# pipelined_add_sub_unit

===== config.mk =====
export PLATFORM = sky130hd
export DESIGN_NAME = pipelined_add_sub_unit
export DESIGN_NICKNAME = d
export VERILOG_FILES = /design/src/rtl/pipelined_add_sub_unit.sv
export SDC_FILE = /design/constraint.sdc
export NUM_CORES = 1
export LEC_CHECK = 0
export CORE_ASPECT_RATIO = 1.75
export CORE_UTILIZATION = 59
export CTS_CLUSTER_DIAMETER = 60
export DETAILED_ROUTE_END_ITERATION = 8
export GPL_ROUTABILITY_DRIVEN = 0
export GPL_TIMING_DRIVEN = 0
export PLACE_DENSITY = 0.85
export SLEW_MARGIN = 20
export SYNTH_ARGS = -nofsm -noshare
export SYNTH_HDL_FRONTEND = slang
export SYNTH_SLANG_ARGS = --single-unit

===== constraint.sdc =====
create_clock -name clk -period 7.4 [get_ports clk]
set_input_delay 1.85 -clock clk [delete_from_list [all_inputs] [get_ports clk]]
set_output_delay 1.85 -clock clk [all_outputs]
set_load 0.1 [all_outputs]

===== src/rtl/pipelined_add_sub_unit.sv =====
// Pipelined adder/subtractor: the carry chain is cut into STAGES equal slices.
// Each rank sums one slice, and the whole pipe shifts or holds on a single advance signal.
module pipelined_add_sub_unit #(
  parameter int WIDTH  = 32,
  parameter int STAGES = 4   // WIDTH must be a multiple of STAGES
) (
  input  logic             clk,
  input  logic             reset,
  input  logic             in_valid,
  output logic             in_ready,
  input  logic [WIDTH-1:0] a,
  input  logic [WIDTH-1:0] b,
  input  logic             c_in,
  input  logic             sub,
  output logic             out_valid,
  input  logic             out_ready,
  output logic [WIDTH-1:0] s,
  output logic             c_out,
  output logic             ovf,
  output logic             zero,
  output logic             neg
);

  localparam int SEG = WIDTH / STAGES;

  logic adv;

  assign adv      = !out_valid || out_ready;
  assign in_ready = adv;

  for (genvar gi = 0; gi < STAGES; gi++) begin : g_rank
    localparam int LO   = gi * SEG;
    localparam int REM  = WIDTH - LO;   // operand bits not yet summed on entry to this rank
    localparam int DONE = LO + SEG;     // result bits held by this rank

    logic            valid_in;
    logic            carry_in;
    logic [REM-1:0]  op_a;
    logic [REM-1:0]  op_b;
    logic [SEG:0]    slice_sum;
    logic [DONE-1:0] s_next;
    logic            valid_reg;
    logic            carry_reg;
    logic [DONE-1:0] s_reg;

    if (gi == 0) begin : g_head
      assign valid_in = in_valid;
      assign op_a     = a;
      assign op_b     = sub ? ~b : b;
      assign carry_in = sub | c_in;
      assign s_next   = slice_sum[SEG-1:0];
    end else begin : g_tail
      assign valid_in = g_rank[gi-1].valid_reg;
      assign op_a     = g_rank[gi-1].g_fwd.a_rem_reg;
      assign op_b     = g_rank[gi-1].g_fwd.b_rem_reg;
      assign carry_in = g_rank[gi-1].carry_reg;
      assign s_next   = {slice_sum[SEG-1:0], g_rank[gi-1].s_reg};
    end

    assign slice_sum = {1'b0, op_a[SEG-1:0]} + {1'b0, op_b[SEG-1:0]} + (SEG+1)'(carry_in);

    // Data only loads with a valid op, so bubbles leave the last result in place.
    always_ff @(posedge clk) begin
      if (reset) begin
        valid_reg <= 1'b0;
        carry_reg <= 1'b0;
        s_reg     <= '0;
      end else if (adv) begin
        valid_reg <= valid_in;
        if (valid_in) begin
          carry_reg <= slice_sum[SEG];
          s_reg     <= s_next;
        end
      end
    end

    if (gi < STAGES - 1) begin : g_fwd
      logic [REM-SEG-1:0] a_rem_reg;
      logic [REM-SEG-1:0] b_rem_reg;

      always_ff @(posedge clk) begin
        if (reset) begin
          a_rem_reg <= '0;
          b_rem_reg <= '0;
        end else if (adv && valid_in) begin
          a_rem_reg <= op_a[REM-1:SEG];
          b_rem_reg <= op_b[REM-1:SEG];
        end
      end
    end else begin : g_flags
      // The last slice carries the operand MSBs, so the flags are formed here.
      logic ovf_reg;
      logic zero_reg;
      logic neg_reg;

      always_ff @(posedge clk) begin
        if (reset) begin
          ovf_reg  <= 1'b0;
          zero_reg <= 1'b0;
          neg_reg  <= 1'b0;
        end else if (adv && valid_in) begin
          ovf_reg  <= (op_a[SEG-1] == op_b[SEG-1]) && (slice_sum[SEG-1] != op_a[SEG-1]);
          zero_reg <= (s_next == '0);
          neg_reg  <= slice_sum[SEG-1];
        end
      end
    end
  end

  assign out_valid = g_rank[STAGES-1].valid_reg;
  assign s         = g_rank[STAGES-1].s_reg;
  assign c_out     = g_rank[STAGES-1].carry_reg;
  assign ovf       = g_rank[STAGES-1].g_flags.ovf_reg;
  assign zero      = g_rank[STAGES-1].g_flags.zero_reg;
  assign neg       = g_rank[STAGES-1].g_flags.neg_reg;

endmodule


# snoop_bus_ctrl

$ cat src/rtl/snoop_bus_ctrl.sv
`timescale 1ns/1ps
`default_nettype none
// ============================================================================
// Module      : snoop_bus_ctrl
// Description : Two-cache snoopy coherence bus controller with write-back,
//               cache-to-cache transfer, memory read and invalidate paths.
//               Define SNOOP_RR_ARB_EN for round-robin arbitration
//               (fixed priority to cache 0 otherwise).
// Revision    : 1.0 - initial release
// ============================================================================
module snoop_bus_ctrl (
    input  logic             CLK,
    input  logic             nRST,
    input  logic [1:0]       cache_dREN,
    input  logic [1:0]       cache_dWEN,
    input  logic [1:0][31:0] dcache_addr,
    input  logic [1:0][31:0] dcache_data,
    input  logic [1:0]       cctrans,
    input  logic [1:0]       ccwrite,
    output logic [1:0]       cache_dwait,
    output logic [1:0][31:0] cache_dload,
    output logic [1:0]       ccwait,
    output logic [1:0]       ccinv,
    output logic [1:0][31:0] snoopy_addr,
    output logic             dREN,
    output logic             dWEN,
    output logic [31:0]      daddr,
    output logic [31:0]      dstore,
    input  logic [31:0]      dload,
    input  logic             dwait
);

    localparam logic [2:0] c_idle  = 3'd0;
    localparam logic [2:0] c_wb    = 3'd1;
    localparam logic [2:0] c_snoop = 3'd2;
    localparam logic [2:0] c_c2c   = 3'd3;
    localparam logic [2:0] c_memrd = 3'd4;
    localparam logic [2:0] c_inv   = 3'd5;

    logic [2:0] r_state;
    logic [2:0] w_next;
    logic       r_req;
    logic       w_oth;
    logic       w_grant;
    logic       w_done;
    logic [1:0] w_want;

    // A cache wants the bus for a write-back, a read miss, or an upgrade.
    assign w_want = cache_dREN | cache_dWEN | (cctrans & ccwrite);
    assign w_oth  = ~r_req;

`ifdef SNOOP_RR_ARB_EN
    logic r_ptr;

    assign w_grant = (&w_want) ? r_ptr : (w_want[1] & ~w_want[0]);

    always_ff @(posedge CLK or negedge nRST) begin
        if (!nRST) begin
            r_ptr <= 1'b0;
        end else if (w_done) begin
            r_ptr <= ~r_req;
        end
    end
`else
    assign w_grant = w_want[1] & ~w_want[0];
`endif

    assign w_done = ((r_state == c_wb) || (r_state == c_c2c) || (r_state == c_memrd))
                    ? ~dwait : (r_state == c_inv);

    always_comb begin
        w_next = r_state;
        case (r_state)
            c_idle: begin
                if (|w_want) begin
                    if (cache_dWEN[w_grant])      w_next = c_wb;
                    else if (cache_dREN[w_grant]) w_next = c_snoop;
                    else                          w_next = c_inv;
                end
            end
            // The snooped cache holding a modified copy supplies the data.
            c_snoop: w_next = (cctrans[w_oth] & ccwrite[w_oth]) ? c_c2c : c_memrd;
            c_wb, c_c2c, c_memrd, c_inv: begin
                if (w_done) w_next = c_idle;
            end
            default: w_next = c_idle;
        endcase
    end

    always_ff @(posedge CLK or negedge nRST) begin
        if (!nRST) begin
            r_state <= c_idle;
            r_req   <= 1'b0;
        end else begin
            r_state <= w_next;
            if ((r_state == c_idle) && (|w_want)) begin
                r_req <= w_grant;
            end
        end
    end

    always_comb begin
        cache_dwait = 2'b11;
        cache_dload = '0;
        ccwait      = 2'b00;
        ccinv       = 2'b00;
        snoopy_addr = '0;
        dREN        = 1'b0;
        dWEN        = 1'b0;
        daddr       = '0;
        dstore      = '0;
        case (r_state)
            c_wb: begin
                dWEN               = 1'b1;
                daddr              = dcache_addr[r_req];
                dstore             = dcache_data[r_req];
                cache_dwait[r_req] = dwait;
            end
            c_snoop: begin
                ccwait[w_oth]      = 1'b1;
                ccinv[w_oth]       = ccwrite[r_req];
                snoopy_addr[w_oth] = dcache_addr[r_req];
            end
            c_c2c: begin
                // Memory is updated with the dirty line while it is forwarded.
                ccwait[w_oth]      = 1'b1;
                dWEN               = 1'b1;
                daddr              = dcache_addr[r_req];
                dstore             = dcache_data[w_oth];
                cache_dload[r_req] = dcache_data[w_oth];
                if (!dwait) cache_dwait = 2'b00;
            end
            c_memrd: begin
                dREN               = 1'b1;
                daddr              = dcache_addr[r_req];
                cache_dload[r_req] = dload;
                cache_dwait[r_req] = dwait;
            end
            c_inv: begin
                ccwait[w_oth]      = 1'b1;
                ccinv[w_oth]       = 1'b1;
                snoopy_addr[w_oth] = dcache_addr[r_req];
                cache_dwait[r_req] = 1'b0;
            end
            default: ;
        endcase
    end

endmodule
`default_nettype wire

$ cat config.mk
export PLATFORM = sky130hd
export DESIGN_NAME = snoop_bus_ctrl
export DESIGN_NICKNAME = d
export VERILOG_FILES = /design/src/rtl/snoop_bus_ctrl.sv
export SDC_FILE = /design/constraint.sdc
export NUM_CORES = 1
export LEC_CHECK = 0
export CORE_AREA = 3 3 144 146
export DETAILED_ROUTE_END_ITERATION = 7
export DIE_AREA = 0 0 147 149
export PLACE_DENSITY = 0.55
export SYNTH_ARGS = -nofsm -noshare
export SYNTH_HDL_FRONTEND = slang
export SYNTH_SLANG_ARGS = --single-unit
$ cat constraint.sdc
create_clock -name CLK -period 3 [get_ports CLK]
set_input_delay 0.3 -clock CLK [delete_from_list [all_inputs] [get_ports CLK]]
set_output_delay 0.3 -clock CLK [all_outputs]
set_load 0.02 [all_outputs]
### Cell placement, snoop_bus_ctrl

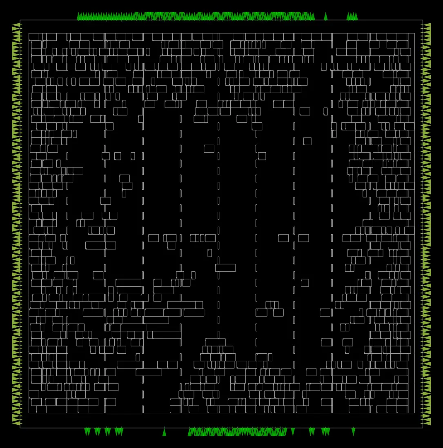
end-of-flow core utilization: 0.339
count of placed standard cells in the final layout, fillers left out: 1125
core footprint: 19500 um2
flop count: 4

==> GITHUB_STEP_SUMMARY, snoop_bus_ctrl <==
### Yosys + OpenROAD results

| Metric | Value |
|---|---|
| Wirelength per Cell | `17.3 um` |
| Post-synthesis share of cell area spent on full adders, half adders and majority gates | `0` |
| Slowest cell delay on critical path | `660 ps` |
| Cell count in the Yosys report | `514` |
| Placed Cells incl. Taps | `1119` |
| Area enclosed by the die boundary | `21900 um2` |
| Post-synth tally of flip-flops with integrated enable | `0` |
| Number of tapcells | `265` |
| Total half-perimeter wirelength after legalization and detailed placement | `15.6 mm` |
| First DRT Iteration DRCs | `164` |
| Floorplan row count | `51` |
| Maximum number of pins on one net before global-route repair | `68` |
| Startpoint of the worst-slack reg-to-reg timing path | `r_req` |
| Share of the cycle needed by the critical path after routing | `0.947` |
| Required time of the critical path | `2700 ps` |
| Number of buffers inserted by port buffering | `370` |
| Number of clock sinks | `4` |
| Top cell category | `buffers` |
| FP Core Util | `0.133` |
| DP Area | `6530 um2` |
| And-or/or-and share of the synthesized area | `0.241` |
| Max FFs per register | `3` |
| Maximum clock path buffer count | `2` |
| Result of the run | `finished, final reports clean` |
| Number of detailed-route iterations in the first pass | `4` |
| Length of routed met2 wiring | `9.83 mm` |
| Post-CTS Resized | `0` |
| Vias post-DR | `4802` |
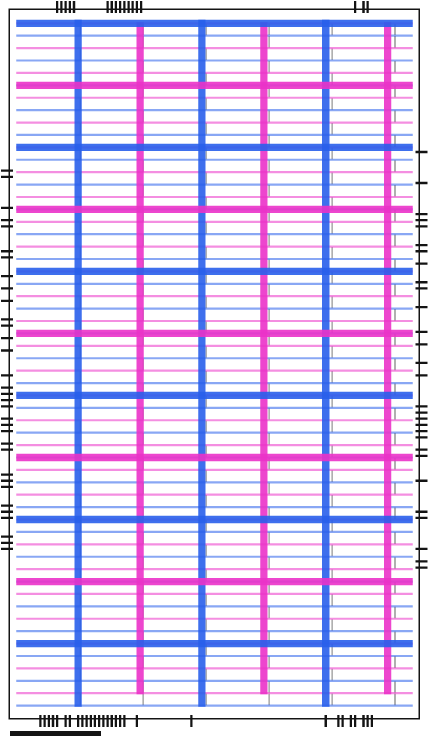
*PDN straps and rails, pipelined_add_sub_unit*
Bar = 20 um. Pins as bars on the die edge. Tap cells in grey.
net	colour
VDD	magenta
VSS	blue
signal pins	108
met1 rails	56
tap cells	171
met5 straps	11

==> GITHUB_STEP_SUMMARY, pipelined_add_sub_unit <==
### Yosys + OpenROAD results

| Metric | Value |
|---|---|
| Result of the run | `finished, final reports clean` |
| H-tree depth | `4` |
| Top Layout Cells | `285 x nand2_1, 186 x dfxtp_1, 159 x a21oi_1, 106 x clkdlybuf4s50_1, 57 x clkbuf_1` |
| RSZ-0062 raised after global routing | `no` |
| Power Clock | `0.000846 W` |
| Clock root cell | `clkbuf_16` |
| Tally of unique sky130hd cells used after synthesis | `41` |
| Chip Area, Yosys | `7920 um2` |
| Measured slew at the worst slew-check pin | `980 ps` |
| Sequential cell power | `0.00106 W` |
| Hold depth | `2` |
| Area fraction in xor and xnor cells | `0.0553` |
| Register-to-register setup slack | `4450 ps` |
| Post-CTS Resized | `0` |
| Vias in the first global route | `6674` |
| Share of power burned in combinational logic | `0.115` |
| Maximum number of pins on one net before global-route repair | `18` |
| Setup Fix Bufs, Post-CTS | `0` |
| Launch point of the worst hold path | `g_rank[1].g_fwd.a_rem_reg[11]` |
| Startpoint of the worst-slack reg-to-reg timing path | `g_rank[2].carry_reg` |
| Global-route wire length before repair | `30.2 mm` |
| Fraction of area in registers | `0.382` |

# wptr_handler_flat

File: src/rtl/wptr_handler_if.sv
// Signal bundle between the write-side FIFO controller and wptr_handler.
// master: write-side controller (drives request, read pointer, overflow clear)
// slave : wptr_handler (drives pointers and flags)
interface wptr_handler_if #(
    parameter int PTR_WIDTH = 3
);
    logic                 w_en;
    logic [PTR_WIDTH:0]   g_rptr;
    logic                 clr_ovf;
    logic [PTR_WIDTH:0]   b_wptr;
    logic [PTR_WIDTH:0]   g_wptr;
    logic                 full;
    logic                 almost_full;
    logic [PTR_WIDTH:0]   wr_level;
    logic                 overflow;

    modport master (
        output w_en, g_rptr, clr_ovf,
        input  b_wptr, g_wptr, full, almost_full, wr_level, overflow
    );

    modport slave (
        input  w_en, g_rptr, clr_ovf,
        output b_wptr, g_wptr, full, almost_full, wr_level, overflow
    );
endinterface

File: src/rtl/wptr_handler.sv
// Write-domain pointer/flag stage of the async FIFO.
// Holds the binary write pointer (fifo_mem address) and its Gray copy (crosses
// to the read domain), and derives full / almost_full / fill level / sticky
// overflow from the read-domain Gray pointer.
// Optional build macro: WPTR_RSYNC_EN -- when defined, g_rptr is taken raw from
// the read domain and passed through an internal 2-flop synchronizer on wclk;
// otherwise g_rptr is assumed to be synchronized already.
module wptr_handler #(
    parameter int PTR_WIDTH = 3,
    parameter int DEPTH     = 8,
    parameter int AF_LEVEL  = 6
) (
    input  logic          wclk,
    input  logic          wrst,
    wptr_handler_if.slave wif
);
    localparam logic [PTR_WIDTH:0] AF_THR = AF_LEVEL[PTR_WIDTH:0];

    if (DEPTH != (1 << PTR_WIDTH)) begin : g_depth_chk
        $error("wptr_handler: DEPTH must equal 2**PTR_WIDTH");
    end

    logic [PTR_WIDTH:0] b_wptr_q;
    logic [PTR_WIDTH:0] g_wptr_q;
    logic [PTR_WIDTH:0] level_q;
    logic               full_q;
    logic               af_q;
    logic               ovf_q;

    logic               wr_acc;
    logic [PTR_WIDTH:0] b_next;
    logic [PTR_WIDTH:0] g_next;
    logic [PTR_WIDTH:0] rs;
    logic [PTR_WIDTH:0] rb;
    logic [PTR_WIDTH:0] full_tgt;
    logic [PTR_WIDTH:0] level_next;

`ifdef WPTR_RSYNC_EN
    logic [PTR_WIDTH:0] rsync1_q;
    logic [PTR_WIDTH:0] rsync2_q;

    // Two-stage synchronizer bringing the read-domain Gray pointer onto wclk.
    always_ff @(posedge wclk) begin
        if (wrst) begin
            rsync1_q <= '0;
            rsync2_q <= '0;
        end else begin
            rsync1_q <= wif.g_rptr;
            rsync2_q <= rsync1_q;
        end
    end

    assign rs = rsync2_q;
`else
    assign rs = wif.g_rptr;
`endif

    // Next-pointer, Gray-to-binary conversion and flag targets for this edge.
    always_comb begin
        wr_acc = wif.w_en & ~full_q;
        b_next = b_wptr_q + {{PTR_WIDTH{1'b0}}, wr_acc};
        g_next = b_next ^ (b_next >> 1);
        rb     = '0;
        // Binary bit i is the XOR of all Gray bits at or above i.
        for (int unsigned i = 0; i <= PTR_WIDTH; i++) begin
            rb[i] = ^(rs >> i);
        end
        full_tgt   = {~rs[PTR_WIDTH:PTR_WIDTH-1], rs[PTR_WIDTH-2:0]};
        level_next = b_next - rb;
    end

    // Pointer, flag and sticky-overflow registers; reset overrides everything.
    always_ff @(posedge wclk) begin
        if (wrst) begin
            b_wptr_q <= '0;
            g_wptr_q <= '0;
            level_q  <= '0;
            full_q   <= 1'b0;
            af_q     <= 1'b0;
            ovf_q    <= 1'b0;
        end else begin
            b_wptr_q <= b_next;
            g_wptr_q <= g_next;
            level_q  <= level_next;
            full_q   <= (g_next == full_tgt);
            af_q     <= (level_next >= AF_THR);
            if (wif.w_en & full_q) begin
                ovf_q <= 1'b1;
            end else if (wif.clr_ovf) begin
                ovf_q <= 1'b0;
            end
        end
    end

    assign wif.b_wptr      = b_wptr_q;
    assign wif.g_wptr      = g_wptr_q;
    assign wif.wr_level    = level_q;
    assign wif.full        = full_q;
    assign wif.almost_full = af_q;
    assign wif.overflow    = ovf_q;
endmodule

File: src/flat_wrapper.sv
// flat-port wrapper written by rule: the top's interface ports become plain ports
module wptr_handler_flat 
#(
    parameter int PTR_WIDTH = 3,
    parameter int DEPTH     = 8,
    parameter int AF_LEVEL  = 6
)
  (wclk, wrst, wif_w_en, wif_g_rptr, wif_clr_ovf, wif_b_wptr, wif_g_wptr, wif_full, wif_almost_full, wif_wr_level, wif_overflow);
  wptr_handler_if #(.PTR_WIDTH(PTR_WIDTH)) wif_i ();
  input  logic wclk;
  input  logic wrst;
  input wire logic [$bits(wif_i.w_en)-1:0] wif_w_en;
  input wire logic [$bits(wif_i.g_rptr)-1:0] wif_g_rptr;
  input wire logic [$bits(wif_i.clr_ovf)-1:0] wif_clr_ovf;
  output wire logic [$bits(wif_i.b_wptr)-1:0] wif_b_wptr;
  output wire logic [$bits(wif_i.g_wptr)-1:0] wif_g_wptr;
  output wire logic [$bits(wif_i.full)-1:0] wif_full;
  output wire logic [$bits(wif_i.almost_full)-1:0] wif_almost_full;
  output wire logic [$bits(wif_i.wr_level)-1:0] wif_wr_level;
  output wire logic [$bits(wif_i.overflow)-1:0] wif_overflow;
  assign wif_i.w_en = wif_w_en;
  assign wif_i.g_rptr = wif_g_rptr;
  assign wif_i.clr_ovf = wif_clr_ovf;
  assign wif_b_wptr = wif_i.b_wptr;
  assign wif_g_wptr = wif_i.g_wptr;
  assign wif_full = wif_i.full;
  assign wif_almost_full = wif_i.almost_full;
  assign wif_wr_level = wif_i.wr_level;
  assign wif_overflow = wif_i.overflow;
  wptr_handler #(.PTR_WIDTH(PTR_WIDTH), .DEPTH(DEPTH), .AF_LEVEL(AF_LEVEL)) u_core (.wclk(wclk), .wrst(wrst), .wif(wif_i));
endmodule
File: config.mk
export PLATFORM = sky130hd
export DESIGN_NAME = wptr_handler_flat
export DESIGN_NICKNAME = d
export VERILOG_FILES = /design/src/rtl/wptr_handler_if.sv /design/src/rtl/wptr_handler.sv /design/src/flat_wrapper.sv
export SDC_FILE = /design/constraint.sdc
export NUM_CORES = 1
export LEC_CHECK = 0
export ABC_AREA = 1
export CAP_MARGIN = 20
export CORE_MARGIN = 2
export CORE_UTILIZATION = 25
export CTS_BUF_LIST = sky130_fd_sc_hd__clkbuf_4
export DETAILED_ROUTE_END_ITERATION = 8
export GPL_TIMING_DRIVEN = 0
export PLACE_DENSITY = 0.5
export SLEW_MARGIN = 20
export SYNTH_ARGS = -nofsm -noshare
export SYNTH_HDL_FRONTEND = slang
export SYNTH_SLANG_ARGS = --single-unit
export TNS_END_PERCENT = 30
File: constraint.sdc
create_clock -name wclk -period 5.2 [get_ports wclk]
set_clock_uncertainty 0.1 [all_clocks]
set_input_delay 0.52 -clock wclk [delete_from_list [all_inputs] [get_ports wclk]]
set_output_delay 0.52 -clock wclk [all_outputs]
set_load 0.01 [all_outputs]
# targ_predictor

File: src/rtl/targ_predictor_pkg.sv
// Shared predictor types: lookup/feedback interface structs and the table entry layout.
package targ_predictor_pkg;

  localparam int unsigned addr_width           = 32;
  localparam int unsigned targ_pred_cnt        = 2;
  localparam int unsigned targ_pred_conf_width = 2;

  typedef struct packed {
    logic [addr_width-1:0] base_pc;
    logic                  valid;
  } targ_pred_req_t;

  typedef struct packed {
    logic [targ_pred_cnt-1:0]                 valid;
    logic [targ_pred_cnt-1:0][addr_width-1:0] pred_pc;
  } targ_pred_rsp_t;

  typedef struct packed {
    logic [addr_width-1:0] base_pc;
    logic [addr_width-1:0] targ_pc;
    logic                  valid;
  } targ_pred_fb_t;

  typedef struct packed {
    logic                            svalid;
    logic [addr_width-1:0]           targ_pc;
    logic [targ_pred_conf_width-1:0] conf;
  } targ_pred_slot_t;

  // Tag is stored zero-extended to addr_width so the entry layout is independent of table depth.
  typedef struct packed {
    logic                                  evalid;
    logic [addr_width-1:0]                 tag;
    targ_pred_slot_t [targ_pred_cnt-1:0]   slot;
  } targ_pred_entry_t;

  typedef enum logic {
    INIT,
    READY
  } targ_pred_state_t;

  function automatic logic [addr_width-1:0] pc_tag(input logic [addr_width-1:0] pc,
                                                   input int unsigned idx_width);
    return pc >> (2 + idx_width);
  endfunction

endpackage

File: src/rtl/targ_pred_update.sv
// Combinational read-modify-write of one predictor entry from a resolved JALR.
module targ_pred_update
  import targ_predictor_pkg::*;
#(
  parameter int unsigned targ_cnt   = targ_pred_cnt,
  parameter int unsigned conf_width = targ_pred_conf_width,
  parameter int unsigned idx_width  = 4
) (
  input  targ_pred_entry_t      old_entry,
  input  logic [addr_width-1:0] fb_base_pc,
  input  logic [addr_width-1:0] fb_targ_pc,
  output targ_pred_entry_t      new_entry
);

  localparam int unsigned sel_width = (targ_cnt > 1) ? $clog2(targ_cnt) : 1;
  localparam logic [conf_width-1:0] conf_max  = '1;
  localparam logic [conf_width-1:0] conf_one  = conf_width'(1);
  localparam logic [sel_width-1:0]  last_slot = sel_width'(targ_cnt - 1);

  logic                 tag_hit;
  logic                 match_found;
  logic                 free_found;
  logic [sel_width-1:0] match_sel;
  logic [sel_width-1:0] free_sel;
  logic [addr_width-1:0] fb_tag;
  targ_pred_slot_t      swap_tmp;

  always_comb begin
    fb_tag      = pc_tag(fb_base_pc, idx_width);
    tag_hit     = old_entry.evalid && (old_entry.tag == fb_tag);
    match_found = 1'b0;
    match_sel   = '0;
    free_found  = 1'b0;
    free_sel    = '0;
    for (int unsigned k = 0; k < targ_cnt; k++) begin
      if (!match_found && old_entry.slot[k].svalid &&
          (old_entry.slot[k].targ_pc == fb_targ_pc)) begin
        match_found = 1'b1;
        match_sel   = sel_width'(k);
      end
      if (!free_found && !old_entry.slot[k].svalid) begin
        free_found = 1'b1;
        free_sel   = sel_width'(k);
      end
    end
  end

  always_comb begin
    new_entry = old_entry;
    swap_tmp  = '0;
    if (!tag_hit) begin
      new_entry         = '0;
      new_entry.evalid  = 1'b1;
      new_entry.tag     = fb_tag;
      new_entry.slot[0] = '{svalid: 1'b1, targ_pc: fb_targ_pc, conf: conf_one};
    end else if (match_found) begin
      if (new_entry.slot[match_sel].conf != conf_max)
        new_entry.slot[match_sel].conf = new_entry.slot[match_sel].conf + 1'b1;
      // Promotion moves a slot up by at most one position per update.
      if ((match_sel != '0) &&
          (new_entry.slot[match_sel].conf > new_entry.slot[match_sel - 1'b1].conf)) begin
        swap_tmp                           = new_entry.slot[match_sel];
        new_entry.slot[match_sel]          = new_entry.slot[match_sel - 1'b1];
        new_entry.slot[match_sel - 1'b1]   = swap_tmp;
      end
    end else if (free_found) begin
      new_entry.slot[free_sel] = '{svalid: 1'b1, targ_pc: fb_targ_pc, conf: conf_one};
    end else begin
      for (int unsigned k = 0; k < targ_cnt; k++) begin
        if (new_entry.slot[k].conf != '0)
          new_entry.slot[k].conf = new_entry.slot[k].conf - 1'b1;
      end
      if (new_entry.slot[last_slot].conf == '0)
        new_entry.slot[last_slot] = '{svalid: 1'b1, targ_pc: fb_targ_pc, conf: conf_one};
    end
  end

endmodule

File: src/rtl/targ_predictor.sv
// Multi-target indirect-jump predictor: direct-mapped table, per-s-pipe combinational
// lookup, two-stage feedback pipeline feeding a confidence-ordered slot update.
module targ_predictor
  import targ_predictor_pkg::*;
#(
  parameter int unsigned s_pipe_cnt = 3,
  parameter int unsigned entry_cnt  = 16,
  parameter int unsigned targ_cnt   = targ_pred_cnt,
  parameter int unsigned conf_width = targ_pred_conf_width
) (
  input  logic                             clk,
  input  logic                             rst,
  input  logic                             en,
  input  targ_pred_req_t [s_pipe_cnt-1:0]  targ_pred_req,
  output targ_pred_rsp_t [s_pipe_cnt-1:0]  targ_pred_rsp,
  input  targ_pred_fb_t                    targ_pred_fb,
  output logic                             busy
);

  localparam int unsigned idx_width = $clog2(entry_cnt);
  localparam logic [idx_width-1:0] last_idx = idx_width'(entry_cnt - 1);

  targ_pred_entry_t       table_q [entry_cnt];
  targ_pred_state_t       state_q;
  targ_pred_state_t       state_d;
  logic [idx_width-1:0]   sweep_q;
  targ_pred_fb_t          fb_q;
  logic [idx_width-1:0]   fb_idx;
  targ_pred_entry_t       upd_entry;

  function automatic targ_pred_rsp_t lookup(input targ_pred_req_t   req,
                                            input targ_pred_entry_t e,
                                            input logic             ready);
    targ_pred_rsp_t r;
    r = '0;
    if (ready && req.valid && e.evalid && (e.tag == pc_tag(req.base_pc, idx_width))) begin
      for (int unsigned k = 0; k < targ_cnt; k++) begin
        r.valid[k]   = e.slot[k].svalid;
        r.pred_pc[k] = e.slot[k].targ_pc;
      end
    end
    return r;
  endfunction

  always_ff @(posedge clk or posedge rst) begin
    if (rst) state_q <= INIT;
    else     state_q <= state_d;
  end

  always_comb begin
    state_d = state_q;
    case (state_q)
      INIT:    if (sweep_q == last_idx) state_d = READY;
      READY:   state_d = READY;
      default: state_d = INIT;
    endcase
  end

  always_comb begin
    busy = (state_q == INIT);
  end

  always_ff @(posedge clk or posedge rst) begin
    if (rst)                  sweep_q <= '0;
    else if (state_q == INIT) sweep_q <= sweep_q + 1'b1;
  end

  always_ff @(posedge clk or posedge rst) begin
    if (rst) begin
      fb_q <= '0;
    end else if (en) begin
      fb_q <= targ_pred_fb;
      if (state_q != READY) fb_q.valid <= 1'b0;
    end
  end

  assign fb_idx = fb_q.base_pc[2 +: idx_width];

  targ_pred_update #(
    .targ_cnt   (targ_cnt),
    .conf_width (conf_width),
    .idx_width  (idx_width)
  ) u_update (
    .old_entry  (table_q[fb_idx]),
    .fb_base_pc (fb_q.base_pc),
    .fb_targ_pc (fb_q.targ_pc),
    .new_entry  (upd_entry)
  );

  // Table has no reset; the INIT sweep invalidates entries one per cycle instead.
  always_ff @(posedge clk) begin
    if (state_q == INIT)
      table_q[sweep_q].evalid <= 1'b0;
    else if (en && fb_q.valid)
      table_q[fb_idx] <= upd_entry;
  end

  always_comb begin
    for (int unsigned p = 0; p < s_pipe_cnt; p++) begin
      targ_pred_rsp[p] = lookup(targ_pred_req[p],
                                table_q[targ_pred_req[p].base_pc[2 +: idx_width]],
                                state_q == READY);
    end
  end

endmodule
File: config.mk
export PLATFORM = sky130hd
export DESIGN_NAME = targ_predictor
export DESIGN_NICKNAME = d
export VERILOG_FILES = /design/src/rtl/targ_predictor_pkg.sv /design/src/rtl/targ_pred_update.sv /design/src/rtl/targ_predictor.sv
export SDC_FILE = /design/constraint.sdc
export NUM_CORES = 2
export LEC_CHECK = 0
export CAP_MARGIN = 20
export CORE_UTILIZATION = 42
export CTS_CLUSTER_SIZE = 14
export DETAILED_ROUTE_END_ITERATION = 12
export DONT_BUFFER_PORTS = 1
export GPL_TIMING_DRIVEN = 1
export PLACE_DENSITY = 0.61
export SLEW_MARGIN = 20
export SYNTH_ARGS = -nofsm -noshare
export SYNTH_HDL_FRONTEND = slang
export SYNTH_SLANG_ARGS = --single-unit
File: constraint.sdc
create_clock -name clk -period 7.1 [get_ports clk]
set_input_delay 0.71 -clock clk [delete_from_list [all_inputs] [get_ports clk]]
set_output_delay 0.71 -clock clk [all_outputs]
set_load 0.1 [all_outputs]
# forwarding_hazard_unit

--- src/rtl/forwarding_hazard_unit_pkg.sv ---
// Shared definitions for the forwarding/hazard unit: address width, forward-select
// encoding and the long-latency scoreboard entry layout.
package forwarding_hazard_unit_pkg;

    localparam int REG_ADDR_W = 5;
    localparam int FWD_RF     = 0;
    // Wide enough for any latency field up to 16 bits.
    localparam int SB_CNT_W   = 16;

    typedef struct packed {
        logic                  valid;
        logic [REG_ADDR_W-1:0] addr;
        logic [SB_CNT_W-1:0]   cnt;
    } sb_entry_t;

    localparam sb_entry_t SB_ENTRY_RST = '{valid: 1'b0, addr: '0, cnt: '0};

    function automatic logic addr_match(input logic [REG_ADDR_W-1:0] a,
                                        input logic [REG_ADDR_W-1:0] b);
        return (a != '0) && (a == b);
    endfunction

endpackage

--- src/rtl/forwarding_hazard_unit_fwd_src_select.sv ---
// Per-source forwarding priority match: the nearest writing stage whose
// nonzero destination equals this source operand wins.
module fwd_src_select
    import forwarding_hazard_unit_pkg::*;
#(
    parameter int NUM_FWD = 2,
    parameter int SEL_W   = 2
) (
    input  logic [REG_ADDR_W-1:0]         src_addr_i,
    input  logic [NUM_FWD-1:0]            stg_wr_en_i,
    input  logic [NUM_FWD*REG_ADDR_W-1:0] stg_wr_addr_i,
    output logic [SEL_W-1:0]              sel_o
);

    // Walk oldest to nearest so the lowest matching index overrides.
    always_comb begin
        sel_o = SEL_W'(FWD_RF);
        for (int j = NUM_FWD - 1; j >= 0; j--) begin
            sel_o = (stg_wr_en_i[j] &&
                     addr_match(stg_wr_addr_i[j*REG_ADDR_W +: REG_ADDR_W], src_addr_i))
                    ? SEL_W'(j + 1) : sel_o;
        end
    end

endmodule

--- src/rtl/forwarding_hazard_unit.sv ---
// Operand forwarding, load-use and long-latency scoreboard hazard detection.
// Optional stall statistics counters are built when FWD_HAZARD_STATS_EN is defined.
module forwarding_hazard_unit
    import forwarding_hazard_unit_pkg::*;
#(
    parameter int NUM_SRC  = 2,
    parameter int NUM_FWD  = 2,
    parameter int SB_DEPTH = 4,
    parameter int LAT_W    = 4,
    localparam int SEL_W   = $clog2(NUM_FWD + 1)
) (
    input  logic                          clk,
    input  logic                          reset,
    input  logic [NUM_SRC*REG_ADDR_W-1:0] ex_src_addr,
    input  logic [NUM_SRC*REG_ADDR_W-1:0] id_src_addr,
    input  logic [NUM_FWD-1:0]            stg_wr_en,
    input  logic [NUM_FWD*REG_ADDR_W-1:0] stg_wr_addr,
    input  logic                          ex_mem_read,
    input  logic [REG_ADDR_W-1:0]         ex_wr_addr,
    input  logic                          issue_long,
    input  logic [REG_ADDR_W-1:0]         issue_addr,
    input  logic [LAT_W-1:0]              issue_lat,
    input  logic                          flush,
    output logic [NUM_SRC*SEL_W-1:0]      fwd_sel,
    output logic                          stall,
    output logic                          sb_full,
    output logic [31:0]                   stall_cycles,
    output logic [31:0]                   load_use_cnt
);

    sb_entry_t             sb_q [SB_DEPTH];
    sb_entry_t             sb_d [SB_DEPTH];
    logic [SB_DEPTH-1:0]   valid_s;
    logic                  load_use_s;
    logic                  sb_hit_s;
    logic                  accept_s;
    logic                  alloc_done_s;
    logic [SB_CNT_W-1:0]   lat_s;

    for (genvar g = 0; g < NUM_SRC; g++) begin : g_src
        fwd_src_select #(
            .NUM_FWD (NUM_FWD),
            .SEL_W   (SEL_W)
        ) u_sel (
            .src_addr_i    (ex_src_addr[g*REG_ADDR_W +: REG_ADDR_W]),
            .stg_wr_en_i   (stg_wr_en),
            .stg_wr_addr_i (stg_wr_addr),
            .sel_o         (fwd_sel[g*SEL_W +: SEL_W])
        );
    end

    // Hazard detection against the ID-stage operands.
    always_comb begin
        load_use_s = 1'b0;
        sb_hit_s   = 1'b0;
        for (int e = 0; e < SB_DEPTH; e++) begin
            valid_s[e] = sb_q[e].valid;
        end
        for (int i = 0; i < NUM_SRC; i++) begin
            load_use_s = load_use_s | (ex_mem_read &&
                         addr_match(ex_wr_addr, id_src_addr[i*REG_ADDR_W +: REG_ADDR_W]));
            for (int e = 0; e < SB_DEPTH; e++) begin
                sb_hit_s = sb_hit_s | (sb_q[e].valid &&
                           addr_match(sb_q[e].addr, id_src_addr[i*REG_ADDR_W +: REG_ADDR_W]));
            end
        end
    end

    assign sb_full  = &valid_s;
    assign stall    = load_use_s | sb_hit_s | (issue_long & sb_full);
    assign accept_s = issue_long & ~stall & ~flush;
    assign lat_s    = (issue_lat == '0) ? SB_CNT_W'(1) : SB_CNT_W'(issue_lat);

    // Scoreboard next state: age valid entries, allocate only into slots already free.
    always_comb begin
        alloc_done_s = 1'b0;
        for (int e = 0; e < SB_DEPTH; e++) begin
            sb_d[e] = sb_q[e];
            if (sb_q[e].valid) begin
                if (sb_q[e].cnt == SB_CNT_W'(1)) begin
                    sb_d[e] = SB_ENTRY_RST;
                end else begin
                    sb_d[e].cnt = sb_q[e].cnt - SB_CNT_W'(1);
                end
            end else if (accept_s && !alloc_done_s) begin
                sb_d[e].valid = 1'b1;
                sb_d[e].addr  = issue_addr;
                sb_d[e].cnt   = lat_s;
                alloc_done_s  = 1'b1;
            end else begin
                sb_d[e] = sb_q[e];
            end
        end
    end

    // Scoreboard state register.
    always_ff @(posedge clk) begin
        for (int e = 0; e < SB_DEPTH; e++) begin
            if (!reset) begin
                sb_q[e] <= SB_ENTRY_RST;
            end else begin
                sb_q[e] <= sb_d[e];
            end
        end
    end

`ifdef FWD_HAZARD_STATS_EN
    logic [31:0] stall_cycles_q;
    logic [31:0] load_use_cnt_q;

    // Saturating stall and load-use event counters.
    always_ff @(posedge clk) begin
        if (!reset) begin
            stall_cycles_q <= 32'd0;
            load_use_cnt_q <= 32'd0;
        end else begin
            if (stall && (stall_cycles_q != 32'hFFFF_FFFF)) begin
                stall_cycles_q <= stall_cycles_q + 32'd1;
            end
            if (load_use_s && (load_use_cnt_q != 32'hFFFF_FFFF)) begin
                load_use_cnt_q <= load_use_cnt_q + 32'd1;
            end
        end
    end

    assign stall_cycles = stall_cycles_q;
    assign load_use_cnt = load_use_cnt_q;
`else
    assign stall_cycles = 32'd0;
    assign load_use_cnt = 32'd0;
`endif

endmodule

--- config.mk ---
export PLATFORM = sky130hd
export DESIGN_NAME = forwarding_hazard_unit
export DESIGN_NICKNAME = d
export VERILOG_FILES = /design/src/rtl/forwarding_hazard_unit_pkg.sv /design/src/rtl/forwarding_hazard_unit_fwd_src_select.sv /design/src/rtl/forwarding_hazard_unit.sv
export SDC_FILE = /design/constraint.sdc
export NUM_CORES = 1
export LEC_CHECK = 0
export CAP_MARGIN = 20
export CORE_MARGIN = 3
export CORE_UTILIZATION = 40
export DETAILED_ROUTE_END_ITERATION = 7
export GPL_TIMING_DRIVEN = 0
export PLACE_DENSITY_LB_ADDON = 0.25
export SLEW_MARGIN = 40
export SYNTH_ARGS = -nofsm -noshare
export SYNTH_HDL_FRONTEND = slang
export SYNTH_HIERARCHICAL = 1
export SYNTH_SLANG_ARGS = --single-unit
--- constraint.sdc ---
create_clock -name clk -period 3.9 [get_ports clk]
set_clock_uncertainty 0.15 [all_clocks]
set_input_delay 0.78 -clock clk [delete_from_list [all_inputs] [get_ports clk]]
set_output_delay 0.78 -clock clk [all_outputs]
set_load 0.1 [all_outputs]
### Cell placement, targ_predictor

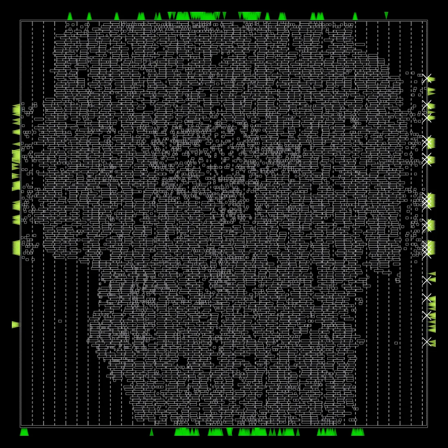
end-of-flow core utilization: 0.478
count of placed standard cells in the final layout, fillers left out: 9736

==> GITHUB_STEP_SUMMARY, targ_predictor <==
### Yosys + OpenROAD results

| Metric | Value |
|---|---|
| Number of pins with negative max-slew slack in the final report | `75` |
| Final weighted congestion in routability-driven placement | `0.971` |
| Number of clock sinks | `1716` |
| Count of antenna-violating nets left after detailed routing | `0` |
| Violations in the final reports | `DRC, slew limit` |
| Ys flops | `1716` |
| Remaining routing DRC violations | `116` |
| Result of the run | `complete, but fails checks` |
| Path type of the worst min-delay path | `in -> reg` |
| Max-cap check violation count | `0` |
| GR Layer Usage met3 | `0.0853` |
| Type of the worst setup path | `in -> out` |
| Worst setup path endpoint | `targ_pred_rsp[136]` |
| Placed Cells incl. Taps | `9295` |
| DP Area | `113000 um2` |
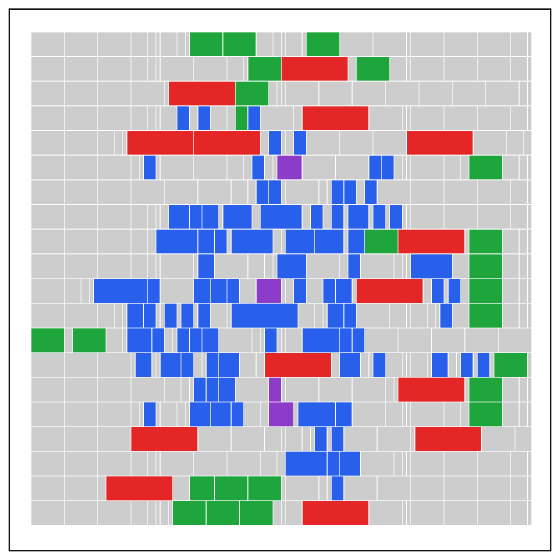
*Cell classes on the final placement, wptr_handler_flat*
Fill, decap, tap and diode cells in grey.
class	colour	cells	share of their area
clock drivers and dummy loads	purple	4	2.6%
combinational and other logic	blue	88	47%
remaining buffers and delay cells	green	24	23%
sequential cells	red	14	28%

==> GITHUB_STEP_SUMMARY, wptr_handler_flat <==
### Yosys + OpenROAD results

| Metric | Value |
|---|---|
| Worst relative slew slack | `0.677` |
| Result of the run | `finished, final reports clean` |
| Cell count in the Yosys report | `104` |
| RSZ-0062 raised after global routing | `no` |
| Required time of the critical path | `5290 ps` |
| Depth of the most critical reg-to-reg path | `12` |
| Count of placed standard cells in the final layout, fillers left out | `163` |
| Multi-input logic cell count | `72` |
| Flop count | `14` |
| Worst-case vdd ir drop | `0.0781 mV` |
| Part of the power in registers | `0.422` |
| Post-synthesis cell area | `771 um2` |
| Worst-path clk slew | `90 ps` |
| Achievable Freq | `0.372 GHz` |
| Hold depth | `2` |
| Number of buffers inserted by port buffering | `22` |
| Post-route met1 wirelength | `766 um` |
| CP startpoint kind | `input port` |
| Area fraction in xor and xnor cells | `0.0666` |
| Net switching power | `0.0000952 W` |
| First DRT Iteration DRCs | `15` |
| Top Layout Cells | `22 x nand2_1, 22 x clkdlybuf4s50_1, 14 x inv_1, 14 x nor2_1, 14 x dfxtp_1` |
| FP Core Util | `0.257` |
| DP Area | `1030 um2` |
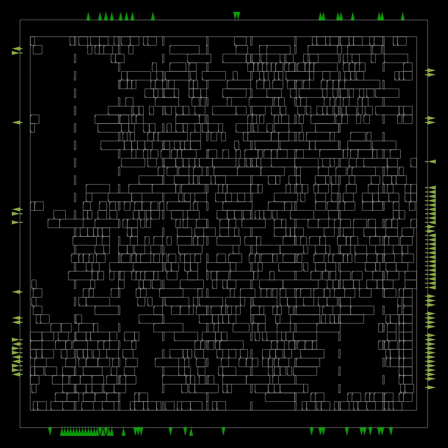
*Cell placement, forwarding_hazard_unit*
count of placed standard cells in the final layout, fillers left out: 1071
floorplan row count: 43
number of tapcells: 180
flop count: 88
Fill cells: 1421

==> GITHUB_STEP_SUMMARY, forwarding_hazard_unit <==
### Yosys + OpenROAD results

| Metric | Value |
|---|---|
| Area grow syn2layout | `20.6%` |
| DR WL met3 | `1.06 mm` |
| Crit path setup slack, layout | `173 ps` |
| Post-route met1 wirelength | `7.28 mm` |
| Overall die width | `128 um` |
| Worst-path clk slew | `70 ps` |
| Overall fraction of global-route tracks in use | `0.187` |
| Tally of unique sky130hd cells used after synthesis | `66` |
| TritonCTS clock tree | `built` |
| Total power | `0.00267 W` |
| Non-clock buffer share of cell area | `0.154` |
| CP startpoint kind | `input port` |
| Invs w/o clock | `27` |
| And-or/or-and share of the synthesized area | `0.216` |
| Leading power group | `the clock network` |
| Top Layout Cells | `88 x dfxtp_1, 83 x nor2_1, 72 x nand2_1, 65 x buf_4, 64 x conb_1` |
| Placed Cells incl. Taps | `1055` |
| Result of the run | `finished, final reports clean` |
| Top cell category | `multi-input combinational cells` |
| Final weighted congestion in routability-driven placement | `0.908` |

==> layout pictures side by side <==
I/O nets highlighted.
panel A
Bar = 200 um.
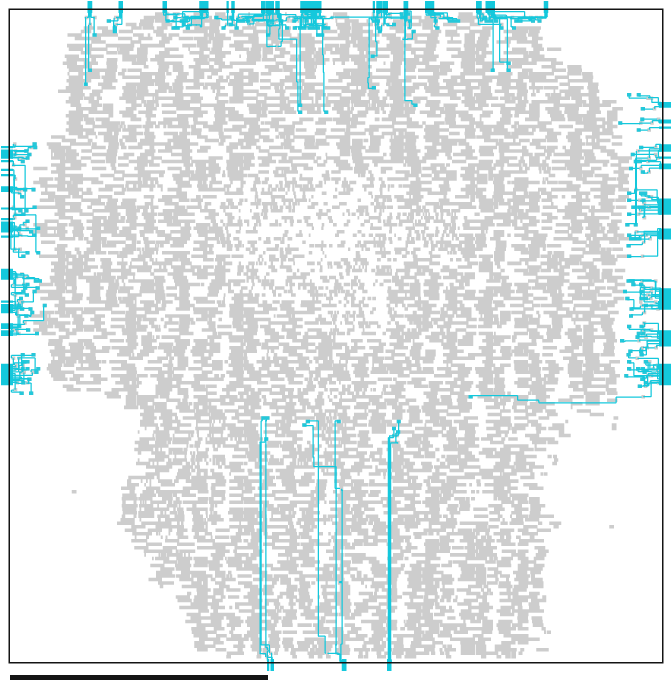
panel B
Bar = 50 um.
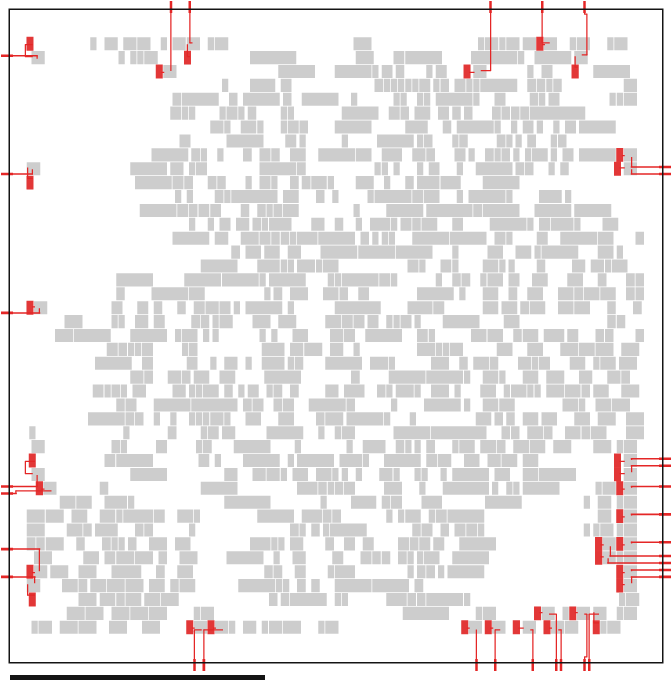
panel C
Bar = 20 um.
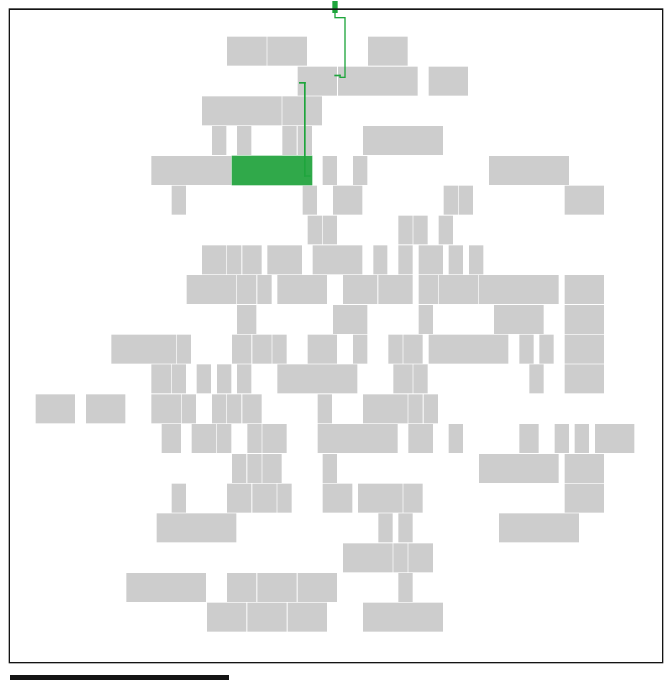
Of these, most cells: panel A
Of these, largest die: panel A
- panel A = targ_predictor
- panel B = forwarding_hazard_unit
- panel C = wptr_handler_flat


# dfd_dst_trace_arbiter

### Wire density map, dfd_dst_trace_arbiter

The die is cut into 37 by 37 equal tiles; dark blue is low, red is high, scaled to the fullest tile. Values are wire area over tile area, all layers added.
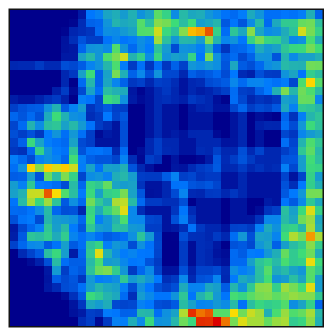

`config.mk`:
```
export PLATFORM = sky130hd
export DESIGN_NAME = dfd_dst_trace_arbiter
export DESIGN_NICKNAME = d
export VERILOG_FILES = /design/src/rtl/dfd_dst_pkg.sv /design/src/rtl/dfd_rr_pick.sv /design/src/rtl/generic_dff.sv /design/src/rtl/dfd_dst_trace_arbiter.sv
export SDC_FILE = /design/constraint.sdc
export NUM_CORES = 1
export LEC_CHECK = 0
export CAP_MARGIN = 20
export CORE_AREA = 2 2 181 183
export DETAILED_ROUTE_END_ITERATION = 12
export DIE_AREA = 0 0 183 185
export GPL_ROUTABILITY_DRIVEN = 0
export GPL_TIMING_DRIVEN = 0
export PLACE_DENSITY_LB_ADDON = 0.3
export SLEW_MARGIN = 5
export SYNTH_ARGS = -nofsm -noshare
export SYNTH_HDL_FRONTEND = slang
export SYNTH_SLANG_ARGS = --single-unit
```
`constraint.sdc`:
```
create_clock -name clock -period 2.85 [get_ports clock]
set_input_delay 0.7125 -clock clock [delete_from_list [all_inputs] [get_ports clock]]
set_output_delay 0.7125 -clock clock [all_outputs]
set_load 0.02 [all_outputs]
```
`src/rtl/dfd_dst_pkg.sv`:
```
// Shared definitions for the debug-signal-trace (DST) block family.
//   VLT_PACKET_WIDTH : width in bits of one VLT packet on the packetizer ingress
//   DST_ARB_MAX_SRC  : largest number of trace generators one arbiter may serve
//   req_bytes_width  : width of a "requested space in bytes" field for a given
//                      packet width (must be able to express a full packet)
package dfd_dst_pkg;

  localparam int VLT_PACKET_WIDTH = 64;
  localparam int DST_ARB_MAX_SRC  = 16;

  function automatic int req_bytes_width(input int packet_width);
    return $clog2(packet_width / 8) + 1;
  endfunction

endpackage

```
`src/rtl/dfd_rr_pick.sv`:
```
// Round-robin picker with a priority-override vector.
//   req       : request vector
//   ptr       : round-robin start index (search begins here, wraps cyclically)
//   prio      : override vector; any requester with prio set wins first,
//               lowest index among them
//   grant_oh  : one-hot winner (all zero when nothing requests)
//   grant_idx : binary index of the winner (0 when nothing requests)
//   valid     : a winner exists
// Purely combinational. Selection is kept in lowest-bit-set form
// (x & -x) so the path into the packetizer grant stays short.
module dfd_rr_pick #(
  parameter int N     = 4,
  parameter int PTR_W = $clog2(N)
) (
  input  logic [N-1:0]     req,
  input  logic [PTR_W-1:0] ptr,
  input  logic [N-1:0]     prio,
  output logic [N-1:0]     grant_oh,
  output logic [PTR_W-1:0] grant_idx,
  output logic             valid
);

  logic [N-1:0] prio_req;
  logic [N-1:0] upper_mask;
  logic [N-1:0] upper_req;
  logic [N-1:0] cand;

  always_comb begin
    prio_req   = req & prio;
    // Bits at or above ptr; requests there win before the wrapped-around ones.
    upper_mask = ~((N'(1) << ptr) - N'(1));
    upper_req  = req & upper_mask;

    if (|prio_req) begin
      cand = prio_req;
    end else if (|upper_req) begin
      cand = upper_req;
    end else begin
      cand = req;
    end

    grant_oh = cand & (~cand + N'(1));
    valid    = |req;

    grant_idx = '0;
    for (int i = 0; i < N; i++) begin
      if (grant_oh[i]) begin
        grant_idx = grant_idx | PTR_W'(i);
      end
    end
  end

endmodule

```
`src/rtl/generic_dff.sv`:
```
// Basic state flops shared across the codebase.
//   generic_dff     : enabled register, synchronous active-low reset to RESET_VALUE
//   generic_dff_clr : as generic_dff plus a synchronous clear that beats enable
// Ports: clock, reset_n, [clr], en, d[WIDTH], q[WIDTH]
module generic_dff #(
  parameter int               WIDTH       = 1,
  parameter logic [WIDTH-1:0] RESET_VALUE = '0
) (
  input  logic             clock,
  input  logic             reset_n,
  input  logic             en,
  input  logic [WIDTH-1:0] d,
  output logic [WIDTH-1:0] q
);

  always_ff @(posedge clock) begin
    if (!reset_n) begin
      q <= RESET_VALUE;
    end else if (en) begin
      q <= d;
    end
  end

endmodule

module generic_dff_clr #(
  parameter int               WIDTH       = 1,
  parameter logic [WIDTH-1:0] RESET_VALUE = '0
) (
  input  logic             clock,
  input  logic             reset_n,
  input  logic             clr,
  input  logic             en,
  input  logic [WIDTH-1:0] d,
  output logic [WIDTH-1:0] q
);

  always_ff @(posedge clock) begin
    if (!reset_n) begin
      q <= RESET_VALUE;
    end else if (clr) begin
      q <= '0;
    end else if (en) begin
      q <= d;
    end
  end

endmodule

```
`src/rtl/dfd_dst_trace_arbiter.sv`:
```
// Shares one packetizer VLT ingress among NUM_SRC trace generators.
//
// Handshake: a source presents a nonzero src_req_bytes in cycle N; the
// arbiter forwards the winner's request, and src_granted[winner] mirrors the
// packetizer's same-cycle combinational grant. A granted source must present
// its packet on src_vlt_packet/src_vlt_byte_enable in cycle N+1, when it is
// steered to pkt_vlt_packet. A source that sees no grant keeps its request
// and data; each such cycle bumps its saturating loss counter.
//
// Ports:
//   clock, reset_n                      clock, synchronous active-low reset
//   src_req_bytes/src_granted           per-source space request / grant
//   src_vlt_packet/src_vlt_byte_enable  per-source packet, one cycle after grant
//   src_flush_mode_enable/_exit         per-source flush request / release
//   src_stream_full                     broadcast of pkt_stream_full
//   pkt_*                               single packetizer ingress
//   loss_cnt_clear, loss_cnt            per-source loss counters and clear
module dfd_dst_trace_arbiter #(
  parameter int NUM_SRC          = 4,
  parameter int VLT_PACKET_WIDTH = dfd_dst_pkg::VLT_PACKET_WIDTH,
  parameter int LOSS_CNT_WIDTH   = 16
) (
  input  logic                                clock,
  input  logic                                reset_n,

  input  logic [$clog2(VLT_PACKET_WIDTH/8):0] src_req_bytes         [NUM_SRC],
  output logic                                src_granted           [NUM_SRC],
  input  logic [VLT_PACKET_WIDTH-1:0]         src_vlt_packet        [NUM_SRC],
  input  logic [VLT_PACKET_WIDTH/8-1:0]       src_vlt_byte_enable   [NUM_SRC],
  input  logic                                src_flush_mode_enable [NUM_SRC],
  output logic                                src_flush_mode_exit   [NUM_SRC],
  output logic                                src_stream_full,

  output logic [$clog2(VLT_PACKET_WIDTH/8):0] pkt_request_packet_space_in_bytes,
  input  logic                                pkt_requested_packet_space_granted,
  output logic [VLT_PACKET_WIDTH-1:0]         pkt_vlt_packet,
  output logic [VLT_PACKET_WIDTH/8-1:0]       pkt_vlt_byte_enable,
  output logic                                pkt_flush_mode_enable,
  input  logic                                pkt_flush_mode_exit,
  input  logic                                pkt_stream_full,

  input  logic                                loss_cnt_clear,
  output logic [LOSS_CNT_WIDTH-1:0]           loss_cnt              [NUM_SRC]
);

  import dfd_dst_pkg::*;

  localparam int PTR_W = $clog2(NUM_SRC);

  logic [NUM_SRC-1:0] req;
  logic [NUM_SRC-1:0] flush_en;
  logic [NUM_SRC-1:0] win_oh;
  logic [NUM_SRC-1:0] granted_v;
  logic [PTR_W-1:0]   win_idx;
  logic               win_vld;
  logic               win_granted;

  logic [PTR_W-1:0]   rr_ptr;
  logic [PTR_W-1:0]   rr_ptr_nxt;
  logic [PTR_W-1:0]   sel_d1;
  logic               vld_d1;

  // Packed views of the per-source request and flush inputs.
  always_comb begin
    for (int i = 0; i < NUM_SRC; i++) begin
      req[i]      = (src_req_bytes[i] != '0);
      flush_en[i] = src_flush_mode_enable[i];
    end
  end

  dfd_rr_pick #(
    .N     (NUM_SRC),
    .PTR_W (PTR_W)
  ) u_pick (
    .req       (req),
    .ptr       (rr_ptr),
    .prio      (flush_en),
    .grant_oh  (win_oh),
    .grant_idx (win_idx),
    .valid     (win_vld)
  );

  // Forward the winner's request; the packetizer answers in the same cycle.
  always_comb begin
    pkt_request_packet_space_in_bytes = '0;
    if (win_vld) begin
      pkt_request_packet_space_in_bytes = src_req_bytes[win_idx];
    end
  end

  assign granted_v   = win_oh & {NUM_SRC{pkt_requested_packet_space_granted}};
  assign win_granted = win_vld & pkt_requested_packet_space_granted;

  always_comb begin
    for (int i = 0; i < NUM_SRC; i++) begin
      src_granted[i] = granted_v[i];
    end
  end

  // Pointer moves just past a granted winner, including flush-priority wins,
  // so a lone requester keeps winning while the pointer cycles around it.
  assign rr_ptr_nxt = (win_idx == PTR_W'(NUM_SRC - 1)) ? '0 : win_idx + PTR_W'(1);

  generic_dff #(.WIDTH(PTR_W)) u_rr_ptr (
    .clock   (clock),
    .reset_n (reset_n),
    .en      (win_granted),
    .d       (rr_ptr_nxt),
    .q       (rr_ptr)
  );

  generic_dff #(.WIDTH(PTR_W)) u_sel_d1 (
    .clock   (clock),
    .reset_n (reset_n),
    .en      (1'b1),
    .d       (win_idx),
    .q       (sel_d1)
  );

  generic_dff #(.WIDTH(1)) u_vld_d1 (
    .clock   (clock),
    .reset_n (reset_n),
    .en      (1'b1),
    .d       (win_granted),
    .q       (vld_d1)
  );

  // Steering: outputs are forced to zero unless a granted packet is in
  // flight, so a stale sel_d1 (e.g. after reset) never reaches the packetizer.
  always_comb begin
    pkt_vlt_packet      = '0;
    pkt_vlt_byte_enable = '0;
    if (vld_d1) begin
      pkt_vlt_packet      = src_vlt_packet[sel_d1];
      pkt_vlt_byte_enable = src_vlt_byte_enable[sel_d1];
    end
  end

  // Flush: any source in flush mode puts the packetizer in flush mode. A
  // source is released only once it has no request and no packet in flight.
  assign pkt_flush_mode_enable = |flush_en;

  always_comb begin
    for (int i = 0; i < NUM_SRC; i++) begin
      src_flush_mode_exit[i] = pkt_flush_mode_exit & flush_en[i] & ~req[i] &
                               ~(vld_d1 & (sel_d1 == PTR_W'(i)));
    end
  end

  assign src_stream_full = pkt_stream_full;

  // Per-source saturating loss counters; clear wins over increment.
  for (genvar g = 0; g < NUM_SRC; g++) begin : g_loss
    logic [LOSS_CNT_WIDTH-1:0] cnt;
    logic                      inc;

    assign inc = req[g] & ~granted_v[g] & ~(&cnt);

    generic_dff_clr #(.WIDTH(LOSS_CNT_WIDTH)) u_cnt (
      .clock   (clock),
      .reset_n (reset_n),
      .clr     (loss_cnt_clear),
      .en      (inc),
      .d       (cnt + LOSS_CNT_WIDTH'(1)),
      .q       (cnt)
    );

    assign loss_cnt[g] = cnt;
  end

endmodule

```
# uart_result_reporter

<file path="config.mk">
export PLATFORM = sky130hd
export DESIGN_NAME = uart_result_reporter
export DESIGN_NICKNAME = d
export VERILOG_FILES = /design/src/rtl/uart_result_reporter.sv
export SDC_FILE = /design/constraint.sdc
export NUM_CORES = 2
export LEC_CHECK = 0
export ABC_AREA = 1
export CORE_AREA = 2 2 317 319
export DETAILED_ROUTE_END_ITERATION = 10
export DIE_AREA = 0 0 319 321
export GPL_TIMING_DRIVEN = 0
export HOLD_SLACK_MARGIN = 0.05
export MAX_ROUTING_LAYER = met4
export PLACE_DENSITY = 0.7
export SETUP_SLACK_MARGIN = 0.2
export SLEW_MARGIN = 30
export SYNTH_ARGS = -nofsm -noshare
export SYNTH_HDL_FRONTEND = slang
export SYNTH_SLANG_ARGS = --single-unit
</file>
<file path="constraint.sdc">
create_clock -name clk -period 7.3 [get_ports clk]
set_input_delay 1.46 -clock clk [delete_from_list [all_inputs] [get_ports clk]]
set_output_delay 1.46 -clock clk [all_outputs]
set_load 0.02 [all_outputs]
</file>
<file path="src/rtl/uart_result_reporter.sv">
// Latches a binary frame and digit on start, then streams SYNC0,SYNC1,digit,image bytes through uart_tx.
// Build option REPORT_CSUM_EN appends an XOR checksum byte covering the digit and image bytes.
module uart_result_reporter #(
  parameter logic [7:0] SYNC0       = 8'hA5,
  parameter logic [7:0] SYNC1       = 8'h5A,
  parameter int         IMG_BITS    = 784,
  parameter int         ACK_TIMEOUT = 16
) (
  input  logic                clk,
  input  logic                rst_n,
  input  logic                start,
  input  logic [IMG_BITS-1:0] img_in,
  input  logic [3:0]          digit,
  output logic                busy,
  output logic                done,
  output logic                ack_err,
  output logic                uart_start,
  output logic [7:0]          uart_data,
  input  logic                uart_busy
);

  localparam int IMG_BYTES = IMG_BITS / 8;
`ifdef REPORT_CSUM_EN
  localparam int NBYTES = IMG_BYTES + 4;
`else
  localparam int NBYTES = IMG_BYTES + 3;
`endif
  localparam logic [6:0] LAST_IDX = 7'(NBYTES - 1);
  localparam logic [6:0] IMG_LAST = 7'(IMG_BYTES + 2);
  localparam int         TW       = $clog2(ACK_TIMEOUT + 1);
  localparam logic [TW-1:0] TMO_LAST = TW'(ACK_TIMEOUT - 1);
  localparam int         BW       = $clog2(IMG_BITS);

  typedef enum logic [2:0] {
    IDLE  = 3'd0,
    SEND  = 3'd1,
    ACK   = 3'd2,
    DRAIN = 3'd3,
    DONE  = 3'd4
  } state_t;

  state_t              state_q;
  logic [IMG_BITS-1:0] img_q;
  logic [3:0]          digit_q;
  logic [6:0]          idx_q;
  logic [TW-1:0]       timer_q;
  logic                busy_q;
  logic                done_q;
  logic                ack_err_q;
  logic                uart_start_q;
  logic [7:0]          uart_data_q;
`ifdef REPORT_CSUM_EN
  logic [7:0]          csum_q;
`endif

  logic [6:0] img_idx;
  logic [7:0] byte_d;

  // Byte for the current packet index; anything past the image is the checksum slot.
  always_comb begin
    img_idx = idx_q - 7'd3;
    byte_d  = 8'h00;
    if (idx_q == 7'd0)
      byte_d = SYNC0;
    else if (idx_q == 7'd1)
      byte_d = SYNC1;
    else if (idx_q == 7'd2)
      byte_d = {4'h0, digit_q};
    else if (idx_q <= IMG_LAST)
      byte_d = img_q[BW'({img_idx, 3'b000}) +: 8];
`ifdef REPORT_CSUM_EN
    else
      byte_d = csum_q;
`endif
  end

  always_ff @(posedge clk or negedge rst_n) begin
    if (!rst_n) begin
      state_q      <= IDLE;
      img_q        <= '0;
      digit_q      <= 4'h0;
      idx_q        <= 7'd0;
      timer_q      <= '0;
      busy_q       <= 1'b0;
      done_q       <= 1'b0;
      ack_err_q    <= 1'b0;
      uart_start_q <= 1'b0;
      uart_data_q  <= 8'h00;
`ifdef REPORT_CSUM_EN
      csum_q       <= 8'h00;
`endif
    end else begin
      uart_start_q <= 1'b0;
      done_q       <= 1'b0;
      case (state_q)
        IDLE: begin
          if (start) begin
            img_q     <= img_in;
            digit_q   <= digit;
            busy_q    <= 1'b1;
            ack_err_q <= 1'b0;
            idx_q     <= 7'd0;
`ifdef REPORT_CSUM_EN
            csum_q    <= 8'h00;
`endif
            state_q   <= SEND;
          end
        end
        SEND: begin
          if (!uart_busy) begin
            uart_start_q <= 1'b1;
            uart_data_q  <= byte_d;
            timer_q      <= '0;
            state_q      <= ACK;
          end
        end
        ACK: begin
          if (uart_busy) begin
            state_q <= DRAIN;
          end else if (timer_q == TMO_LAST) begin
            // No retry: the byte is treated as sent and the fault is made sticky.
            ack_err_q <= 1'b1;
            state_q   <= DRAIN;
          end else begin
            timer_q <= timer_q + 1'b1;
          end
        end
        DRAIN: begin
          if (!uart_busy) begin
`ifdef REPORT_CSUM_EN
            if (idx_q >= 7'd2 && idx_q <= IMG_LAST)
              csum_q <= csum_q ^ uart_data_q;
`endif
            if (idx_q == LAST_IDX) begin
              done_q  <= 1'b1;
              state_q <= DONE;
            end else begin
              idx_q   <= idx_q + 7'd1;
              state_q <= SEND;
            end
          end
        end
        DONE: begin
          busy_q  <= 1'b0;
          state_q <= IDLE;
        end
        default: state_q <= IDLE;
      endcase
    end
  end

  assign busy       = busy_q;
  assign done       = done_q;
  assign ack_err    = ack_err_q;
  assign uart_start = uart_start_q;
  assign uart_data  = uart_data_q;

endmodule
</file>
# ca_cmd_decoder_flat

`src/rtl/ca_cmd_decoder_if.sv`:
```
// ---------------------------------------------------------------------------
// ca_cmd_decoder_if
//
// Bundles the DDR5 CA/CS link and the decoded command outputs of
// ca_cmd_decoder.
//
//   CS_n        chip select, active low; low marks UI1 of a packet
//   CA[13:0]    command/address bus
//   cmd_valid   one-cycle pulse, legal command decoded
//   cmd_type    8=ACT, 5=WRA, 12=RDA, 0=none
//   bg, ba      decoded bank group / bank
//   row, col    decoded row (ACT) / column (WRA, RDA)
//   bank_open   open flag per bank, index {bg,ba}
//   err_frame   one-cycle pulse, CS_n low again during UI2
//   err_illegal one-cycle pulse, undecodable packet
//   err_bank    one-cycle pulse, bank-state violation
//
// Modports:
//   master - controller / stimulus side: drives CS_n and CA, observes results
//   slave  - decoder side: samples CS_n and CA, drives results
// ---------------------------------------------------------------------------
interface ca_cmd_decoder_if;
  logic        CS_n;
  logic [13:0] CA;
  logic        cmd_valid;
  logic [3:0]  cmd_type;
  logic [2:0]  bg;
  logic        ba;
  logic [15:0] row;
  logic [9:0]  col;
  logic [15:0] bank_open;
  logic        err_frame;
  logic        err_illegal;
  logic        err_bank;

  modport master (
    output CS_n,
    output CA,
    input  cmd_valid,
    input  cmd_type,
    input  bg,
    input  ba,
    input  row,
    input  col,
    input  bank_open,
    input  err_frame,
    input  err_illegal,
    input  err_bank
  );

  modport slave (
    input  CS_n,
    input  CA,
    output cmd_valid,
    output cmd_type,
    output bg,
    output ba,
    output row,
    output col,
    output bank_open,
    output err_frame,
    output err_illegal,
    output err_bank
  );
endinterface

```
`src/rtl/ca_cmd_decoder.sv`:
```
// ---------------------------------------------------------------------------
// ca_cmd_decoder
//
// Device-side receiver for the DDR5 CA bus. Frames two-UI command packets
// (UI1 marked by CS_n low, UI2 by CS_n high on the following edge), decodes
// ACT, WRA and RDA into bank group / bank / row / column, and tracks the
// open/closed state of all 16 banks. Malformed packets and bank-state
// violations are reported as one-cycle error pulses.
//
// Ports:
//   clk    sampling clock, all state changes on the rising edge
//   rst_n  asynchronous active-low reset
//   bus    ca_cmd_decoder_if.slave (CS_n/CA in, decoded results out)
//
// Build option:
//   CA_RSVD_CHECK_EN  when defined, packets that pass the opcode check are
//                     additionally required to carry 0 in every fixed-zero
//                     field and 1 in every VALID bit, else err_illegal.
//                     When undefined, only opcode bits are checked.
// ---------------------------------------------------------------------------
module ca_cmd_decoder (
  input  logic             clk,
  input  logic             rst_n,
  ca_cmd_decoder_if.slave  bus
);

  // FSM encoding
  localparam logic [0:0] ST_IDLE = 1'b0;
  localparam logic [0:0] ST_UI2  = 1'b1;

  // Command type codes as reported on cmd_type
  localparam logic [3:0] CMD_NONE = 4'd0;
  localparam logic [3:0] CMD_ACT  = 4'd8;
  localparam logic [3:0] CMD_WRA  = 4'd5;
  localparam logic [3:0] CMD_RDA  = 4'd12;

  localparam int NUM_BANKS = 16;

  // ------------------------------------------------------------------
  // State
  // ------------------------------------------------------------------
  logic [0:0]  state;
  logic [0:0]  state_next;
  logic [13:0] ui1_q;
  logic [13:0] ui1_next;

  logic        cmd_valid_q;
  logic [3:0]  cmd_type_q;
  logic [2:0]  bg_q;
  logic        ba_q;
  logic [15:0] row_q;
  logic [9:0]  col_q;
  logic [15:0] bank_open_q;
  logic        err_frame_q;
  logic        err_illegal_q;
  logic        err_bank_q;

  logic        cmd_valid_next;
  logic [3:0]  cmd_type_next;
  logic [2:0]  bg_next;
  logic        ba_next;
  logic [15:0] row_next;
  logic [9:0]  col_next;
  logic [15:0] bank_open_next;
  logic        err_frame_next;
  logic        err_illegal_next;
  logic        err_bank_next;

  // ------------------------------------------------------------------
  // Packet view: u = latched UI1, v = UI2 currently on the bus
  // ------------------------------------------------------------------
  logic [13:0] u;
  logic [13:0] v;
  assign u = ui1_q;
  assign v = bus.CA;

  // Framing events
  logic decode_fire;  // UI2 sampled this edge
  logic frame_err;    // CS_n low again while waiting for UI2
  assign decode_fire = (state == ST_UI2) &&  bus.CS_n;
  assign frame_err   = (state == ST_UI2) && !bus.CS_n;

  // Opcode match
  logic op_act;
  logic op_wra;
  logic op_rda;
  assign op_act = (u[1:0] == 2'b00);
  assign op_wra = (u[1:0] == 2'b01) && (u[5:2] == 4'b0011);
  assign op_rda = (u[1:0] == 2'b01) && (u[5:2] == 4'b0111);

  // Reserved-field / VALID-bit qualification per command
  logic rsvd_ok_act;
  logic rsvd_ok_wra;
  logic rsvd_ok_rda;

`ifdef CA_RSVD_CHECK_EN
  logic ui1_zero_ok;
  assign ui1_zero_ok = (u[13:11] == 3'b000) && !u[7];
  assign rsvd_ok_act = ui1_zero_ok && (v[13:12] == 2'b00);
  // WRA: fixed zeros v13, v11, v10, v8; VALID bits v0, v9, v12
  assign rsvd_ok_wra = ui1_zero_ok &&
                       !v[13] && !v[11] && !v[10] && !v[8] &&
                       v[0] && v[9] && v[12];
  // RDA: fixed zeros v13, v10, v8; VALID bits v9, v11, v12
  assign rsvd_ok_rda = ui1_zero_ok &&
                       !v[13] && !v[10] && !v[8] &&
                       v[9] && v[11] && v[12];
`else
  assign rsvd_ok_act = 1'b1;
  assign rsvd_ok_wra = 1'b1;
  assign rsvd_ok_rda = 1'b1;
  // Reserved bits carry no meaning in this build.
  logic rsvd_unused;
  assign rsvd_unused = &{u[13:11], u[7], v[13:12], 1'b0};
`endif

  logic is_act;
  logic is_wra;
  logic is_rda;
  logic is_legal;
  assign is_act   = op_act && rsvd_ok_act;
  assign is_wra   = op_wra && rsvd_ok_wra;
  assign is_rda   = op_rda && rsvd_ok_rda;
  assign is_legal = is_act || is_wra || is_rda;

  // Addressed bank and its current state
  logic [3:0] bank_idx;
  logic       bank_is_open;
  assign bank_idx     = {u[10:8], u[6]};
  assign bank_is_open = bank_open_q[bank_idx];

  // Opening an open bank, or auto-precharging a closed one, is a violation.
  logic bank_violation;
  assign bank_violation = (is_act && bank_is_open) ||
                          ((is_wra || is_rda) && !bank_is_open);

  logic legal_fire;
  assign legal_fire = decode_fire && is_legal;

  // ------------------------------------------------------------------
  // FSM and UI1 capture
  // ------------------------------------------------------------------
  always_comb begin
    state_next = state;
    ui1_next   = ui1_q;
    case (state)
      ST_IDLE: begin
        if (!bus.CS_n) begin
          ui1_next   = bus.CA;
          state_next = ST_UI2;
        end
      end
      ST_UI2: begin
        if (bus.CS_n) begin
          state_next = ST_IDLE;
        end else begin
          // Broken packet: restart framing with this CA as the new UI1.
          ui1_next   = bus.CA;
          state_next = ST_UI2;
        end
      end
      default: state_next = ST_IDLE;
    endcase
  end

  // ------------------------------------------------------------------
  // Decoded outputs: non-zero only in the cycle after UI2
  // ------------------------------------------------------------------
  always_comb begin
    cmd_valid_next   = 1'b0;
    cmd_type_next    = CMD_NONE;
    bg_next          = 3'd0;
    ba_next          = 1'b0;
    row_next         = 16'd0;
    col_next         = 10'd0;
    err_frame_next   = frame_err;
    err_illegal_next = 1'b0;
    err_bank_next    = 1'b0;

    if (decode_fire) begin
      if (!is_legal) begin
        err_illegal_next = 1'b1;
      end else begin
        cmd_valid_next = 1'b1;
        bg_next        = u[10:8];
        ba_next        = u[6];
        err_bank_next  = bank_violation;
        if (is_act) begin
          cmd_type_next = CMD_ACT;
          row_next      = {v[11:0], u[5:2]};
        end else if (is_wra) begin
          cmd_type_next = CMD_WRA;
          col_next      = {v[7:1], 3'b000};
        end else begin
          cmd_type_next = CMD_RDA;
          col_next      = {v[7:0], 2'b00};
        end
      end
    end
  end

  // ------------------------------------------------------------------
  // Bank state: ACT sets the addressed bit, WRA/RDA clear it. A violating
  // command lands on a bit already in the target state, so set/clear
  // unconditionally gives "bit unchanged" for free.
  // ------------------------------------------------------------------
  for (genvar gi = 0; gi < NUM_BANKS; gi++) begin : g_bank
    always_comb begin
      bank_open_next[gi] = bank_open_q[gi];
      if (legal_fire && (bank_idx == 4'(gi))) begin
        bank_open_next[gi] = is_act;
      end
    end
  end

  // ------------------------------------------------------------------
  // Registers
  // ------------------------------------------------------------------
  always_ff @(posedge clk or negedge rst_n) begin
    if (!rst_n) begin
      state         <= ST_IDLE;
      ui1_q         <= 14'd0;
      cmd_valid_q   <= 1'b0;
      cmd_type_q    <= CMD_NONE;
      bg_q          <= 3'd0;
      ba_q          <= 1'b0;
      row_q         <= 16'd0;
      col_q         <= 10'd0;
      bank_open_q   <= 16'd0;
      err_frame_q   <= 1'b0;
      err_illegal_q <= 1'b0;
      err_bank_q    <= 1'b0;
    end else begin
      state         <= state_next;
      ui1_q         <= ui1_next;
      cmd_valid_q   <= cmd_valid_next;
      cmd_type_q    <= cmd_type_next;
      bg_q          <= bg_next;
      ba_q          <= ba_next;
      row_q         <= row_next;
      col_q         <= col_next;
      bank_open_q   <= bank_open_next;
      err_frame_q   <= err_frame_next;
      err_illegal_q <= err_illegal_next;
      err_bank_q    <= err_bank_next;
    end
  end

  assign bus.cmd_valid   = cmd_valid_q;
  assign bus.cmd_type    = cmd_type_q;
  assign bus.bg          = bg_q;
  assign bus.ba          = ba_q;
  assign bus.row         = row_q;
  assign bus.col         = col_q;
  assign bus.bank_open   = bank_open_q;
  assign bus.err_frame   = err_frame_q;
  assign bus.err_illegal = err_illegal_q;
  assign bus.err_bank    = err_bank_q;

endmodule

```
`src/flat_wrapper.sv`:
```
// flat-port wrapper written by rule: the top's interface ports become plain ports
module ca_cmd_decoder_flat 
  (clk, rst_n, bus_CS_n, bus_CA, bus_cmd_valid, bus_cmd_type, bus_bg, bus_ba, bus_row, bus_col, bus_bank_open, bus_err_frame, bus_err_illegal, bus_err_bank);
  ca_cmd_decoder_if bus_i ();
  input  logic clk;
  input  logic rst_n;
  input wire logic [$bits(bus_i.CS_n)-1:0] bus_CS_n;
  input wire logic [$bits(bus_i.CA)-1:0] bus_CA;
  output wire logic [$bits(bus_i.cmd_valid)-1:0] bus_cmd_valid;
  output wire logic [$bits(bus_i.cmd_type)-1:0] bus_cmd_type;
  output wire logic [$bits(bus_i.bg)-1:0] bus_bg;
  output wire logic [$bits(bus_i.ba)-1:0] bus_ba;
  output wire logic [$bits(bus_i.row)-1:0] bus_row;
  output wire logic [$bits(bus_i.col)-1:0] bus_col;
  output wire logic [$bits(bus_i.bank_open)-1:0] bus_bank_open;
  output wire logic [$bits(bus_i.err_frame)-1:0] bus_err_frame;
  output wire logic [$bits(bus_i.err_illegal)-1:0] bus_err_illegal;
  output wire logic [$bits(bus_i.err_bank)-1:0] bus_err_bank;
  assign bus_i.CS_n = bus_CS_n;
  assign bus_i.CA = bus_CA;
  assign bus_cmd_valid = bus_i.cmd_valid;
  assign bus_cmd_type = bus_i.cmd_type;
  assign bus_bg = bus_i.bg;
  assign bus_ba = bus_i.ba;
  assign bus_row = bus_i.row;
  assign bus_col = bus_i.col;
  assign bus_bank_open = bus_i.bank_open;
  assign bus_err_frame = bus_i.err_frame;
  assign bus_err_illegal = bus_i.err_illegal;
  assign bus_err_bank = bus_i.err_bank;
  ca_cmd_decoder u_core (.clk(clk), .rst_n(rst_n), .bus(bus_i));
endmodule
```
`config.mk`:
```
export PLATFORM = sky130hd
export DESIGN_NAME = ca_cmd_decoder_flat
export DESIGN_NICKNAME = d
export VERILOG_FILES = /design/src/rtl/ca_cmd_decoder_if.sv /design/src/rtl/ca_cmd_decoder.sv /design/src/flat_wrapper.sv
export SDC_FILE = /design/constraint.sdc
export NUM_CORES = 1
export LEC_CHECK = 0
export CORE_UTILIZATION = 30
export CTS_CLUSTER_SIZE = 16
export DETAILED_ROUTE_END_ITERATION = 16
export RECOVER_POWER = 50
export SLEW_MARGIN = 20
export SYNTH_ARGS = -nofsm -noshare
export SYNTH_HDL_FRONTEND = slang
export SYNTH_SLANG_ARGS = --single-unit
```
`constraint.sdc`:
```
create_clock -name clk -period 3 [get_ports clk]
set_clock_uncertainty 0.05 [all_clocks]
set_input_delay 0.3 -clock clk [delete_from_list [all_inputs] [get_ports clk]]
set_output_delay 0.3 -clock clk [all_outputs]
set_load 0.01 [all_outputs]
```
# mem_arbiter

--- config.mk ---
export PLATFORM = sky130hd
export DESIGN_NAME = mem_arbiter
export DESIGN_NICKNAME = d
export VERILOG_FILES = /design/src/rtl/mem_arbiter.sv
export SDC_FILE = /design/constraint.sdc
export NUM_CORES = 1
export LEC_CHECK = 0
export ABC_AREA = 1
export CAP_MARGIN = 20
export CORE_AREA = 5 5 289 291
export CTS_CLUSTER_SIZE = 25
export DETAILED_ROUTE_END_ITERATION = 8
export DIE_AREA = 0 0 294 296
export PLACE_DENSITY_LB_ADDON = 0.3
export SLEW_MARGIN = 5
export SYNTH_ARGS = -nofsm -noshare
export SYNTH_HDL_FRONTEND = slang
export SYNTH_SLANG_ARGS = --single-unit
--- constraint.sdc ---
create_clock -name clk -period 5.7 [get_ports clk]
set_input_delay 1.71 -clock clk [delete_from_list [all_inputs] [get_ports clk]]
set_output_delay 1.71 -clock clk [all_outputs]
set_load 0.1 [all_outputs]
--- src/rtl/mem_arbiter.sv ---
// Round-robin arbiter sharing one main-memory line port between the I-cache fill path
// and the D-cache fill/write-back path, with registered request and a hung-transaction timeout.
module mem_arbiter #(
  parameter int WIDTH   = 128,
  parameter int TIMEOUT = 256
) (
  input  logic             clk,
  input  logic             reset,
  input  logic             ic_req,
  input  logic [31:0]      ic_addr,
  output logic [WIDTH-1:0] ic_data,
  output logic             ic_ack,
  input  logic             dc_req,
  input  logic             dc_we,
  input  logic [31:0]      dc_addr,
  input  logic [WIDTH-1:0] dc_wdata,
  output logic [WIDTH-1:0] dc_rdata,
  output logic             dc_ack,
  output logic             mem_req,
  output logic             mem_we,
  output logic [31:0]      mem_addr,
  output logic [WIDTH-1:0] mem_wdata,
  input  logic [WIDTH-1:0] mem_rdata,
  input  logic             mem_ack,
  output logic             bus_err,
  output logic             last_grant
);

  localparam int OFS = $clog2(WIDTH / 8);
  localparam int CW  = (TIMEOUT > 1) ? $clog2(TIMEOUT) : 1;
  localparam logic [CW-1:0] TMO_LAST = CW'((TIMEOUT > 0) ? TIMEOUT - 1 : 0);

  typedef enum logic [1:0] {IDLE, GRANT_I, GRANT_D, RESP} state_t;

  state_t        state;
  logic [CW-1:0] tmo_cnt;
  logic          pick_d;
  logic          timed_out;

  // On a tie the side that was not served last wins; a lone requester always wins.
  assign pick_d    = dc_req && (!ic_req || !last_grant);
  assign timed_out = (TIMEOUT > 0) && (tmo_cnt == TMO_LAST);

  always_ff @(posedge clk) begin
    if (!reset) begin
      // NOTE: the line registers are cleared too, since every output must read 0 out of reset.
      state      <= IDLE;
      tmo_cnt    <= '0;
      ic_data    <= '0;
      ic_ack     <= 1'b0;
      dc_rdata   <= '0;
      dc_ack     <= 1'b0;
      mem_req    <= 1'b0;
      mem_we     <= 1'b0;
      mem_addr   <= '0;
      mem_wdata  <= '0;
      bus_err    <= 1'b0;
      last_grant <= 1'b0;
    end else begin
      // NOTE: pulse outputs default low here so each is high for exactly the one RESP cycle.
      ic_ack  <= 1'b0;
      dc_ack  <= 1'b0;
      bus_err <= 1'b0;
      unique case (state)
        IDLE: begin
          tmo_cnt <= '0;
          if (ic_req || dc_req) begin
            state      <= pick_d ? GRANT_D : GRANT_I;
            last_grant <= pick_d;
            mem_req    <= 1'b1;
            mem_we     <= pick_d && dc_we;
            mem_addr   <= pick_d ? {dc_addr[31:OFS], {OFS{1'b0}}}
                                 : {ic_addr[31:OFS], {OFS{1'b0}}};
            mem_wdata  <= pick_d ? dc_wdata : '0;
          end
        end
        GRANT_I, GRANT_D: begin
          if (mem_ack || timed_out) begin
            state   <= RESP;
            mem_req <= 1'b0;
            ic_ack  <= (state == GRANT_I);
            dc_ack  <= (state == GRANT_D);
            bus_err <= !mem_ack;
            // A timed-out transaction returns an all-zero line; a completed write-back keeps dc_rdata.
            if (state == GRANT_I)
              ic_data <= mem_ack ? mem_rdata : '0;
            else if (!mem_we || !mem_ack)
              dc_rdata <= mem_ack ? mem_rdata : '0;
          end else begin
            tmo_cnt <= tmo_cnt + CW'(1);
          end
        end
        RESP: begin
          state <= IDLE;
        end
        default: begin
          state <= IDLE;
        end
      endcase
    end
  end

endmodule


==> layout pictures side by side <==
PDN straps and rails.
shot_01.png
Bar = 100 um. Pins as bars on the die edge. Tap cells in grey.
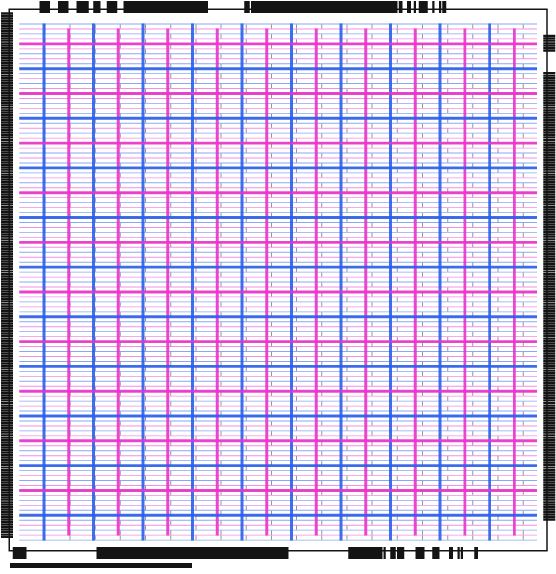
shot_02.png
Bar = 50 um. Pins as bars on the die edge. Tap cells in grey.
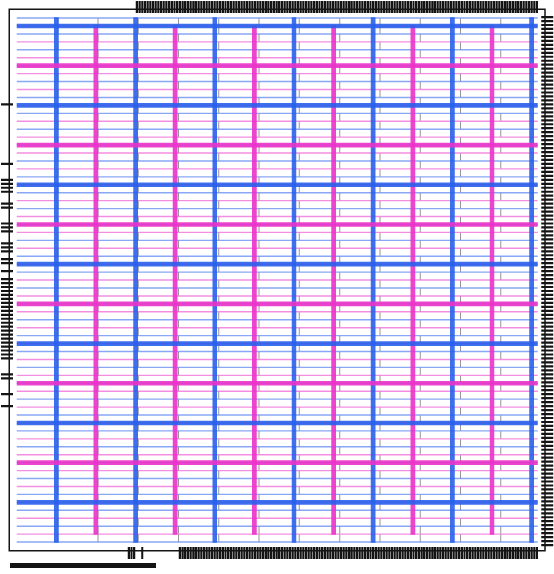
shot_03.png
Bar = 20 um. Pins as bars on the die edge. Tap cells in grey.
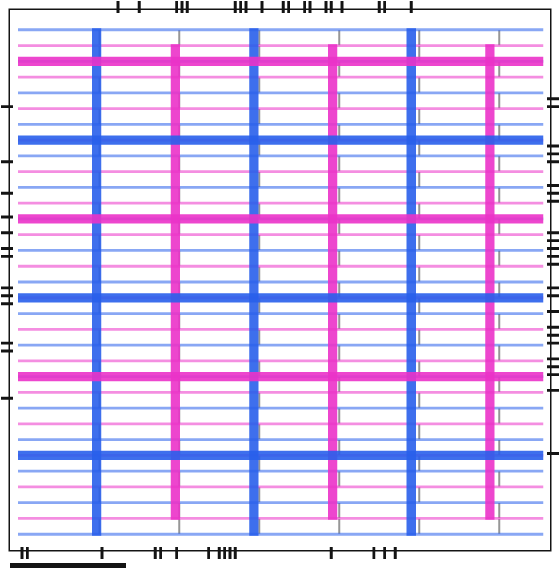
shot_04.png
Bar = 100 um. Pins as bars on the die edge. Tap cells in grey.
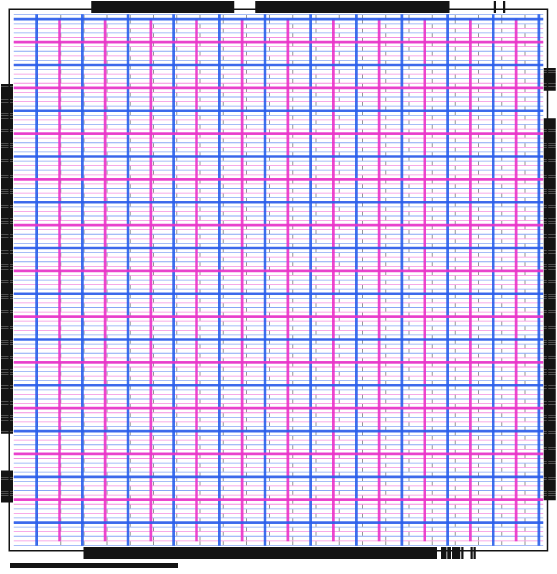
dfd_dst_trace_arbiter -> shot_02.png
uart_result_reporter -> shot_04.png
ca_cmd_decoder_flat -> shot_03.png
mem_arbiter -> shot_01.png

Key to shot_02.png:
net	colour
VSS	blue
VDD	magenta
signal pins	464
met4 straps	13
met5 straps	13
rows	66
met1 rails	67

### Cell classes on the final placement, mem_arbiter

Fill, decap, tap and diode cells in grey.
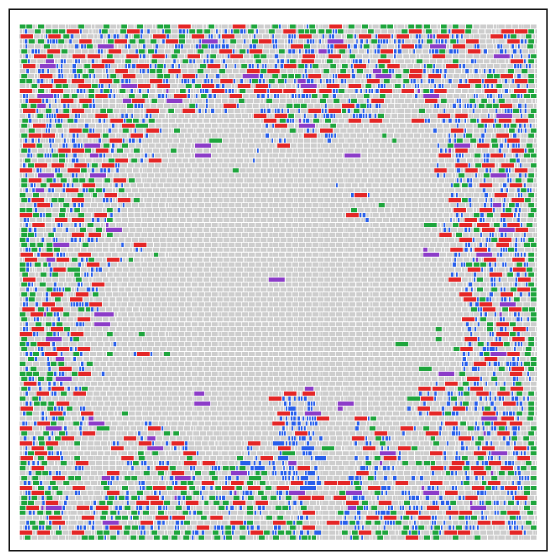
class	colour	cells	share of their area
combinational and other logic	blue	1641	30%
remaining buffers and delay cells	green	757	30%
clock drivers and dummy loads	purple	91	6.6%
sequential cells	red	428	34%

==> GITHUB_STEP_SUMMARY, mem_arbiter <==
### Yosys + OpenROAD results

| Metric | Value |
|---|---|
| Result of the run | `finished, final reports clean` |
| Required time of the critical path | `3990 ps` |
| Wirelength, routed | `76.0 mm` |
| Reg-to-reg critical path endpoint | `dc_rdata[110]` |
| Max layer used | `met5` |
| Worst path bufs/invs | `1` |
| Cell area leaders | `dfxtp_1 50%, nand2_1 16%, a21oi_1 11%` |
| CTS hold repair buffers | `0` |
| Total power | `0.0131 W` |
| Sequential-to-total area share from yosys stat | `0.505` |
| DP Area | `25000 um2` |
| Tool warning count | `49` |
| Crit path setup slack, layout | `1720 ps` |
| Power per standard cell area | `491 nW/um2` |
| And-or/or-and share of the synthesized area | `0.141` |
| Sequential cell power | `0.00363 W` |
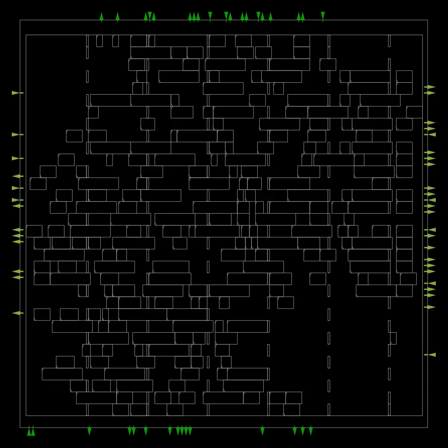
*Cell placement, ca_cmd_decoder_flat*
fraction of area in registers: 0.451
Fill cells: 747
number of tapcells: 102
end-of-flow core utilization: 0.436

==> GITHUB_STEP_SUMMARY, ca_cmd_decoder_flat <==
### Yosys + OpenROAD results

| Metric | Value |
|---|---|
| Tally of unique sky130hd cells used after synthesis | `28` |
| Total Negative Setup Slacks | `0 ps` |
| Max-cap check violation count | `1` |
| Type of the worst setup path | `in -> reg` |
| Dominant register cell | `dfrtp_1` |
| Signal buffers | `69` |
| Worst Setup SP | `bus_CS_n` |
| Clock network fraction of total power | `0.392` |
| Post-CTS Resized | `0` |
| Number of buffers inserted by port buffering | `65` |
| Flop area | `1550 um2` |
| Result of the run | `complete, but fails checks` |
| Layer with the highest usage | `met2` |
| Number of pins with negative max-slew slack in the final report | `41` |
| Number of I/O pins | `71` |
| Insertion delay at the late pin of the worst-skew pair | `340 ps` |
| Share of power burned in combinational logic | `0.117` |
| Final weighted congestion in routability-driven placement | `0.741` |
| H-tree depth | `3` |
| Shortest period the worst path allows | `2240 ps` |
| Final Hold Slack | `450 ps` |
| Violations in the final reports | `capacitance limit, slew limit` |
| Master of the slowest instance on the critical path | `a2111oi_4` |
| DP Area | `3240 um2` |
| Ys async rst share | `1.00` |
| Top cell category | `flip-flops and latches` |
| Number of detailed-route iterations in the first pass | `4` |
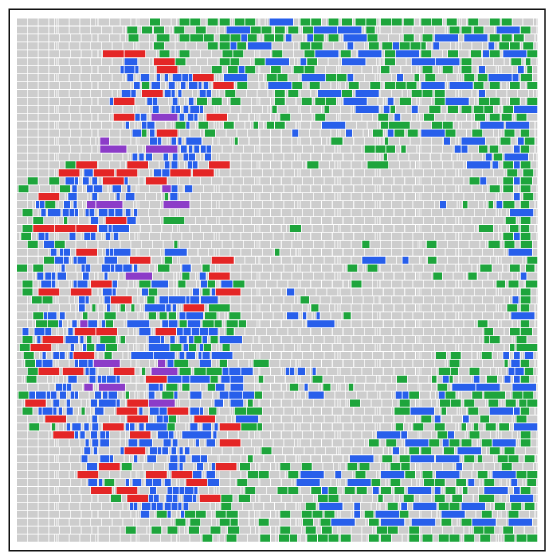
*Cell classes on the final placement, dfd_dst_trace_arbiter*
Fill, decap, tap and diode cells in grey.
class	colour	cells	share of their area
sequential cells	red	69	12%
combinational and other logic	blue	531	41%
remaining buffers and delay cells	green	544	45%
clock drivers and dummy loads	purple	16	2.6%

## Picture notes: 'Wire density map' of dfd_dst_trace_arbiter
nearly empty tiles	12%
tiles over half the peak	9.9%
densest ninth of the die	bottom right
mean over tiles	0.17
fullest tile	0.70

==> GITHUB_STEP_SUMMARY, dfd_dst_trace_arbiter <==
### Yosys + OpenROAD results

| Metric | Value |
|---|---|
| Total power | `0.00350 W` |
| Share of the cycle needed by the critical path after routing | `1.16` |
| Startpoint of the worst-slack reg-to-reg timing path | `g_loss[2].u_cnt.q[0]` |
| Floorplan row count | `66` |
| Violations in the final reports | `setup timing` |
| TritonCTS clock tree | `built` |
| Synthesized netlist cell count | `644` |
| Worst relative slew slack | `0.301` |
| Top delay family on crit path | `simple AND/OR/NAND/NOR gates` |
| Crit path setup slack, layout | `-462 ps` |
| Depth of the most critical reg-to-reg path | `9` |
| Ys flops | `69` |
| Result of the run | `complete, but fails checks` |
| Cell area leaders | `mux4_2 27%, dfxtp_1 23%, and2_1 8.8%` |
| Tool warning count | `29` |
| CTS hold repair buffers | `0` |
| Multi-input logic portion of the cell area | `0.389` |
| DR WL met3 | `2.58 mm` |
| Placed Cells incl. Taps | `1514` |
| Insertion delay at the late pin of the worst-skew pair | `330 ps` |
| Launch point of the worst hold path | `g_loss[2].u_cnt.q[10]` |
| Final Setup Violations | `9` |
| Flop area | `1390 um2` |
| Register-to-register setup slack | `530 ps` |
| Die span in y | `185 um` |
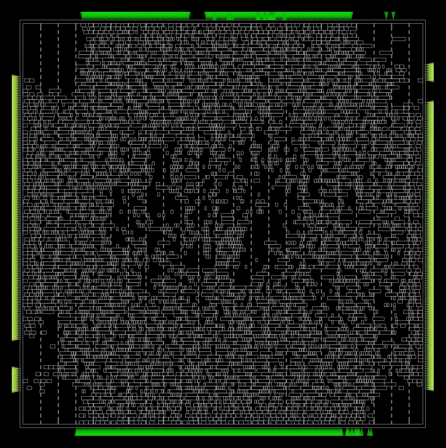
*Cell placement, uart_result_reporter*
end-of-flow core utilization: 0.519
Fill cells: 9714

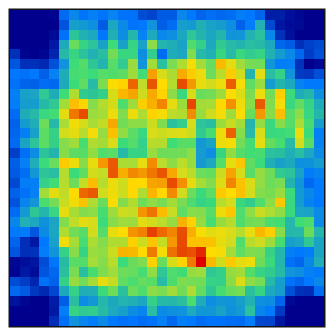
*Wire density map, uart_result_reporter*
The die is cut into 32 by 32 equal tiles; dark blue is low, red is high, scaled to the fullest tile. Values are wire area over tile area, all layers added.
fullest tile	0.85
mean over tiles	0.40
tiles over half the peak	48%

==> GITHUB_STEP_SUMMARY, uart_result_reporter <==
### Yosys + OpenROAD results

| Metric | Value |
|---|---|
| Leading power group | `combinational cells` |
| Worst-case vdd ir drop | `0.569 mV` |
| Remaining routing DRC violations | `0` |
| Count of antenna-violating nets left after detailed routing | `0` |
| Post-CTS Resized | `0` |
| Measured slew at the worst slew-check pin | `1160 ps` |
| Power per standard cell area | `512 nW/um2` |
| Master of the slowest instance on the critical path | `buf_1` |
| Setup skew after layout | `18.4 ps` |
| Top cell category | `flip-flops and latches` |
| Length of routed met2 wiring | `96.7 mm` |
| Maximum number of pins on one net before global-route repair | `116` |
| Post-synth top area cell | `dfrtp_1` |
| Post-route met1 wirelength | `81.9 mm` |
| Reg-to-reg critical path endpoint | `uart_data[2]` |
| RSZ-0062 raised after global routing | `no` |
| Area fraction in xor and xnor cells | `0.00136` |
| Result of the run | `finished, final reports clean` |


## Gallery

Wire density map.
picture 1
The die is cut into 12 by 12 equal tiles; dark blue is low, red is high, scaled to the fullest tile. Values are wire area over tile area, all layers added.
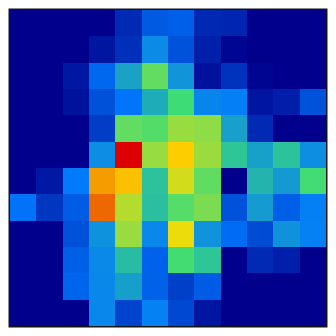
picture 2
The die is cut into 18 by 31 equal tiles; dark blue is low, red is high, scaled to the fullest tile. Values are wire area over tile area, all layers added.
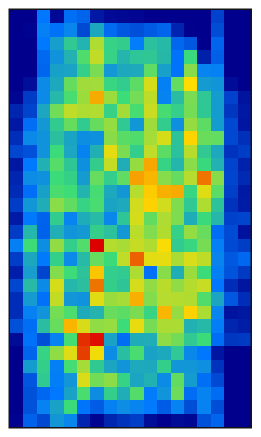
picture 3
The die is cut into 19 by 19 equal tiles; dark blue is low, red is high, scaled to the fullest tile. Values are wire area over tile area, all layers added.
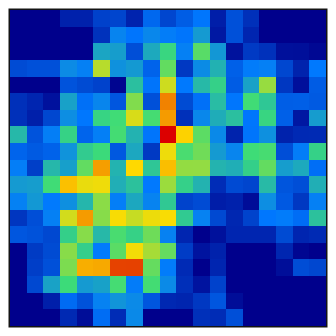
picture 4
The die is cut into 26 by 26 equal tiles; dark blue is low, red is high, scaled to the fullest tile. Values are wire area over tile area, all layers added.
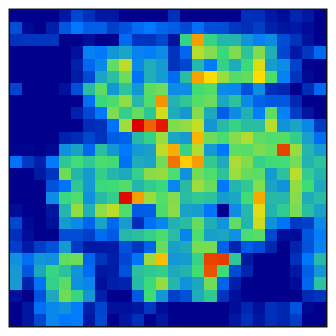
picture 5
The die is cut into 29 by 30 equal tiles; dark blue is low, red is high, scaled to the fullest tile. Values are wire area over tile area, all layers added.
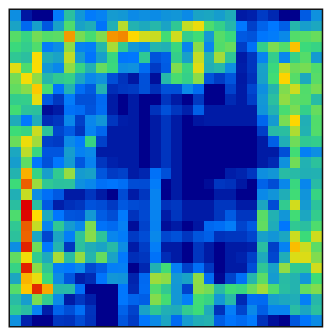
picture 6
The die is cut into 29 by 30 equal tiles; dark blue is low, red is high, scaled to the fullest tile. Values are wire area over tile area, all layers added.
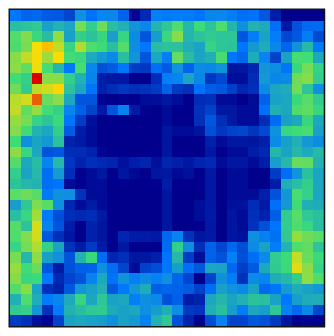
mem_arbiter is picture 6.
pipelined_add_sub_unit is picture 2.
wptr_handler_flat is picture 1.
snoop_bus_ctrl is picture 5.
ca_cmd_decoder_flat is picture 3.
forwarding_hazard_unit is picture 4.


==> layout pictures side by side <==
I/O nets highlighted.
image #1
Bar = 50 um.
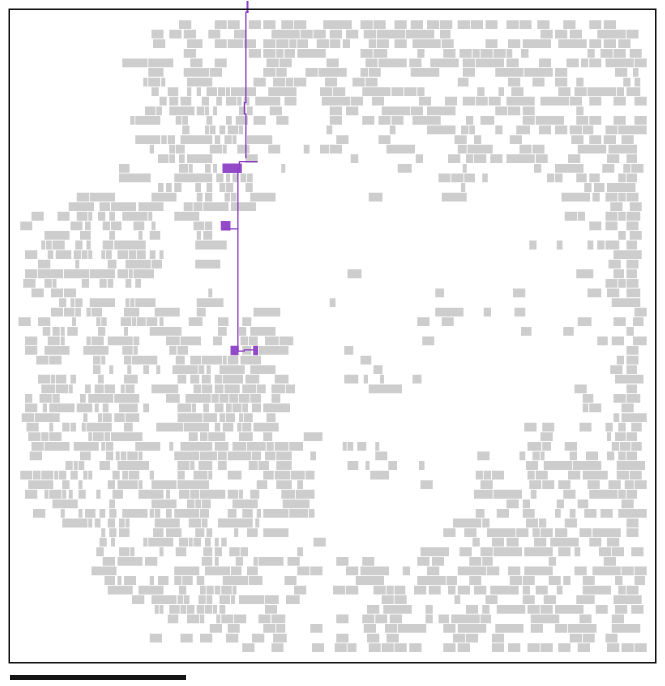
image #2
Bar = 20 um.
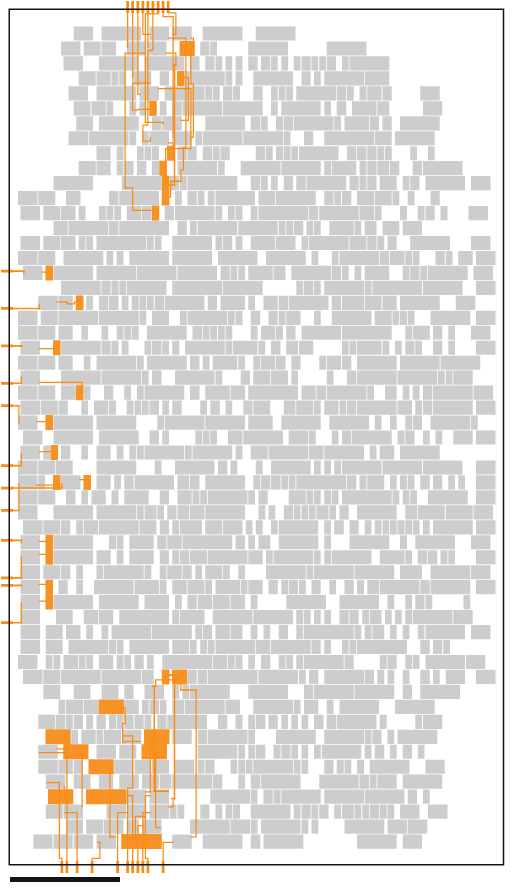
image #3
Bar = 100 um.
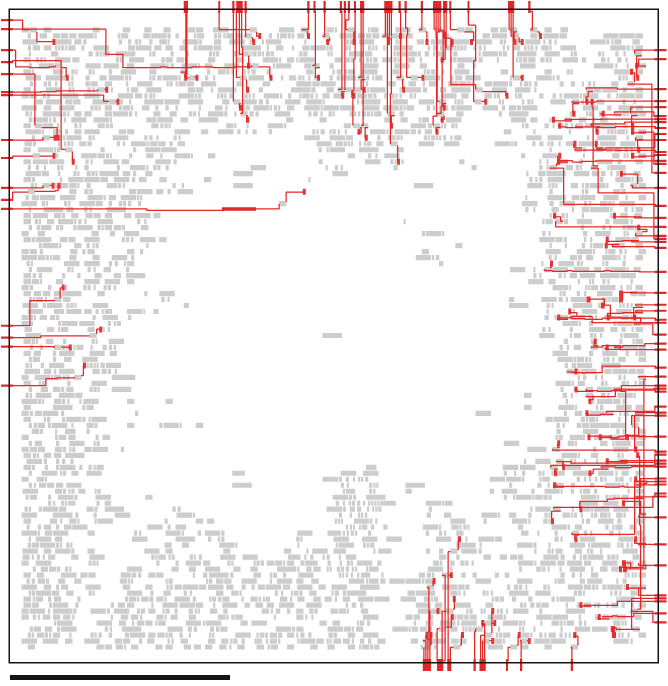
image #4
Bar = 50 um.
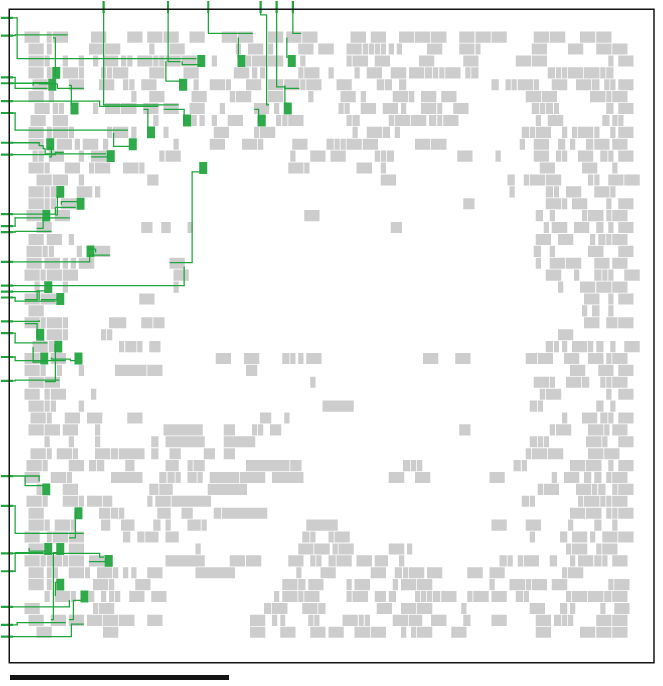
image #5
Bar = 20 um.
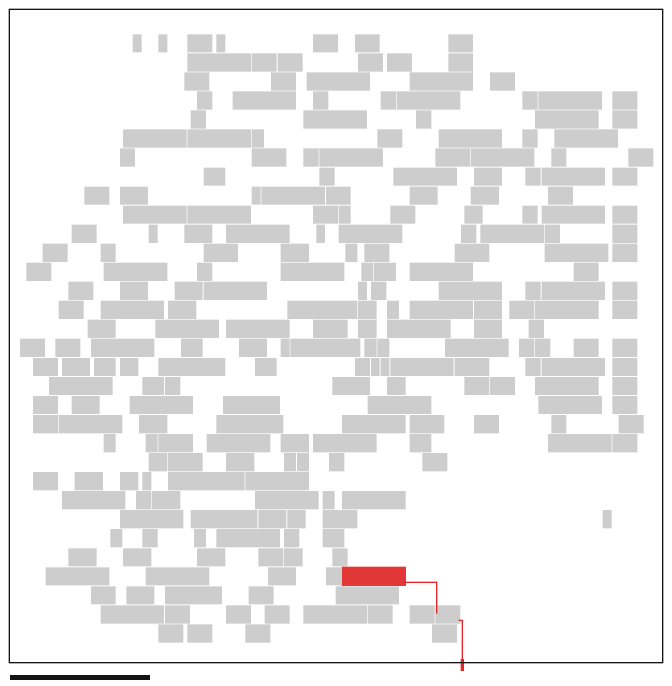
image #6
Bar = 100 um.
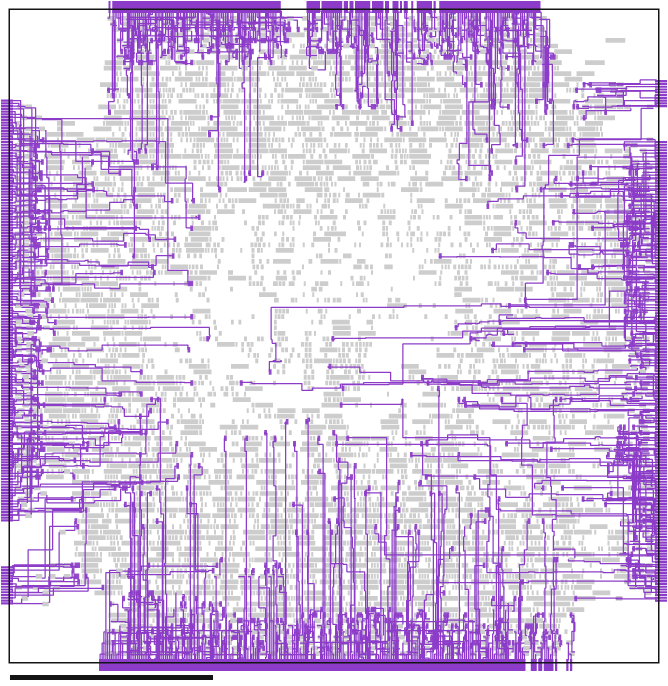
The one with the most cells is image #6.
image #6: uart_result_reporter
image #2: pipelined_add_sub_unit
image #3: mem_arbiter
image #4: snoop_bus_ctrl
image #1: dfd_dst_trace_arbiter
image #5: ca_cmd_decoder_flat

No activity file was given, so power comes from the tool's default toggle rates.
